=== design 1 ===
Design 1, placement by cell class:
Scale: 4 px per um.
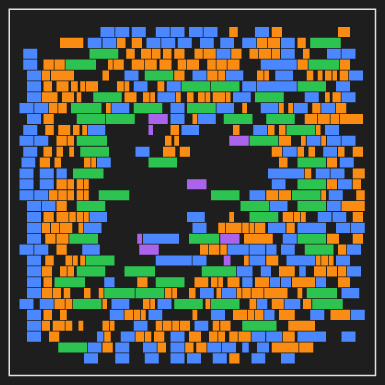

### config.mk
export PLATFORM = sky130hd
export DESIGN_NAME = chunk_cmd_arbiter_flat
export DESIGN_NICKNAME = d
export VERILOG_FILES = /design/src/rtl/chunk_cmd_arbiter_if.sv /design/src/rtl/chunk_cmd_arbiter.sv /design/src/flat_wrapper.sv
export SDC_FILE = /design/constraint.sdc
export NUM_CORES = 1
export LEC_CHECK = 0
export ABC_CLOCK_PERIOD_IN_PS = 1400
export CAP_MARGIN = 20
export CORE_MARGIN = 2
export CORE_UTILIZATION = 35
export DETAILED_ROUTE_END_ITERATION = 16
export PLACE_DENSITY = 0.87
export REMOVE_ABC_BUFFERS = 1
export SLEW_MARGIN = 20
export SYNTH_ARGS = -nofsm -noshare
export SYNTH_HDL_FRONTEND = slang
export SYNTH_SLANG_ARGS = --single-unit
### constraint.sdc
create_clock -name i_clk -period 1.4 [get_ports i_clk]
set_input_delay 0.21 -clock i_clk [delete_from_list [all_inputs] [get_ports i_clk]]
set_output_delay 0.21 -clock i_clk [all_outputs]
set_load 0.005 [all_outputs]
### src/rtl/chunk_cmd_arbiter_if.sv
// Command bus between N chunk-address-looper requesters and the shared DMA command port.
// The slave modport is the arbiter's view. The master modport is the environment's view.
interface chunk_cmd_arbiter_if #(
  parameter int N     = 2,
  parameter int GBW   = 32,
  parameter int C_BW  = 6,
  parameter int V_BW1 = 5,
  parameter int IDBW  = (N > 1) ? $clog2(N) : 1
);
  logic [N-1:0]            src_rdy;
  logic [N-1:0]            src_ack;
  logic [N-1:0][1:0]       i_cmd_type;
  logic [N-1:0]            i_cmd_islast;
  logic [N-1:0][GBW-1:0]   i_cmd_addr;
  logic [N-1:0][C_BW-1:0]  i_cmd_addrofs;
  logic [N-1:0][V_BW1-1:0] i_cmd_len;

  logic                    dst_rdy;
  logic                    dst_ack;
  logic [1:0]              o_cmd_type;
  logic                    o_cmd_islast;
  logic [GBW-1:0]          o_cmd_addr;
  logic [C_BW-1:0]         o_cmd_addrofs;
  logic [V_BW1-1:0]        o_cmd_len;
  logic [IDBW-1:0]         o_cmd_id;

  modport master (
    output src_rdy, i_cmd_type, i_cmd_islast, i_cmd_addr, i_cmd_addrofs, i_cmd_len, dst_ack,
    input  src_ack, dst_rdy, o_cmd_type, o_cmd_islast, o_cmd_addr, o_cmd_addrofs, o_cmd_len,
           o_cmd_id
  );

  modport slave (
    input  src_rdy, i_cmd_type, i_cmd_islast, i_cmd_addr, i_cmd_addrofs, i_cmd_len, dst_ack,
    output src_ack, dst_rdy, o_cmd_type, o_cmd_islast, o_cmd_addr, o_cmd_addrofs, o_cmd_len,
           o_cmd_id
  );
endinterface

### src/rtl/chunk_cmd_arbiter.sv
// Round-robin arbiter with burst locking onto one registered DMA command port.
// The CHUNK_CMD_ARB_STAT_EN macro adds per-requester grant and stall counters.
module chunk_cmd_arbiter #(
  parameter int N     = 2,
  parameter int GBW   = 32,
  parameter int C_BW  = 6,
  parameter int V_BW1 = 5,
  parameter int IDBW  = (N > 1) ? $clog2(N) : 1
) (
  input  logic                 i_clk,
  input  logic                 i_rst,
`ifdef CHUNK_CMD_ARB_STAT_EN
  input  logic                 i_stat_clr,
  output logic [N-1:0][15:0]   o_stat_cmds,
  output logic [N-1:0][15:0]   o_stat_stall,
`endif
  chunk_cmd_arbiter_if.slave   bus
);

  localparam logic [0:0] ST_UNLOCKED = 1'b0;
  localparam logic [0:0] ST_LOCKED   = 1'b1;

  logic [0:0]       state_q, state_d;
  logic [IDBW-1:0]  ptr_q, ptr_d;
  logic [IDBW-1:0]  owner_q, owner_d;
  logic             dst_rdy_q, dst_rdy_d;
  logic [1:0]       type_q, type_d;
  logic             islast_q, islast_d;
  logic [GBW-1:0]   addr_q, addr_d;
  logic [C_BW-1:0]  addrofs_q, addrofs_d;
  logic [V_BW1-1:0] len_q, len_d;
  logic [IDBW-1:0]  id_q, id_d;

  logic             free_s;
  logic             found_s;
  logic             grant_s;
  logic             hit_s;
  logic [IDBW-1:0]  win_s;
  logic [IDBW-1:0]  win_next_s;
  logic [N-1:0]     ack_s;
  int               scan_idx_s;

  // Winner selection: the lock owner only, or the first ready requester from ptr.
  // The scan runs from the farthest offset down so that the nearest ready requester wins.
  always_comb begin
    free_s     = !dst_rdy_q || bus.dst_ack;
    win_s      = '0;
    found_s    = 1'b0;
    hit_s      = 1'b0;
    scan_idx_s = 0;
    case (state_q)
      ST_LOCKED: begin
        win_s   = owner_q;
        found_s = bus.src_rdy[owner_q];
      end
      default: begin
        for (int k = N - 1; k >= 0; k--) begin
          scan_idx_s = (int'(ptr_q) + k >= N) ? int'(ptr_q) + k - N : int'(ptr_q) + k;
          hit_s      = bus.src_rdy[IDBW'(scan_idx_s)];
          win_s      = hit_s ? IDBW'(scan_idx_s) : win_s;
          found_s    = found_s | hit_s;
        end
      end
    endcase
    grant_s    = found_s && free_s && !i_rst;
    win_next_s = (win_s == IDBW'(N - 1)) ? '0 : win_s + IDBW'(1);
    for (int i = 0; i < N; i++) begin
      ack_s[i] = grant_s && (win_s == IDBW'(i));
    end
  end

  // Next state: load the output register on a grant and update the lock and the pointer.
  always_comb begin
    state_d   = state_q;
    ptr_d     = ptr_q;
    owner_d   = owner_q;
    dst_rdy_d = dst_rdy_q;
    type_d    = type_q;
    islast_d  = islast_q;
    addr_d    = addr_q;
    addrofs_d = addrofs_q;
    len_d     = len_q;
    id_d      = id_q;
    if (grant_s) begin
      dst_rdy_d = 1'b1;
      type_d    = bus.i_cmd_type[win_s];
      islast_d  = bus.i_cmd_islast[win_s];
      addr_d    = bus.i_cmd_addr[win_s];
      addrofs_d = bus.i_cmd_addrofs[win_s];
      len_d     = bus.i_cmd_len[win_s];
      id_d      = win_s;
      if (bus.i_cmd_islast[win_s]) begin
        state_d = ST_UNLOCKED;
        ptr_d   = win_next_s;
      end else begin
        state_d = ST_LOCKED;
        owner_d = win_s;
      end
    end else if (bus.dst_ack) begin
      dst_rdy_d = 1'b0;
    end else begin
      dst_rdy_d = dst_rdy_q;
    end
  end

  // State and output command register.
  always_ff @(posedge i_clk) begin
    if (i_rst) begin
      state_q   <= ST_UNLOCKED;
      ptr_q     <= '0;
      owner_q   <= '0;
      dst_rdy_q <= 1'b0;
      type_q    <= 2'd0;
      islast_q  <= 1'b0;
      addr_q    <= '0;
      addrofs_q <= '0;
      len_q     <= '0;
      id_q      <= '0;
    end else begin
      state_q   <= state_d;
      ptr_q     <= ptr_d;
      owner_q   <= owner_d;
      dst_rdy_q <= dst_rdy_d;
      type_q    <= type_d;
      islast_q  <= islast_d;
      addr_q    <= addr_d;
      addrofs_q <= addrofs_d;
      len_q     <= len_d;
      id_q      <= id_d;
    end
  end

  assign bus.src_ack       = ack_s;
  assign bus.dst_rdy       = dst_rdy_q;
  assign bus.o_cmd_type    = type_q;
  assign bus.o_cmd_islast  = islast_q;
  assign bus.o_cmd_addr    = addr_q;
  assign bus.o_cmd_addrofs = addrofs_q;
  assign bus.o_cmd_len     = len_q;
  assign bus.o_cmd_id      = id_q;

`ifdef CHUNK_CMD_ARB_STAT_EN
  logic [N-1:0][15:0] stat_cmds_q;
  logic [N-1:0][15:0] stat_stall_q;

  // Saturating grant and stall counters. A clear takes priority over the increments.
  always_ff @(posedge i_clk) begin
    if (i_rst || i_stat_clr) begin
      stat_cmds_q  <= '0;
      stat_stall_q <= '0;
    end else begin
      for (int i = 0; i < N; i++) begin
        if (ack_s[i] && (stat_cmds_q[i] != 16'hFFFF)) begin
          stat_cmds_q[i] <= stat_cmds_q[i] + 16'd1;
        end
        if (bus.src_rdy[i] && !ack_s[i] && (stat_stall_q[i] != 16'hFFFF)) begin
          stat_stall_q[i] <= stat_stall_q[i] + 16'd1;
        end
      end
    end
  end

  assign o_stat_cmds  = stat_cmds_q;
  assign o_stat_stall = stat_stall_q;
`endif

endmodule

### src/flat_wrapper.sv
// flat-port wrapper written by rule: the top's interface ports become plain ports
module chunk_cmd_arbiter_flat 
#(
  parameter int N     = 2,
  parameter int GBW   = 32,
  parameter int C_BW  = 6,
  parameter int V_BW1 = 5,
  parameter int IDBW  = (N > 1) ? $clog2(N) : 1
)
  (i_clk, i_rst, bus_src_rdy, bus_i_cmd_type, bus_i_cmd_islast, bus_i_cmd_addr, bus_i_cmd_addrofs, bus_i_cmd_len, bus_dst_ack, bus_src_ack, bus_dst_rdy, bus_o_cmd_type, bus_o_cmd_islast, bus_o_cmd_addr, bus_o_cmd_addrofs, bus_o_cmd_len, bus_o_cmd_id);
  chunk_cmd_arbiter_if #(.N(N), .GBW(GBW), .C_BW(C_BW), .V_BW1(V_BW1), .IDBW(IDBW)) bus_i ();
  input  logic i_clk;
  input  logic i_rst;
  input wire logic [$bits(bus_i.src_rdy)-1:0] bus_src_rdy;
  input wire logic [$bits(bus_i.i_cmd_type)-1:0] bus_i_cmd_type;
  input wire logic [$bits(bus_i.i_cmd_islast)-1:0] bus_i_cmd_islast;
  input wire logic [$bits(bus_i.i_cmd_addr)-1:0] bus_i_cmd_addr;
  input wire logic [$bits(bus_i.i_cmd_addrofs)-1:0] bus_i_cmd_addrofs;
  input wire logic [$bits(bus_i.i_cmd_len)-1:0] bus_i_cmd_len;
  input wire logic [$bits(bus_i.dst_ack)-1:0] bus_dst_ack;
  output wire logic [$bits(bus_i.src_ack)-1:0] bus_src_ack;
  output wire logic [$bits(bus_i.dst_rdy)-1:0] bus_dst_rdy;
  output wire logic [$bits(bus_i.o_cmd_type)-1:0] bus_o_cmd_type;
  output wire logic [$bits(bus_i.o_cmd_islast)-1:0] bus_o_cmd_islast;
  output wire logic [$bits(bus_i.o_cmd_addr)-1:0] bus_o_cmd_addr;
  output wire logic [$bits(bus_i.o_cmd_addrofs)-1:0] bus_o_cmd_addrofs;
  output wire logic [$bits(bus_i.o_cmd_len)-1:0] bus_o_cmd_len;
  output wire logic [$bits(bus_i.o_cmd_id)-1:0] bus_o_cmd_id;
  assign bus_i.src_rdy = bus_src_rdy;
  assign bus_i.i_cmd_type = bus_i_cmd_type;
  assign bus_i.i_cmd_islast = bus_i_cmd_islast;
  assign bus_i.i_cmd_addr = bus_i_cmd_addr;
  assign bus_i.i_cmd_addrofs = bus_i_cmd_addrofs;
  assign bus_i.i_cmd_len = bus_i_cmd_len;
  assign bus_i.dst_ack = bus_dst_ack;
  assign bus_src_ack = bus_i.src_ack;
  assign bus_dst_rdy = bus_i.dst_rdy;
  assign bus_o_cmd_type = bus_i.o_cmd_type;
  assign bus_o_cmd_islast = bus_i.o_cmd_islast;
  assign bus_o_cmd_addr = bus_i.o_cmd_addr;
  assign bus_o_cmd_addrofs = bus_i.o_cmd_addrofs;
  assign bus_o_cmd_len = bus_i.o_cmd_len;
  assign bus_o_cmd_id = bus_i.o_cmd_id;
  chunk_cmd_arbiter #(.N(N), .GBW(GBW), .C_BW(C_BW), .V_BW1(V_BW1), .IDBW(IDBW)) u_core (.i_clk(i_clk), .i_rst(i_rst), .bus(bus_i));
endmodule
=== design 2 ===
[src/rtl/mem_access_unit.sv]
// mem_access_unit: MEM-stage initiator for the word-addressed data memory.
// One request at a time; byte address -> word index, registered write strobe
// with a setup cycle ahead of the pulse, extended load data on completion.
// Build option MAU_BYTE_LANES_EN: when defined, byte/half loads and stores
// (read-modify-write) are supported; otherwise only word accesses are legal.
//
// state    | meaning
// IDLE     | ready for a request
// READ     | memory read; load data or old word captured at end of cycle
// WR_SETUP | address/data stable, strobe low
// WR_PULSE | strobe high, memory writes on its rising edge
// DONE     | one-cycle response (resp_valid)
module mem_access_unit #(
  parameter int DATA_MEM_LO = 0,
  parameter int DATA_MEM_HI = 1023
) (
  input  logic        clk,
  input  logic        rst_n,
  input  logic        req_valid,
  output logic        req_ready,
  input  logic        req_write,
  input  logic [1:0]  req_size,
  input  logic        req_unsigned,
  input  logic [31:0] req_addr,
  input  logic [31:0] req_wdata,
  output logic        resp_valid,
  output logic [31:0] resp_rdata,
  output logic        resp_error,
  output logic        sig_mem_write,
  output logic [31:0] mem_addr,
  output logic [31:0] mem_write_data,
  input  logic [31:0] mem_read_data
);

  localparam logic [2:0] S_IDLE     = 3'd0;
  localparam logic [2:0] S_READ     = 3'd1;
  localparam logic [2:0] S_WR_SETUP = 3'd2;
  localparam logic [2:0] S_WR_PULSE = 3'd3;
  localparam logic [2:0] S_DONE     = 3'd4;

  // 33-bit bounds so the low-bound test stays meaningful when DATA_MEM_LO is 0
  localparam logic [32:0] LO33 = 33'(DATA_MEM_LO);
  localparam logic [32:0] HI33 = 33'(DATA_MEM_HI);

  logic [2:0]  r_state;
  logic        r_error;
  logic [31:0] r_rdata;
  logic [31:0] r_mem_addr;
  logic [31:0] r_mem_wdata;
  logic        r_mem_write;

  logic [31:0] w_word_idx;
  logic        w_range_err;
  logic        w_size_err;
  logic        w_err;
  logic        w_accept;

`ifdef MAU_BYTE_LANES_EN
  logic        r_write;
  logic [1:0]  r_size;
  logic        r_unsigned;
  logic [1:0]  r_lane;
  logic [31:0] r_wdata;
  logic [4:0]  w_shamt;
  logic [31:0] w_shifted;
  logic [31:0] w_lane_mask;
  logic [31:0] w_load;
  logic [31:0] w_merge;
`else
  logic        w_unused_in;
  assign w_unused_in = req_unsigned;
`endif

  assign w_word_idx  = {2'b00, req_addr[31:2]};
  assign w_range_err = !((({1'b0, w_word_idx} + 33'd1) > LO33) &&
                         ({1'b0, w_word_idx} <= HI33));
`ifdef MAU_BYTE_LANES_EN
  assign w_size_err  = (req_size == 2'b11) ||
                       ((req_size == 2'b01) && req_addr[0]) ||
                       ((req_size == 2'b10) && (req_addr[1:0] != 2'b00));
`else
  assign w_size_err  = (req_size != 2'b10) || (req_addr[1:0] != 2'b00);
`endif
  assign w_err       = w_size_err || w_range_err;
  assign w_accept    = req_valid && (r_state == S_IDLE);

  assign req_ready      = (r_state == S_IDLE);
  assign resp_valid     = (r_state == S_DONE);
  assign resp_rdata     = r_rdata;
  assign resp_error     = r_error;
  assign sig_mem_write  = r_mem_write;
  assign mem_addr       = r_mem_addr;
  assign mem_write_data = r_mem_wdata;

`ifdef MAU_BYTE_LANES_EN
  // lane extraction for loads and lane merge for sub-word stores
  always_comb begin
    w_shamt     = {r_lane, 3'b000};
    w_shifted   = mem_read_data >> w_shamt;
    w_lane_mask = (r_size == 2'b00) ? 32'h0000_00FF : 32'h0000_FFFF;
    case (r_size)
      2'b00:   w_load = r_unsigned ? {24'd0, w_shifted[7:0]}
                                   : {{24{w_shifted[7]}}, w_shifted[7:0]};
      2'b01:   w_load = r_unsigned ? {16'd0, w_shifted[15:0]}
                                   : {{16{w_shifted[15]}}, w_shifted[15:0]};
      default: w_load = mem_read_data;
    endcase
    w_merge = (mem_read_data & ~(w_lane_mask << w_shamt)) |
              ((r_wdata & w_lane_mask) << w_shamt);
  end
`endif

  // access sequencer; all outputs are registered or decoded from state
  always_ff @(posedge clk or negedge rst_n) begin
    if (!rst_n) begin
      r_state     <= S_IDLE;
      r_error     <= 1'b0;
      r_rdata     <= 32'd0;
      r_mem_addr  <= 32'd0;
      r_mem_wdata <= 32'd0;
      r_mem_write <= 1'b0;
`ifdef MAU_BYTE_LANES_EN
      r_write     <= 1'b0;
      r_size      <= 2'b00;
      r_unsigned  <= 1'b0;
      r_lane      <= 2'b00;
      r_wdata     <= 32'd0;
`endif
    end else begin
      case (r_state)
        S_IDLE: begin
          if (w_accept) begin
            r_error <= w_err;
            r_rdata <= 32'd0;
`ifdef MAU_BYTE_LANES_EN
            r_write    <= req_write;
            r_size     <= req_size;
            r_unsigned <= req_unsigned;
            r_lane     <= req_addr[1:0];
            r_wdata    <= req_wdata;
`endif
            if (w_err) begin
              r_state <= S_DONE;
            end else begin
              r_mem_addr <= w_word_idx;
              if (!req_write) begin
                r_state <= S_READ;
`ifdef MAU_BYTE_LANES_EN
              end else if (req_size != 2'b10) begin
                r_state <= S_READ;
`endif
              end else begin
                r_mem_wdata <= req_wdata;
                r_state     <= S_WR_SETUP;
              end
            end
          end
        end
        S_READ: begin
`ifdef MAU_BYTE_LANES_EN
          if (r_write) begin
            r_mem_wdata <= w_merge;
            r_state     <= S_WR_SETUP;
          end else begin
            r_rdata <= w_load;
            r_state <= S_DONE;
          end
`else
          r_rdata <= mem_read_data;
          r_state <= S_DONE;
`endif
        end
        S_WR_SETUP: begin
          r_mem_write <= 1'b1;
          r_state     <= S_WR_PULSE;
        end
        S_WR_PULSE: begin
          r_mem_write <= 1'b0;
          r_state     <= S_DONE;
        end
        S_DONE: begin
          r_error <= 1'b0;
          r_state <= S_IDLE;
        end
        default: r_state <= S_IDLE;
      endcase
    end
  end

endmodule

[config.mk]
export PLATFORM = sky130hd
export DESIGN_NAME = mem_access_unit
export DESIGN_NICKNAME = d
export VERILOG_FILES = /design/src/rtl/mem_access_unit.sv
export SDC_FILE = /design/constraint.sdc
export NUM_CORES = 1
export LEC_CHECK = 0
export ABC_AREA = 1
export CELL_PAD_IN_SITES_DETAIL_PLACEMENT = 0
export CELL_PAD_IN_SITES_GLOBAL_PLACEMENT = 2
export CORE_MARGIN = 2
export CORE_UTILIZATION = 24
export CTS_CLUSTER_DIAMETER = 120
export DETAILED_ROUTE_END_ITERATION = 12
export GPL_ROUTABILITY_DRIVEN = 0
export HOLD_SLACK_MARGIN = 0.06
export PLACE_DENSITY_LB_ADDON = 0.1
export SETUP_SLACK_MARGIN = 0.5
export SYNTH_ARGS = -nofsm -noshare
export SYNTH_HDL_FRONTEND = slang
export SYNTH_SLANG_ARGS = --single-unit
export TNS_END_PERCENT = 100
[constraint.sdc]
create_clock -name clk -period 2.76 [get_ports clk]
set_input_delay 0.552 -clock clk [delete_from_list [all_inputs] [get_ports clk]]
set_output_delay 0.552 -clock clk [all_outputs]
set_load 0.1 [all_outputs]
=== design 3 ===
<file path="src/rtl/dds_table_reader.sv">
// Direct digital synthesis table reader: a phase accumulator addresses a waveform
// table RAM, and the returned samples are re-registered and qualified by wave_valid.
module dds_table_reader #(
    parameter int PHASE_WIDTH = 32,
    parameter int ADDR_WIDTH  = 10,
    parameter int DATA_WIDTH  = 16,
    parameter int RAM_LATENCY = 2
) (
    input  logic                   clk,
    input  logic                   rst,
    input  logic                   start,
    input  logic                   stop,
    input  logic [PHASE_WIDTH-1:0] freq_word,
    input  logic                   freq_load,
    input  logic [PHASE_WIDTH-1:0] phase_offset,
    input  logic [15:0]            sample_count,
    output logic [ADDR_WIDTH-1:0]  ram_addr,
    output logic                   ram_we,
    input  logic [DATA_WIDTH-1:0]  ram_rdata,
    output logic [DATA_WIDTH-1:0]  wave_out,
    output logic                   wave_valid,
    output logic                   busy,
    output logic                   done
);

    typedef enum logic [1:0] {
        S_IDLE,
        S_RUN,
        S_DRAIN
    } state_t;

    state_t                 state;
    logic [PHASE_WIDTH-1:0] acc;
    logic [PHASE_WIDTH-1:0] inc;
    logic [PHASE_WIDTH-1:0] off;
    logic [15:0]            remaining;
    logic                   continuous;
    logic [RAM_LATENCY-1:0] valid_pipe;
    logic [ADDR_WIDTH-1:0]  addr_hold;
    logic [PHASE_WIDTH-1:0] phase;
    logic                   issue;
    logic                   pipe_empty;

    assign phase      = acc + off;
    assign issue      = (state == S_RUN) && !stop;
    assign pipe_empty = (valid_pipe == '0);

    // The address leaves in the issuing cycle itself, so RAM latency is counted from
    // there; between issues the last issued address is held.
    assign ram_addr = issue ? phase[PHASE_WIDTH-1 -: ADDR_WIDTH] : addr_hold;
    assign ram_we   = 1'b0;
    assign busy     = (state != S_IDLE);
    assign done     = (state == S_DRAIN) && pipe_empty;

    // Read-return path: valid marker travels alongside the RAM access.
    always_ff @(posedge clk or posedge rst) begin
        if (rst) begin
            valid_pipe <= '0;
            addr_hold  <= '0;
            wave_out   <= '0;
            wave_valid <= 1'b0;
        end else begin
            // NOTE: non-blocking assignments let every stage read the previous-cycle
            // value of its neighbour, which is what makes this a shift register.
            valid_pipe[0] <= issue;
            for (int i = 1; i < RAM_LATENCY; i++) begin
                valid_pipe[i] <= valid_pipe[i-1];
            end
            wave_valid <= valid_pipe[RAM_LATENCY-1];
            if (valid_pipe[RAM_LATENCY-1]) begin
                wave_out <= ram_rdata;
            end
            if (issue) begin
                addr_hold <= phase[PHASE_WIDTH-1 -: ADDR_WIDTH];
            end
        end
    end

    always_ff @(posedge clk or posedge rst) begin
        if (rst) begin
            state      <= S_IDLE;
            acc        <= '0;
            inc        <= '0;
            off        <= '0;
            remaining  <= '0;
            continuous <= 1'b0;
        end else begin
            case (state)
                S_IDLE: begin
                    if (start) begin
                        state      <= S_RUN;
                        acc        <= '0;
                        inc        <= freq_word;
                        off        <= phase_offset;
                        remaining  <= sample_count;
                        continuous <= (sample_count == 16'd0);
                    end
                end
                S_RUN: begin
                    if (stop) begin
                        state <= S_DRAIN;
                    end else begin
                        // A reloaded increment only affects the accumulation after this one.
                        acc <= acc + inc;
                        if (freq_load) begin
                            inc <= freq_word;
                        end
                        if (!continuous) begin
                            remaining <= remaining - 16'd1;
                            if (remaining == 16'd1) begin
                                state <= S_DRAIN;
                            end
                        end
                    end
                end
                S_DRAIN: begin
                    if (pipe_empty) begin
                        state <= S_IDLE;
                    end
                end
                default: state <= S_IDLE;
            endcase
        end
    end

endmodule

</file>
<file path="config.mk">
export PLATFORM = sky130hd
export DESIGN_NAME = dds_table_reader
export DESIGN_NICKNAME = d
export VERILOG_FILES = /design/src/rtl/dds_table_reader.sv
export SDC_FILE = /design/constraint.sdc
export NUM_CORES = 1
export LEC_CHECK = 0
export ABC_CLOCK_PERIOD_IN_PS = 6000
export CORE_AREA = 2 2 168 170
export CTS_CLUSTER_DIAMETER = 200
export DETAILED_ROUTE_END_ITERATION = 10
export DIE_AREA = 0 0 170 172
export GPL_TIMING_DRIVEN = 0
export MAX_ROUTING_LAYER = met4
export PLACE_DENSITY = 0.46
export SLEW_MARGIN = 30
export SYNTH_ARGS = -nofsm -noshare
export SYNTH_HDL_FRONTEND = slang
export SYNTH_SLANG_ARGS = --single-unit
</file>
<file path="constraint.sdc">
create_clock -name clk -period 6 [get_ports clk]
set_clock_uncertainty 0.05 [all_clocks]
set_input_delay 0.9 -clock clk [delete_from_list [all_inputs] [get_ports clk]]
set_output_delay 0.9 -clock clk [all_outputs]
set_load 0.02 [all_outputs]
</file>
Design 1, placement view:
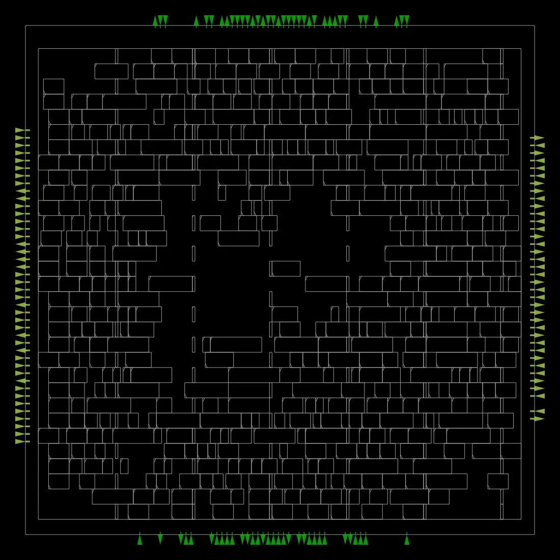
Seq Cell Count: 51
Fillers: 596
tap cells: 99
fin util: 65.43%

Design 1, nets reached from selected ports:
Scale: 3 px per um.
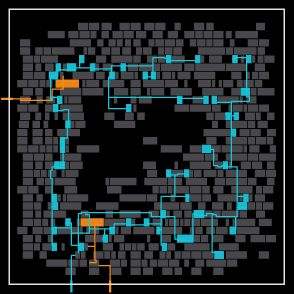
Key: orange = bus_o_cmd_type [direction output, edge 1 south, 1 west, end cells 2, buffers 2, wire 63.0 um]; cyan = i_rst [direction input, edge south, end cells 53, buffers 3, wire 519 um]

Notes on 'placement by cell class' of design 1 above:
Key: green = sequential cells [cells 51, share of their area 22%]; purple = clock drivers and dummy loads [cells 8, share of their area 1.8%]; orange = combinational and other logic [cells 255, share of their area 36%]; blue = remaining buffers and delay cells [cells 171, share of their area 39%]

==> run summary, design 1 <==
Crit. path cell count: 7
CTS tree: done
Non-clock buffers, area share: 38.47%
Biggest Area Class: buffers
Hpwl dp: 6005 um
Total power: 3.456 mW
Num CTS Buffers: 5
Final setup vio count: 51
Grt met3 use: 4.813%
Status: complete, but fails checks
Worst Slack Setup Final: -120.4 ps
Non-CTS inverters: 1
Die width: 91.18 um
CTS resizes: 37
Power density cells: 724.5 nW/um^2
Failing checks: setup timing
Chip area in the Yosys report: 2660 um^2
Setup WS pre-CTS: -685.8 ps
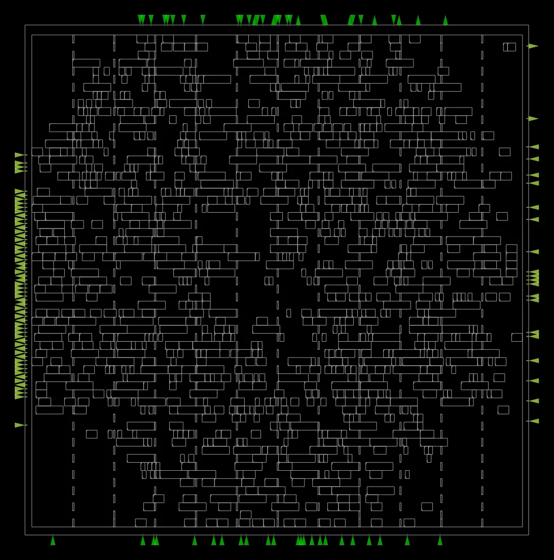
Design 3: placement view
Seq Cell Count: 144
fin util: 38.52%
Seq area share: 34.05%
core area: 27480 um^2

==> run summary, design 3 <==
Largest logic family: AND-OR/OR-AND gates
Post-CTS Setup Inserts: 0
Area after DPL: 9886 um^2
Non-CTS inverters: 21
ClkCell Share: 6.562%
Critical path endpoint category: output port
Worst Path Arrival: 4190 ps
Worst Slack Setup Final: 855.9 ps
DIE AREA: 29240 um^2
Num CTS Buffers: 17
H-tree depth: 4
CP delay by family, top: AND-OR/OR-AND gates
Routed Antenna Nets: 0
Total number of vias: 6505
Achievable frequency: 194.4 MHz
VDD IR-drop max: 0.2237 mV
Internal Power: 3.521 mW
Simple-Gate Area Share: 14.72%
Clock sinks: 144
Row count: 61
Ys flop type: dfrtp_1
Pin count of the biggest net entering global routing: 80
Post-synthesis cell area: 8127 um^2
Hold Crit Class: reg -> reg
Worst path cell trace: ha_1 > a21oi_1 > nor2b_1 > o31ai_1 > a21oi_1 > o21ai_1 > a21oi_1 > a2111oi_0 > xor2_1 > o21ai_1 > clkdlybuf4s50_1
Grt met3 use: 3.937%
Inserted Diodes: 1
Biggest Area Class: logic gates
Clock-pin slew on the worst setup and hold paths: 60 ps
Period utilisation layout: 85.74%
Unrepaired setup endpoints after global routing: false
Port bufs: 129
Chip area in the Yosys report: 8127 um^2
Status: finished clean
Top power group: combinational logic
Post-Place Cells: 1304
Met1 wire length: 10630 um
Top cells by count: nand2_1 (162), dfrtp_1 (144), a21oi_1 (63), ha_1 (63), mux2_2 (48)
Design 2, placement by cell class:
Scale: 3 px per um.
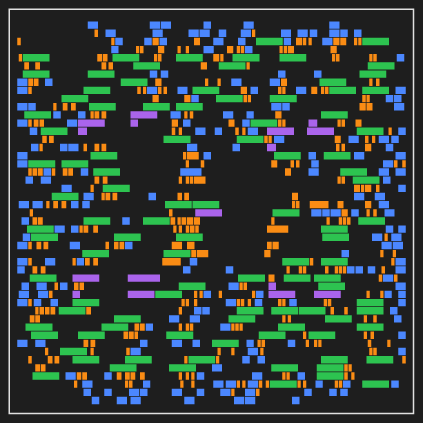
Key: blue = remaining buffers and delay cells [cells 207, share of their area 30%]; orange = combinational and other logic [cells 318, share of their area 24%]; purple = clock drivers and dummy loads [cells 16, share of their area 5.0%]; green = sequential cells [cells 99, share of their area 41%]

==> run summary, design 2 <==
Xor+xnor area frac: 0%
Hold Crit Class: in -> async
Row count: 47
Logic power comb: 631 uW
Port bufs: 199
Slew @ Worst Pin: 617.2 ps
Routed len/inst: 13.78 um
Starting Density: 24.55%
Adder Area Share: 0%
Capture point of the worst path: mem_write_data[25]
Worst path cell trace: clkdlybuf4s50_1 > inv_1 > nor2_1 > nand2_1 > nor2_2 > nand2_2 > nor2_8 > nand3_4 > nand2_1 > nand2_1
Sequential area share after synthesis: 60.85%
CP peak stage delay: 450 ps
All-Layer GR Usage: 13.54%
Seq Cell Count: 99
Nets: 738
Post-Syn Instances: 443
Number of max-cap violations: 0
Hold-fix buffers, CTS: 0
Static Leakage: 3.305 nW
Combinational share of power: 18.6%
Skew final: 8.856 ps
Grt met3 use: 4.611%
Top cells by count: nand2_1 (105), dfrtp_1 (99), inv_1 (57)
Worst path slowest cell: clkdlybuf4s50_1
Hold slack: 207.6 ps
Hpwl dp: 8510 um
Latency at later pin: 350 ps
Detailed-route vias per instance: 4.115
Mux area share: 0%
Post-synthesis cell area: 4071 um^2
Post-route DRC: 0
Status: finished clean
H-tree depth: 3
Tap cells: 220
Post-layout min period: 2079 ps
Clock sinks: 99
Chip area in the Yosys report: 4071 um^2
Unrepaired setup endpoints after global routing: true
Max-slew violation count: 0
Critical path endpoint category: register
Internal Power: 2.380 mW

## Gallery

Met1 routing.
(a)
Scale: 4 px per um. Supply wires on this layer in grey. Cells faint in the background.
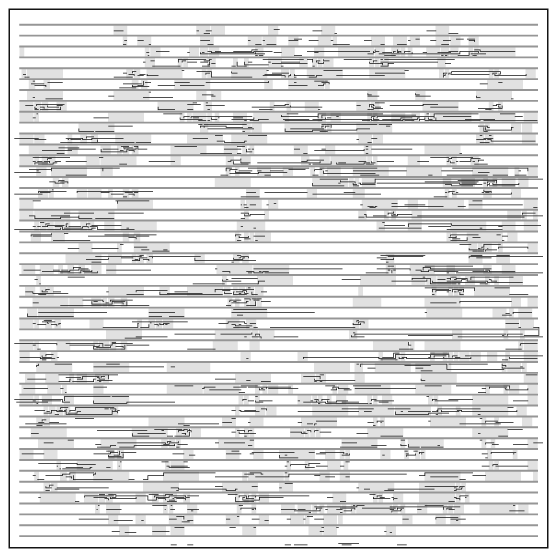
(b)
Scale: 3 px per um. Supply wires on this layer in grey. Cells faint in the background.
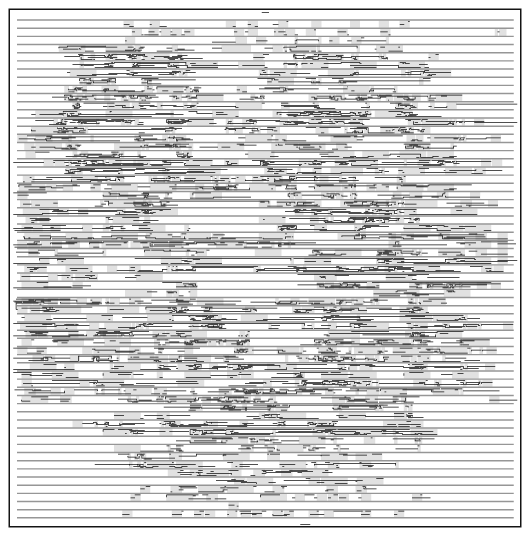
(c)
Scale: 4 px per um. Supply wires on this layer in grey. Cells faint in the background.
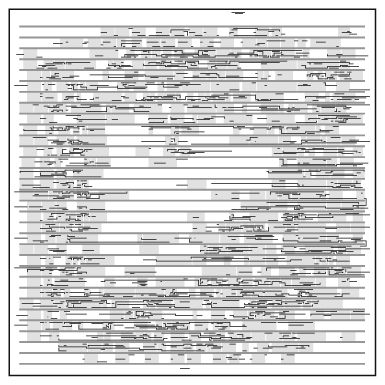
| picture | from |
|---|---|
| (a) | design 2 |
| (c) | design 1 |
| (b) | design 3 |
Of these, largest die: (b)
Of these, smallest die: (c)


=== design 4 ===
Design 4, met1 routing:
Scale: 2 px per um. Supply wires on this layer in grey. Cells faint in the background.
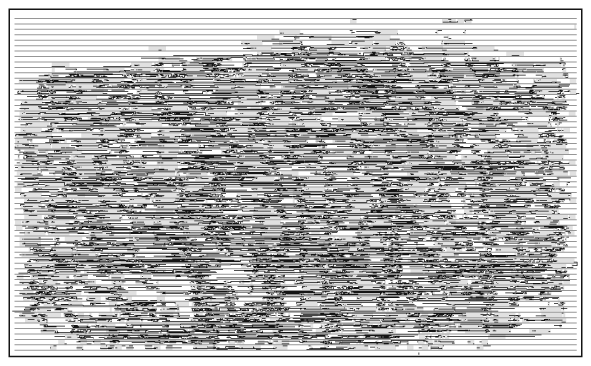

### src/rtl/ppu_obj_scanner.sv
//-----------------------------------------------------------------------------
// ppu_obj_scanner
// Per-scanline OAM search. Walks NUM_OBJ OAM entries (Y then X byte, two
// cycles per object), keeps up to MAX_PER_LINE hits in a double-buffered slot
// list (optionally sorted by X) and exposes the previous line's list to the
// sprite fetcher through a combinational slot read port.
// Revision: 1.0
//-----------------------------------------------------------------------------
`default_nettype none

module ppu_obj_scanner #(
  parameter int NUM_OBJ      = 40,
  parameter int MAX_PER_LINE = 10,
  parameter int SORT_BY_X    = 1,
  parameter int IDX_W        = 6,
  parameter int SLOT_W       = 4,
  parameter int CNT_W        = 4
) (
  input  logic              clk,
  input  logic              resetn,
  input  logic              start_i,
  input  logic [7:0]        line_i,
  input  logic              obj_en_i,
  input  logic              tall_i,
  output logic              oam_rd_o,
  output logic [7:0]        oam_addr_o,
  input  logic [7:0]        oam_rdata_i,
  output logic              busy_o,
  output logic              done_o,
  output logic              overflow_o,
  output logic [CNT_W-1:0]  count_o,
  input  logic [SLOT_W-1:0] rd_slot_i,
  output logic              rd_valid_o,
  output logic [IDX_W-1:0]  rd_idx_o,
  output logic [7:0]        rd_x_o,
  output logic [3:0]        rd_row_o
);

  localparam logic [1:0] ST_IDLE = 2'd0;
  localparam logic [1:0] ST_SCAN = 2'd1;
  localparam logic [1:0] ST_FIN  = 2'd2;

  localparam logic [IDX_W-1:0] LAST_PTR = IDX_W'(NUM_OBJ - 1);
  localparam logic [CNT_W-1:0] MAX_CNT  = CNT_W'(MAX_PER_LINE);

  // FSM and OAM address generation
  logic [1:0]        state_q, state_d;
  logic [IDX_W-1:0]  ptr_q;
  logic              phase_q;
  logic              oam_rd_q;
  logic [7:0]        oam_addr_q;

  // Read-data pipeline: tags which object/byte the returning OAM data belongs to
  logic              rv_q;
  logic              rph_q;
  logic [IDX_W-1:0]  rptr_q;
  logic              yhit_q;
  logic [3:0]        row_q;

  // Per-scan latched controls
  logic [7:0]        line_q;
  logic              en_q;
  logic              tall_q;

  // Double-buffered list: bank sel_q is front (read), ~sel_q is back (filled)
  logic              sel_q;
  logic [CNT_W-1:0]  cnt_q [2];
  logic [1:0]        ovf_q;
  logic              done_q;
  logic [7:0]        slot_x_q   [2][MAX_PER_LINE];
  logic [IDX_W-1:0]  slot_idx_q [2][MAX_PER_LINE];
  logic [3:0]        slot_row_q [2][MAX_PER_LINE];

  logic              w_start;
  logic              w_finish;
  logic              w_back;
  logic [CNT_W-1:0]  w_back_cnt;
  logic [7:0]        w_row8;
  logic              w_yhit;
  logic              w_xbyte;
  logic              w_ins_en;
  logic              w_drop;
  logic [SLOT_W-1:0] w_ins_pos;
  logic [CNT_W-1:0]  w_front_cnt;
  logic [SLOT_W-1:0] w_rd_sel;
  logic [IDX_W-1:0]  w_ptr_inc;

  assign w_start     = (state_q == ST_IDLE) && start_i;
  // The last X byte is consumed on the FIN edge where rv_q is still set;
  // banks swap one edge later once the pipeline is empty.
  assign w_finish    = (state_q == ST_FIN) && !rv_q;
  assign w_back      = ~sel_q;
  assign w_back_cnt  = cnt_q[w_back];
  assign w_ptr_inc   = ptr_q + IDX_W'(1);

  // Y byte test: wrap-around rows (Y above the line) land at >= 16 and miss.
  assign w_row8      = line_q + 8'd16 - oam_rdata_i;
  assign w_yhit      = en_q && (w_row8 < (tall_q ? 8'd16 : 8'd8));

  assign w_xbyte     = rv_q && rph_q && yhit_q;
  assign w_ins_en    = w_xbyte && (w_back_cnt < MAX_CNT);
  assign w_drop      = w_xbyte && (w_back_cnt >= MAX_CNT);

  // Next-state decode for the scan FSM
  always_comb begin
    state_d = state_q;
    case (state_q)
      ST_IDLE: if (start_i) state_d = ST_SCAN;
      ST_SCAN: if (phase_q && (ptr_q == LAST_PTR)) state_d = ST_FIN;
      ST_FIN:  if (!rv_q) state_d = ST_IDLE;
      default: state_d = ST_IDLE;
    endcase
  end

  // FSM state register
  always_ff @(posedge clk) begin
    if (!resetn) state_q <= ST_IDLE;
    else         state_q <= state_d;
  end

  // OAM address sequencer: 4*ptr+0 (Y), then 4*ptr+1 (X)
  always_ff @(posedge clk) begin
    if (!resetn) begin
      ptr_q      <= '0;
      phase_q    <= 1'b0;
      oam_rd_q   <= 1'b0;
      oam_addr_q <= '0;
    end else if (w_start) begin
      ptr_q      <= '0;
      phase_q    <= 1'b0;
      oam_rd_q   <= 1'b1;
      oam_addr_q <= '0;
    end else if (state_q == ST_SCAN) begin
      if (!phase_q) begin
        phase_q    <= 1'b1;
        oam_addr_q <= 8'({ptr_q, 2'b01});
      end else if (ptr_q == LAST_PTR) begin
        phase_q    <= 1'b0;
        oam_rd_q   <= 1'b0;
        oam_addr_q <= '0;
      end else begin
        ptr_q      <= w_ptr_inc;
        phase_q    <= 1'b0;
        oam_addr_q <= 8'({w_ptr_inc, 2'b00});
      end
    end
  end

  // Track the one-cycle OAM latency and evaluate the Y byte on arrival
  always_ff @(posedge clk) begin
    if (!resetn) begin
      rv_q   <= 1'b0;
      rph_q  <= 1'b0;
      rptr_q <= '0;
      yhit_q <= 1'b0;
      row_q  <= '0;
    end else begin
      rv_q   <= oam_rd_q;
      rph_q  <= phase_q;
      rptr_q <= ptr_q;
      if (rv_q && !rph_q) begin
        yhit_q <= w_yhit;
        row_q  <= w_row8[3:0];
      end
    end
  end

  // Latch scan controls on the accepted start edge
  always_ff @(posedge clk) begin
    if (!resetn) begin
      line_q <= '0;
      en_q   <= 1'b0;
      tall_q <= 1'b0;
    end else if (w_start) begin
      line_q <= line_i;
      en_q   <= obj_en_i;
      tall_q <= tall_i;
    end
  end

  // Bank select, per-bank count/overflow and the done pulse
  always_ff @(posedge clk) begin
    if (!resetn) begin
      sel_q    <= 1'b0;
      cnt_q[0] <= '0;
      cnt_q[1] <= '0;
      ovf_q    <= '0;
      done_q   <= 1'b0;
    end else begin
      done_q <= w_finish;
      if (w_finish) sel_q <= ~sel_q;
      if (w_start) begin
        cnt_q[w_back] <= '0;
        ovf_q[w_back] <= 1'b0;
      end else if (w_ins_en) begin
        cnt_q[w_back] <= w_back_cnt + CNT_W'(1);
      end else if (w_drop) begin
        ovf_q[w_back] <= 1'b1;
      end
    end
  end

  generate
    if (SORT_BY_X != 0) begin : g_sorted
      // Back list is kept sorted, so the entries with x <= X form a prefix
      // and its length is the insert slot (ties stay in OAM order).
      always_comb begin
        w_ins_pos = '0;
        for (int s = 0; s < MAX_PER_LINE; s++) begin
          if ((CNT_W'(s) < w_back_cnt) && (slot_x_q[w_back][s] <= oam_rdata_i))
            w_ins_pos = w_ins_pos + SLOT_W'(1);
        end
      end
    end else begin : g_append
      assign w_ins_pos = SLOT_W'(w_back_cnt);
    end
  endgenerate

  // Single-cycle insert: shift slots above the insert point up by one
  always_ff @(posedge clk) begin
    if (w_ins_en) begin
      for (int s = 1; s < MAX_PER_LINE; s++) begin
        if (SLOT_W'(s) > w_ins_pos) begin
          slot_x_q[w_back][s]   <= slot_x_q[w_back][s-1];
          slot_idx_q[w_back][s] <= slot_idx_q[w_back][s-1];
          slot_row_q[w_back][s] <= slot_row_q[w_back][s-1];
        end
      end
      slot_x_q[w_back][w_ins_pos]   <= oam_rdata_i;
      slot_idx_q[w_back][w_ins_pos] <= rptr_q;
      slot_row_q[w_back][w_ins_pos] <= row_q;
    end
  end

  assign w_front_cnt = cnt_q[sel_q];
  assign rd_valid_o  = (32'(rd_slot_i) < 32'(w_front_cnt)) &&
                       (32'(rd_slot_i) < MAX_PER_LINE);
  // Keep the array index in range; invalid slots read back as zero.
  assign w_rd_sel    = rd_valid_o ? rd_slot_i : '0;
  assign rd_idx_o    = rd_valid_o ? slot_idx_q[sel_q][w_rd_sel] : '0;
  assign rd_x_o      = rd_valid_o ? slot_x_q[sel_q][w_rd_sel]   : '0;
  assign rd_row_o    = rd_valid_o ? slot_row_q[sel_q][w_rd_sel] : '0;

  assign oam_rd_o    = oam_rd_q;
  assign oam_addr_o  = oam_addr_q;
  assign busy_o      = (state_q != ST_IDLE);
  assign done_o      = done_q;
  assign overflow_o  = ovf_q[sel_q];
  assign count_o     = w_front_cnt;

endmodule

`default_nettype wire
### config.mk
export PLATFORM = sky130hd
export DESIGN_NAME = ppu_obj_scanner
export DESIGN_NICKNAME = d
export VERILOG_FILES = /design/src/rtl/ppu_obj_scanner.sv
export SDC_FILE = /design/constraint.sdc
export NUM_CORES = 1
export LEC_CHECK = 0
export ABC_AREA = 1
export CAP_MARGIN = 10
export CORE_ASPECT_RATIO = 0.6
export CORE_MARGIN = 2
export CORE_UTILIZATION = 50
export DETAILED_ROUTE_END_ITERATION = 16
export PLACE_DENSITY = 0.67
export SLEW_MARGIN = 20
export SYNTH_ARGS = -nofsm -noshare
export SYNTH_HDL_FRONTEND = slang
export SYNTH_SLANG_ARGS = --single-unit
### constraint.sdc
create_clock -name clk -period 13.3 [get_ports clk]
set_clock_uncertainty 0.15 [all_clocks]
set_input_delay 1.33 -clock clk [delete_from_list [all_inputs] [get_ports clk]]
set_output_delay 1.33 -clock clk [all_outputs]
set_load 0.03 [all_outputs]
=== design 5 ===
### src/rtl/final_bitstream_packer.sv
// final_bitstream_packer
// Resolves carry propagation on a stream of 16-bit pre-carry words and emits
// a clean byte stream. A pending byte plus a count of trailing 0xFF bytes is
// held back until a later word decides whether a carry ripples through them.
// On a final beat all held state is flushed and the last byte is marked.
//
// Ports:
//   clk, reset      clock, asynchronous active-high reset
//   in_valid/ready  input beat handshake (ready only while idle)
//   in_flag         00/11: no words, 01: in_bit_1, 10: in_bit_1 then in_bit_2
//   in_bit_1/2      pre-carry words: [7:0] data byte, [8] carry, rest ignored
//   in_last         flush after this beat's words
//   out_valid/ready output byte handshake
//   out_byte        resolved byte
//   out_last        marks the final byte of the stream
//   out_done        one-cycle pulse when a flush has completed
//   err_carry       sticky: carry with no pending byte
//   err_run         sticky: 0xFF run counter saturated (byte dropped)
//   out_byte_count  (only with FINAL_BITSTREAM_BYTE_COUNT_EN) bytes handed off
//
// Build option: define FINAL_BITSTREAM_BYTE_COUNT_EN to add out_byte_count.
module final_bitstream_packer #(
    parameter int unsigned OUTPUT_BITSTREAM_WIDTH = 16,
    parameter int unsigned RUN_WIDTH              = 8
) (
    input  logic                              clk,
    input  logic                              reset,
    input  logic                              in_valid,
    output logic                              in_ready,
    input  logic [1:0]                        in_flag,
    input  logic [OUTPUT_BITSTREAM_WIDTH-1:0] in_bit_1,
    input  logic [OUTPUT_BITSTREAM_WIDTH-1:0] in_bit_2,
    input  logic                              in_last,
    output logic                              out_valid,
    input  logic                              out_ready,
    output logic [7:0]                        out_byte,
    output logic                              out_last,
    output logic                              out_done,
    output logic                              err_carry,
    output logic                              err_run
`ifdef FINAL_BITSTREAM_BYTE_COUNT_EN
    ,
    output logic [31:0]                       out_byte_count
`endif
);

    localparam logic [RUN_WIDTH-1:0] RUN_MAX = '1;

    typedef enum logic [2:0] {
        S_ACCEPT,
        S_PROC,
        S_EMIT_PEND,
        S_EMIT_RUN,
        S_FLUSH_PEND,
        S_FLUSH_RUN,
        S_DONE
    } state_t;

    state_t                 state, state_d;
    logic [8:0]             word1, word1_d, word2, word2_d;
    logic [1:0]             nwords, nwords_d;
    logic                   widx, widx_d;
    logic                   last_q, last_d;
    logic                   have_pend, have_pend_d;
    logic [7:0]             pend_byte, pend_byte_d;
    logic [RUN_WIDTH-1:0]   run, run_d;
    logic [RUN_WIDTH-1:0]   ecnt, ecnt_d;
    logic [7:0]             rval, rval_d;
    logic                   in_ready_d, out_valid_d, out_last_d, out_done_d;
    logic [7:0]             out_byte_d;
    logic                   err_carry_d, err_run_d;
    logic [8:0]             word_c;
    logic                   more_c;
    logic                   hs_c;
    logic                   unused_hi;

    // Upper word bits carry no information for this block.
    assign unused_hi = ^{in_bit_1[OUTPUT_BITSTREAM_WIDTH-1:9], in_bit_2[OUTPUT_BITSTREAM_WIDTH-1:9]};

    assign word_c = widx ? word2 : word1;
    assign more_c = !widx && (nwords == 2'd2);
    assign hs_c   = out_valid && out_ready;

    // Where to go once the current word's emission (if any) is finished.
    function automatic state_t advance(input logic more, input logic last, input logic have);
        if (more)      return S_PROC;
        else if (last) return have ? S_FLUSH_PEND : S_DONE;
        else           return S_ACCEPT;
    endfunction

    // Next-state and next-output logic.
    always_comb begin
        state_d     = state;
        word1_d     = word1;
        word2_d     = word2;
        nwords_d    = nwords;
        widx_d      = widx;
        last_d      = last_q;
        have_pend_d = have_pend;
        pend_byte_d = pend_byte;
        run_d       = run;
        ecnt_d      = ecnt;
        rval_d      = rval;
        out_valid_d = out_valid;
        out_byte_d  = out_byte;
        out_last_d  = out_last;
        err_carry_d = err_carry;
        err_run_d   = err_run;

        case (state)
            S_ACCEPT: begin
                if (in_valid) begin
                    word1_d = in_bit_1[8:0];
                    word2_d = in_bit_2[8:0];
                    case (in_flag)
                        2'b01:   nwords_d = 2'd1;
                        2'b10:   nwords_d = 2'd2;
                        default: nwords_d = 2'd0;
                    endcase
                    last_d  = in_last;
                    widx_d  = 1'b0;
                    state_d = S_PROC;
                end
            end

            S_PROC: begin
                out_valid_d = 1'b0;
                out_last_d  = 1'b0;
                if (nwords != 2'd0) begin
                    if (word_c[8]) begin
                        // Carry ripples into pending byte; held 0xFF run wraps to 0x00.
                        if (have_pend) begin
                            out_valid_d = 1'b1;
                            out_byte_d  = pend_byte + 8'd1;
                            ecnt_d      = run;
                            rval_d      = 8'h00;
                        end else begin
                            err_carry_d = 1'b1;
                        end
                        pend_byte_d = word_c[7:0];
                        have_pend_d = 1'b1;
                        run_d       = '0;
                    end else if (word_c[7:0] == 8'hFF) begin
                        // 0xFF may still be hit by a later carry: hold it as run length.
                        if (have_pend) begin
                            if (run == RUN_MAX) err_run_d = 1'b1;
                            else                run_d     = run + RUN_WIDTH'(1);
                        end else begin
                            pend_byte_d = 8'hFF;
                            have_pend_d = 1'b1;
                        end
                    end else begin
                        // Non-0xFF byte absorbs any future carry: release held bytes.
                        if (have_pend) begin
                            out_valid_d = 1'b1;
                            out_byte_d  = pend_byte;
                            ecnt_d      = run;
                            rval_d      = 8'hFF;
                        end
                        pend_byte_d = word_c[7:0];
                        have_pend_d = 1'b1;
                        run_d       = '0;
                    end
                end
                if (out_valid_d) state_d = S_EMIT_PEND;
                else             state_d = advance(more_c, last_q, have_pend_d);
            end

            S_EMIT_PEND: begin
                if (hs_c) begin
                    if (ecnt != '0) begin
                        out_byte_d = rval;
                        state_d    = S_EMIT_RUN;
                    end else begin
                        out_valid_d = 1'b0;
                        state_d     = advance(more_c, last_q, have_pend);
                    end
                end
            end

            S_EMIT_RUN: begin
                if (hs_c) begin
                    ecnt_d = ecnt - RUN_WIDTH'(1);
                    if (ecnt == RUN_WIDTH'(1)) begin
                        out_valid_d = 1'b0;
                        state_d     = advance(more_c, last_q, have_pend);
                    end
                end
            end

            S_FLUSH_PEND: begin
                if (hs_c) begin
                    if (run != '0) begin
                        out_byte_d = 8'hFF;
                        out_last_d = (run == RUN_WIDTH'(1));
                        state_d    = S_FLUSH_RUN;
                    end else begin
                        out_valid_d = 1'b0;
                        out_last_d  = 1'b0;
                        state_d     = S_DONE;
                    end
                end
            end

            S_FLUSH_RUN: begin
                if (hs_c) begin
                    run_d = run - RUN_WIDTH'(1);
                    if (run == RUN_WIDTH'(1)) begin
                        out_valid_d = 1'b0;
                        out_last_d  = 1'b0;
                        state_d     = S_DONE;
                    end else begin
                        out_last_d = (run_d == RUN_WIDTH'(1));
                    end
                end
            end

            S_DONE: begin
                have_pend_d = 1'b0;
                pend_byte_d = 8'h00;
                run_d       = '0;
                ecnt_d      = '0;
                nwords_d    = 2'd0;
                widx_d      = 1'b0;
                last_d      = 1'b0;
                state_d     = S_ACCEPT;
            end

            default: state_d = S_ACCEPT;
        endcase

        // Entering the flush presents the pending byte immediately.
        if (state_d == S_FLUSH_PEND && state != S_FLUSH_PEND) begin
            out_valid_d = 1'b1;
            out_byte_d  = pend_byte_d;
            out_last_d  = (run_d == '0);
        end
        // Moving on to the second word of a beat.
        if (state_d == S_PROC && state != S_ACCEPT) widx_d = 1'b1;

        in_ready_d = (state_d == S_ACCEPT);
        out_done_d = (state_d == S_DONE);
    end

    // State and registered outputs.
    always_ff @(posedge clk or posedge reset) begin
        if (reset) begin
            state     <= S_ACCEPT;
            word1     <= '0;
            word2     <= '0;
            nwords    <= 2'd0;
            widx      <= 1'b0;
            last_q    <= 1'b0;
            have_pend <= 1'b0;
            pend_byte <= 8'h00;
            run       <= '0;
            ecnt      <= '0;
            rval      <= 8'h00;
            in_ready  <= 1'b1;
            out_valid <= 1'b0;
            out_byte  <= 8'h00;
            out_last  <= 1'b0;
            out_done  <= 1'b0;
            err_carry <= 1'b0;
            err_run   <= 1'b0;
        end else begin
            state     <= state_d;
            word1     <= word1_d;
            word2     <= word2_d;
            nwords    <= nwords_d;
            widx      <= widx_d;
            last_q    <= last_d;
            have_pend <= have_pend_d;
            pend_byte <= pend_byte_d;
            run       <= run_d;
            ecnt      <= ecnt_d;
            rval      <= rval_d;
            in_ready  <= in_ready_d;
            out_valid <= out_valid_d;
            out_byte  <= out_byte_d;
            out_last  <= out_last_d;
            out_done  <= out_done_d;
            err_carry <= err_carry_d;
            err_run   <= err_run_d;
        end
    end

`ifdef FINAL_BITSTREAM_BYTE_COUNT_EN
    // Running count of bytes handed downstream; survives DONE, wraps at 2^32.
    always_ff @(posedge clk or posedge reset) begin
        if (reset)                       out_byte_count <= 32'd0;
        else if (out_valid && out_ready) out_byte_count <= out_byte_count + 32'd1;
    end
`endif

endmodule

### config.mk
export PLATFORM = sky130hd
export DESIGN_NAME = final_bitstream_packer
export DESIGN_NICKNAME = d
export VERILOG_FILES = /design/src/rtl/final_bitstream_packer.sv
export SDC_FILE = /design/constraint.sdc
export NUM_CORES = 1
export LEC_CHECK = 0
export CAP_MARGIN = 20
export CORE_MARGIN = 2
export CORE_UTILIZATION = 40
export CTS_BUF_LIST = sky130_fd_sc_hd__clkbuf_8
export DETAILED_ROUTE_END_ITERATION = 10
export SYNTH_ARGS = -nofsm -noshare
export SYNTH_HDL_FRONTEND = slang
export SYNTH_SLANG_ARGS = --single-unit
export TNS_END_PERCENT = 10
### constraint.sdc
create_clock -name clk -period 4 [get_ports clk]
set_clock_uncertainty 0.1 [all_clocks]
set_input_delay 0.6 -clock clk [delete_from_list [all_inputs] [get_ports clk]]
set_output_delay 0.6 -clock clk [all_outputs]
set_load 0.02 [all_outputs]
=== design 6 ===
### src/rtl/db_multi_fsmd_pkg.sv
// db_multi_fsmd_pkg: shared debounce state encodings used by every debounce block
package db_multi_fsmd_pkg;
    // bit 0 marks a wait state
    typedef enum logic [1:0] {
        ZERO  = 2'b00,
        WAIT0 = 2'b01,
        ONE   = 2'b10,
        WAIT1 = 2'b11
    } db_state_e;
endpackage

### src/rtl/db_multi_fsmd_chan.sv
// db_chan: one debounce channel, two-flop synchroniser feeding a ZERO/WAIT1/ONE/WAIT0 FSMD
//   iCLK clock, iRESET async active-high reset, iSW raw switch
//   oDB debounced level, oRISE/oFALL one-cycle edge pulses, oBUSY channel in a wait state
module db_chan
    import db_multi_fsmd_pkg::*;
#(
    parameter int N     = 21,
    parameter bit EARLY = 1'b0
) (
    input  logic iCLK,
    input  logic iRESET,
    input  logic iSW,
    output logic oDB,
    output logic oRISE,
    output logic oFALL,
    output logic oBUSY
);
    logic         sw1_q, s_q, db_prev_q;
    db_state_e    state_q, state_d;
    logic [N-1:0] q_q, q_d;

    always_comb begin
        state_d = state_q;
        q_d     = q_q;
        case (state_q)
            ZERO: if (s_q) begin
                state_d = WAIT1;
                q_d     = '1;
            end
            ONE: if (!s_q) begin
                state_d = WAIT0;
                q_d     = '1;
            end
            WAIT1, WAIT0: begin
                // delayed mode aborts when s falls back to the level being left
                if (!EARLY && s_q == (state_q == WAIT0))
                    state_d = state_q == WAIT1 ? ZERO : ONE;
                else if (q_q == N'(1))
                    state_d = state_q == WAIT1 ? ONE : ZERO;
                else
                    q_d = q_q - N'(1);
            end
            default: state_d = ZERO;
        endcase
    end

    always_ff @(posedge iCLK or posedge iRESET) begin
        if (iRESET) begin
            sw1_q     <= 1'b0;
            s_q       <= 1'b0;
            state_q   <= ZERO;
            q_q       <= '0;
            db_prev_q <= 1'b0;
        end else begin
            sw1_q     <= iSW;
            s_q       <= sw1_q;
            state_q   <= state_d;
            q_q       <= q_d;
            db_prev_q <= oDB;
        end
    end

    // delayed: high in ONE/WAIT0; early: high in WAIT1/ONE
    assign oDB   = EARLY ? state_q[1] : ^state_q;
    assign oRISE = oDB & ~db_prev_q;
    assign oFALL = ~oDB & db_prev_q;
    assign oBUSY = state_q[0];
endmodule

### src/rtl/db_multi_fsmd.sv
// db_multi_fsmd: W independent switch debouncers with edge pulses and a shared busy flag
//   iCLK clock, iRESET async active-high reset, iSW[W] raw switches
//   oDB[W] debounced levels, oRISE/oFALL[W] edge pulses, oBUSY any channel waiting
module db_multi_fsmd #(
    parameter int W     = 4,
    parameter int N     = 21,
    parameter bit EARLY = 1'b0
) (
    input  logic         iCLK,
    input  logic         iRESET,
    input  logic [W-1:0] iSW,
    output logic [W-1:0] oDB,
    output logic [W-1:0] oRISE,
    output logic [W-1:0] oFALL,
    output logic         oBUSY
);
    logic [W-1:0] busy;

    for (genvar i = 0; i < W; i++) begin : g_chan
        db_chan #(.N(N), .EARLY(EARLY)) u_chan (
            .iCLK  (iCLK),
            .iRESET(iRESET),
            .iSW   (iSW[i]),
            .oDB   (oDB[i]),
            .oRISE (oRISE[i]),
            .oFALL (oFALL[i]),
            .oBUSY (busy[i])
        );
    end

    assign oBUSY = |busy;
endmodule

### config.mk
export PLATFORM = sky130hd
export DESIGN_NAME = db_multi_fsmd
export DESIGN_NICKNAME = d
export VERILOG_FILES = /design/src/rtl/db_multi_fsmd_pkg.sv /design/src/rtl/db_multi_fsmd_chan.sv /design/src/rtl/db_multi_fsmd.sv
export SDC_FILE = /design/constraint.sdc
export NUM_CORES = 1
export LEC_CHECK = 0
export CORE_AREA = 4 4 116 118
export DETAILED_ROUTE_END_ITERATION = 16
export DIE_AREA = 0 0 120 122
export DONT_BUFFER_PORTS = 1
export MAX_ROUTING_LAYER = met4
export PLACE_DENSITY = 0.68
export SLEW_MARGIN = 20
export SYNTH_ARGS = -nofsm -noshare
export SYNTH_HDL_FRONTEND = slang
export SYNTH_SLANG_ARGS = --single-unit
### constraint.sdc
create_clock -name iCLK -period 3.25 [get_ports iCLK]
set_clock_uncertainty 0.1 [all_clocks]
set_input_delay 0.65 -clock iCLK [delete_from_list [all_inputs] [get_ports iCLK]]
set_output_delay 0.65 -clock iCLK [all_outputs]
set_load 0.005 [all_outputs]
=== design 7 ===
### src/rtl/seg_scan_ctrl.sv
// seg_scan_ctrl
// Time-multiplexed scan controller that shares one BCD-to-7-segment decoder
// across DIGITS common-enable digits. Each digit slot is PRESCALE cycles long:
// BLANK_CYCLES cycles with every select off (anti-ghosting gap), then the
// remaining cycles with the digit's select high. New values are taken only at
// frame boundaries so a frame never mixes old and new digits.
//
// Optional feature (macro SEG_SCAN_LZB_EN): leading-zero blanking. When
// defined, digit i > 0 keeps its select low during SHOW if active nibbles
// i..DIGITS-1 are all zero. Slot timing is unchanged; digit 0 always shows.
//
// Ports
//   clk          in   system clock, rising edge
//   rst_n        in   asynchronous active-low reset
//   en           in   scan enable; 0 parks the scanner in IDLE with sel=0
//   value        in   4*DIGITS new display value, nibble i = digit i
//   load         in   single-cycle strobe, captures value into pending
//   pending      out  a captured value waits for the next frame boundary
//   bcd          out  4-bit code to the shared decoder
//   sel          out  DIGITS one-hot digit select, all-zero while blanking
//   frame_done   out  one-cycle pulse after each completed frame
//   dbg_state_o  out  FSM state (0=IDLE, 1=BLANK, 2=SHOW)
//
// Handshake: load is a plain strobe with no back-pressure. Every cycle with
// load=1 is accepted; the last strobe before a boundary wins.

`timescale 1ns/1ps

module seg_scan_ctrl #(
  parameter int DIGITS       = 4,
  parameter int PRESCALE     = 50000,
  parameter int BLANK_CYCLES = 16
) (
  input  logic                  clk,
  input  logic                  rst_n,
  input  logic                  en,
  input  logic [4*DIGITS-1:0]   value,
  input  logic                  load,
  output logic                  pending,
  output logic [3:0]            bcd,
  output logic [DIGITS-1:0]     sel,
  output logic                  frame_done,
  output logic [1:0]            dbg_state_o
);

  localparam int CW = $clog2(PRESCALE);
  localparam int IW = $clog2(DIGITS);

  localparam logic [CW-1:0] BLANK_LAST = CW'(BLANK_CYCLES - 1);
  localparam logic [CW-1:0] SHOW_LAST  = CW'(PRESCALE - BLANK_CYCLES - 1);
  localparam logic [IW-1:0] IDX_LAST   = IW'(DIGITS - 1);

  typedef enum logic [1:0] {
    IDLE  = 2'd0,
    BLANK = 2'd1,
    SHOW  = 2'd2
  } state_t;

  state_t              state_q;
  logic [CW-1:0]       cnt_q;
  logic [IW-1:0]       idx_q;
  logic [4*DIGITS-1:0] active_q;
  logic [4*DIGITS-1:0] pend_val_q;
  logic                pending_q;
  logic                frame_done_q;
  logic [3:0]          bcd_q;
  logic [DIGITS-1:0]   sel_q;

  // Value that becomes active at a frame boundary: the pending one if any.
  logic [4*DIGITS-1:0] frame_active_d;
  logic [IW-1:0]       idx_inc_d;
  logic [3:0]          nib_inc_d;
  logic [DIGITS-1:0]   sel_cur_d;
  logic [DIGITS-1:0]   show_mask;

  always_comb begin
    frame_active_d = pending_q ? pend_val_q : active_q;
    idx_inc_d      = idx_q + IW'(1);
    nib_inc_d      = active_q[{idx_inc_d, 2'b00} +: 4];
    sel_cur_d      = DIGITS'(1) << idx_q;
  end

`ifdef SEG_SCAN_LZB_EN
  // Scan from the most significant digit down; a digit is shown once any
  // nibble at or above it is non-zero.
  logic seen_nz;
  always_comb begin
    seen_nz      = 1'b0;
    show_mask    = '0;
    show_mask[0] = 1'b1;
    for (int i = DIGITS - 1; i >= 1; i--) begin
      seen_nz      = seen_nz | (active_q[4*i +: 4] != 4'd0);
      show_mask[i] = seen_nz;
    end
  end
`else
  assign show_mask = '1;
`endif

  always_ff @(posedge clk or negedge rst_n) begin
    if (!rst_n) begin
      state_q      <= IDLE;
      cnt_q        <= '0;
      idx_q        <= '0;
      active_q     <= '0;
      pend_val_q   <= '0;
      pending_q    <= 1'b0;
      frame_done_q <= 1'b0;
      bcd_q        <= 4'd0;
      sel_q        <= '0;
    end else begin
      frame_done_q <= 1'b0;
      if (!en) begin
        // Park; active and pending values are kept.
        state_q <= IDLE;
        cnt_q   <= '0;
        idx_q   <= '0;
        sel_q   <= '0;
      end else begin
        case (state_q)
          IDLE: begin
            // Frame boundary without a frame_done pulse.
            state_q   <= BLANK;
            cnt_q     <= '0;
            idx_q     <= '0;
            sel_q     <= '0;
            active_q  <= frame_active_d;
            pending_q <= 1'b0;
            bcd_q     <= frame_active_d[3:0];
          end
          BLANK: begin
            if (cnt_q == BLANK_LAST) begin
              state_q <= SHOW;
              cnt_q   <= '0;
              sel_q   <= sel_cur_d & show_mask;
            end else begin
              cnt_q <= cnt_q + CW'(1);
            end
          end
          SHOW: begin
            if (cnt_q == SHOW_LAST) begin
              state_q <= BLANK;
              cnt_q   <= '0;
              sel_q   <= '0;
              if (idx_q == IDX_LAST) begin
                idx_q        <= '0;
                active_q     <= frame_active_d;
                pending_q    <= 1'b0;
                bcd_q        <= frame_active_d[3:0];
                frame_done_q <= 1'b1;
              end else begin
                idx_q <= idx_inc_d;
                bcd_q <= nib_inc_d;
              end
            end else begin
              cnt_q <= cnt_q + CW'(1);
            end
          end
          default: state_q <= IDLE;
        endcase
      end
      // Placed last so a load on a boundary edge keeps pending set with the
      // new value while the boundary consumes the old one.
      if (load) begin
        pend_val_q <= value;
        pending_q  <= 1'b1;
      end
    end
  end

  assign pending     = pending_q;
  assign bcd         = bcd_q;
  assign sel         = sel_q;
  assign frame_done  = frame_done_q;
  assign dbg_state_o = state_q;

endmodule

### config.mk
export PLATFORM = sky130hd
export DESIGN_NAME = seg_scan_ctrl
export DESIGN_NICKNAME = d
export VERILOG_FILES = /design/src/rtl/seg_scan_ctrl.sv
export SDC_FILE = /design/constraint.sdc
export NUM_CORES = 1
export LEC_CHECK = 0
export ABC_AREA = 1
export CAP_MARGIN = 0
export CORE_AREA = 3 3 78 80
export DETAILED_ROUTE_END_ITERATION = 7
export DIE_AREA = 0 0 81 83
export PLACE_DENSITY = 0.91
export SYNTH_ARGS = -nofsm -noshare
export SYNTH_HDL_FRONTEND = slang
export SYNTH_SLANG_ARGS = --single-unit
### constraint.sdc
create_clock -name clk -period 4.6 [get_ports clk]
set_input_delay 0.92 -clock clk [delete_from_list [all_inputs] [get_ports clk]]
set_output_delay 0.92 -clock clk [all_outputs]
set_load 0.01 [all_outputs]
Design 6, placement view:
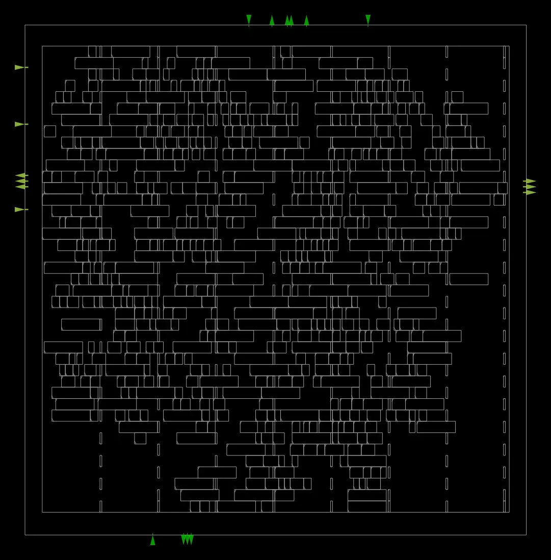
Seq Cell Count: 104
fin util: 51.94%

==> run summary, design 6 <==
Logic power comb: 1.62 mW
Flop pwr share: 37.7%
Post-route DRC: 0
Tap cells: 172
Inserted Diodes: 0
Routed WL: 12640 um
Final Hold Vio Count: 0
Hold-fix buffers, CTS: 0
Initial DRC count: 303
Nets: 668
Ys flop type: dfrtp_1
GRT overflow: 0
Final instance area: 6475 um^2
Worst path cell trace: inv_1 > ha_1 > or4b_2 > or4_1 > o31ai_1 > a21oi_1 > o32a_1
Drt pass-1 iters: 5
Sequential area share after synthesis: 42.96%
Clock power frac: 23.9%
Reg area: 2603 um^2
Fillers: 1117
R2R setup slack: 370 ps
Unrepaired setup endpoints after global routing: false
WL met2: 6038 um
Share of cells above drive strength 1: 8.411%
P_clk: 1.01 mW
Chip area in the Yosys report: 6058 um^2
Crit. path cell count: 7
Worst Path Arrival: 3010 ps
Port bufs: 0
Combinational share of cell area: 48.66%
Status: finished clean
Top area contributor share: 42.96%
Largest area contributor in the synthesized netlist: dfrtp_1
Post-synthesis register bit count: 104
Max FFs per register: 84
Grt met3 use: 3.946%
Top cells by count: dfrtp_1 (104), nand2_1 (53), nor2_1 (41)
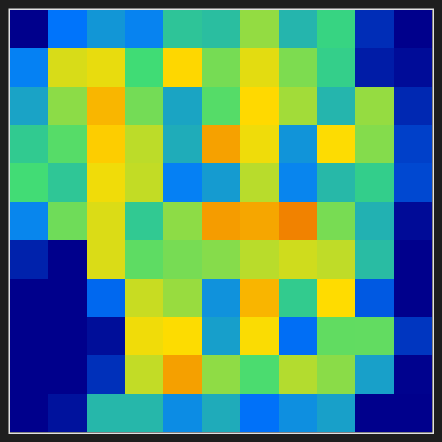
Design 5: cell density map
Scale: 4 px per um. 11 x 11 tiles, from dark blue (low) to red (high), 0 to 100% covered.
12% of the tiles are nearly empty. The emptiest ninth of the die: south-west. 8.3% of the tiles are over 75% full.

Design 5, met1 routing:
Scale: 4 px per um. Supply wires on this layer in grey. Cells faint in the background.
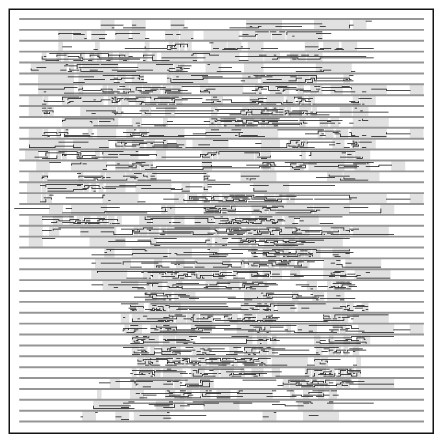
The wires run mostly horizontal. 502 nets have wire on it. The layer carries 5110 um of wire.

==> run summary, design 5 <==
Row count: 37
Vias in the first global route: 3387
Combinational share of power: 48.2%
Tap cells: 136
Hold-fix buffers, CTS: 0
All-Layer GR Usage: 19.52%
Biggest Area Class: logic gates
Top cells by count: nand2_1 (85), dfrtp_1 (64), o21ai_0 (38)
Latency at later pin: 360 ps
Aoi share: 20.54%
Crit Path Max Fanout: 18
Routed len/inst: 15.75 um
Post-Syn Instances: 481
Slew HR: 50.33%
Max-slew violation count: 0
Worst path slowest cell: o311ai_0
Top power group: combinational logic
Top area contributor share: 38.78%
Number of max-cap violations: 0
Chip area in the Yosys report: 4130 um^2
Routed WL: 10330 um
Crit path required time: 4150 ps
Comb gates: 376
Inserted Diodes: 0
Grt met3 use: 2.783%
Hold Crit Class: in -> async
Final setup vio count: 0
Total power: 3.855 mW
Startpoint Class: register
Status: finished clean
H-tree depth: 3
Period utilisation layout: 85.13%
Layout area overhead: 18.54%
Worst Slack Setup Final: 594.8 ps
R2R depth: 7
Design 7, placement view:
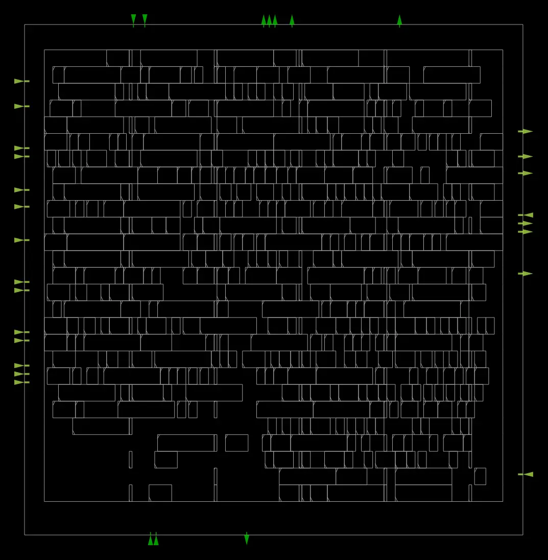
core area: 5473 um^2
Seq Cell Count: 62
tap cells: 72

==> run summary, design 7 <==
GR Util met1: 29.69%
Routed len/inst: 12.93 um
Fin util: 71.10%
Crit Path Max Fanout: 16
CTS resizes: 0
Capture point of the worst path: cnt_q[14]
Final instance area: 3891 um^2
Period utilisation layout: 57.25%
CP Class: in -> reg
Hold depth: 2
Logic power comb: 694 uW
Starting Density: 61.75%
Detailed-route vias per instance: 5.311
Layout area overhead: 15.14%
Grt met2 use: 36.15%
Yosys Instances: 409
Startpoint Class: primary input
Non-clk bufs: 32
CP peak stage delay: 730 ps
Origin of the worst setup path: en
Status: finished clean
Most numerous logic cell after layout: nand2_1
Largest regs: active_q x16, cnt_q x16, pend_val_q x16
Seq. pwr: 748 uW
Yosys cell types: 32
Mux area share: 0.2962%
Routed WL: 6700 um
Gate Area: 1589 um^2
Initial DRC count: 127
Final Hold Vio Count: 0
DIE AREA: 6723 um^2
Achievable frequency: 379.7 MHz
Post-route DRC: 0
Design 4, cell density map:
Scale: 1.5 px per um. 29 x 17 tiles, from dark blue (low) to red (high), 0 to 100% covered.
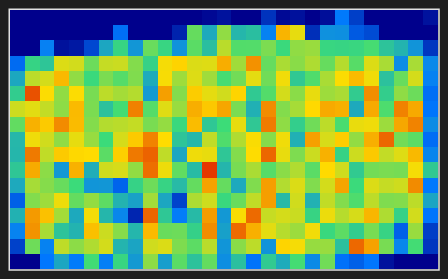
8.7% of the tiles are nearly empty. The fullest tile reaches 94%. The mean over all tiles is 51%. 15% of the tiles are over 75% full. The emptiest ninth of the die: north-west.
fin util: 56.09%
core area: 46630 um^2
Starting Density: 50.96%

About 'met1 routing' of design 4:
The layer carries 32.5 mm of wire. The wires run mostly horizontal.

==> run summary, design 4 <==
Mux area share: 0.6740%
Die width: 285.4 um
Highest Signal Layer: met4
Top power group: sequential cells
Internal Power: 2.253 mW
Crit path required time: 13320 ps
Logic power comb: 623 uW
Global route hottest layer: met1
Initial antenna violation count: 1
Post-synthesis register bit count: 412
Top cells, area: edfxtp_1 (47%), nand2_1 (12%), o21ai_0 (6.7%)
Layout Cells excl Fill: 3414
Largest area contributor in the synthesized netlist: edfxtp_1
GR Util met1: 46.03%
Reg2reg end: slot_x_q[1][73]
Crit Path Max Fanout: 21
Xor+xnor area frac: 0.4107%
GRT overflow: 0
Status: finished clean
CP dominant cell by count: nand2_1
Routed Antenna Nets: 0
Min-delay src: line_q[5]
Crit path buf inv count: 10
Seq Cell Count: 412
Grt met3 use: 6.478%
Vias in the first global route: 18000
CP peak stage delay: 760 ps
Largest logic family: simple AND/OR/NAND/NOR gates
Root Driver: clkbuf_16
Startpoint Class: primary input
Setup WS pre-CTS: 2360 ps
Most numerous logic cells after layout: nand2_1 (786), edfxtp_1 (368), o21ai_0 (317), inv_1 (264), nor2_1 (157)
Seq. pwr: 1.42 mW
Latency at later pin: 560 ps
Aoi share: 16.19%
DIE AREA: 49340 um^2
Total power: 3.221 mW
Row count: 61
Mean Syn Cell Area: 8.588 um^2
Pin count of the biggest net entering global routing: 197


==> gallery <==
Nets reached from selected ports.
shot_01.png
Scale: 2 px per um.
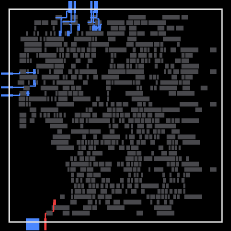
shot_02.png
Scale: 2 px per um.
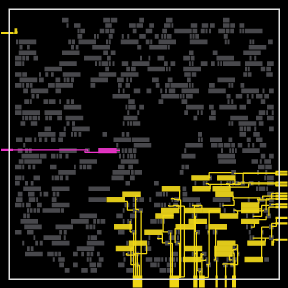
shot_03.png
Scale: 1.5 px per um.
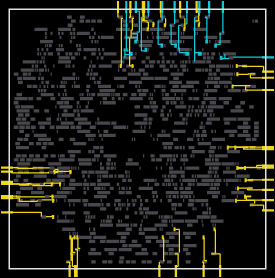
shot_04.png
Scale: 3 px per um.
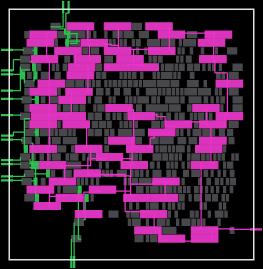
shot_05.png
Scale: 2 px per um.
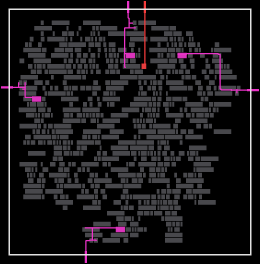
shot_06.png
Scale: 1 px per um.
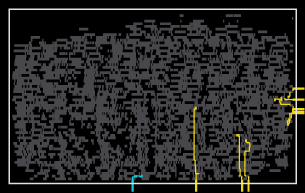
shot_02.png: design 2
shot_05.png: design 6
shot_06.png: design 4
shot_01.png: design 5
shot_03.png: design 3
shot_04.png: design 7


==> notes/layouts.md <==
Pictures saved along the way, in no particular order.

Placement by cell class.
Plate I
Scale: 4 px per um.
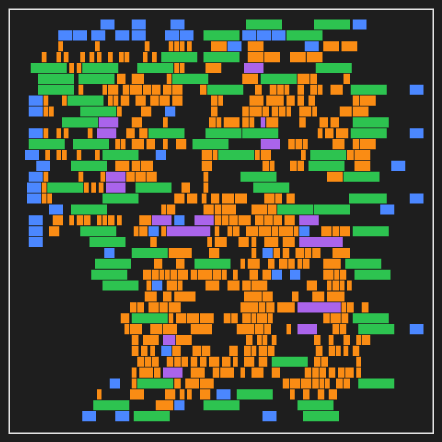
Plate II
Scale: 2 px per um.
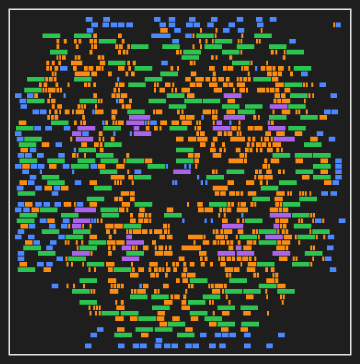
Plate III
Scale: 3 px per um.
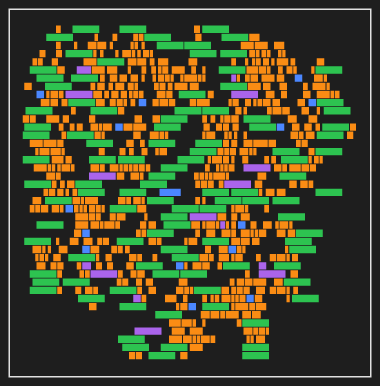
Plate IV
Scale: 1.5 px per um.
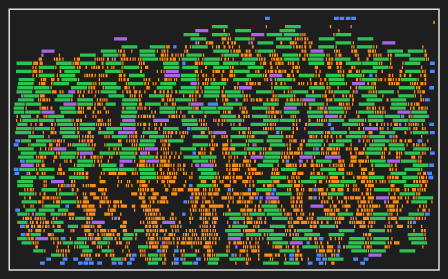
Plate V
Scale: 4 px per um.
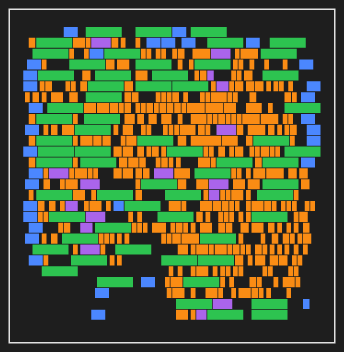
- design 3 = Plate II
- design 4 = Plate IV
- design 6 = Plate III
- design 7 = Plate V
- design 5 = Plate I

Key to Plate III:
Key: orange = combinational and other logic [cells 508, share of their area 52%]; purple = clock drivers and dummy loads [cells 15, share of their area 4.4%]; green = sequential cells [cells 104, share of their area 42%]; blue = remaining buffers and delay cells [cells 15, share of their area 2.0%]

Power and IR drop assume default switching activity.
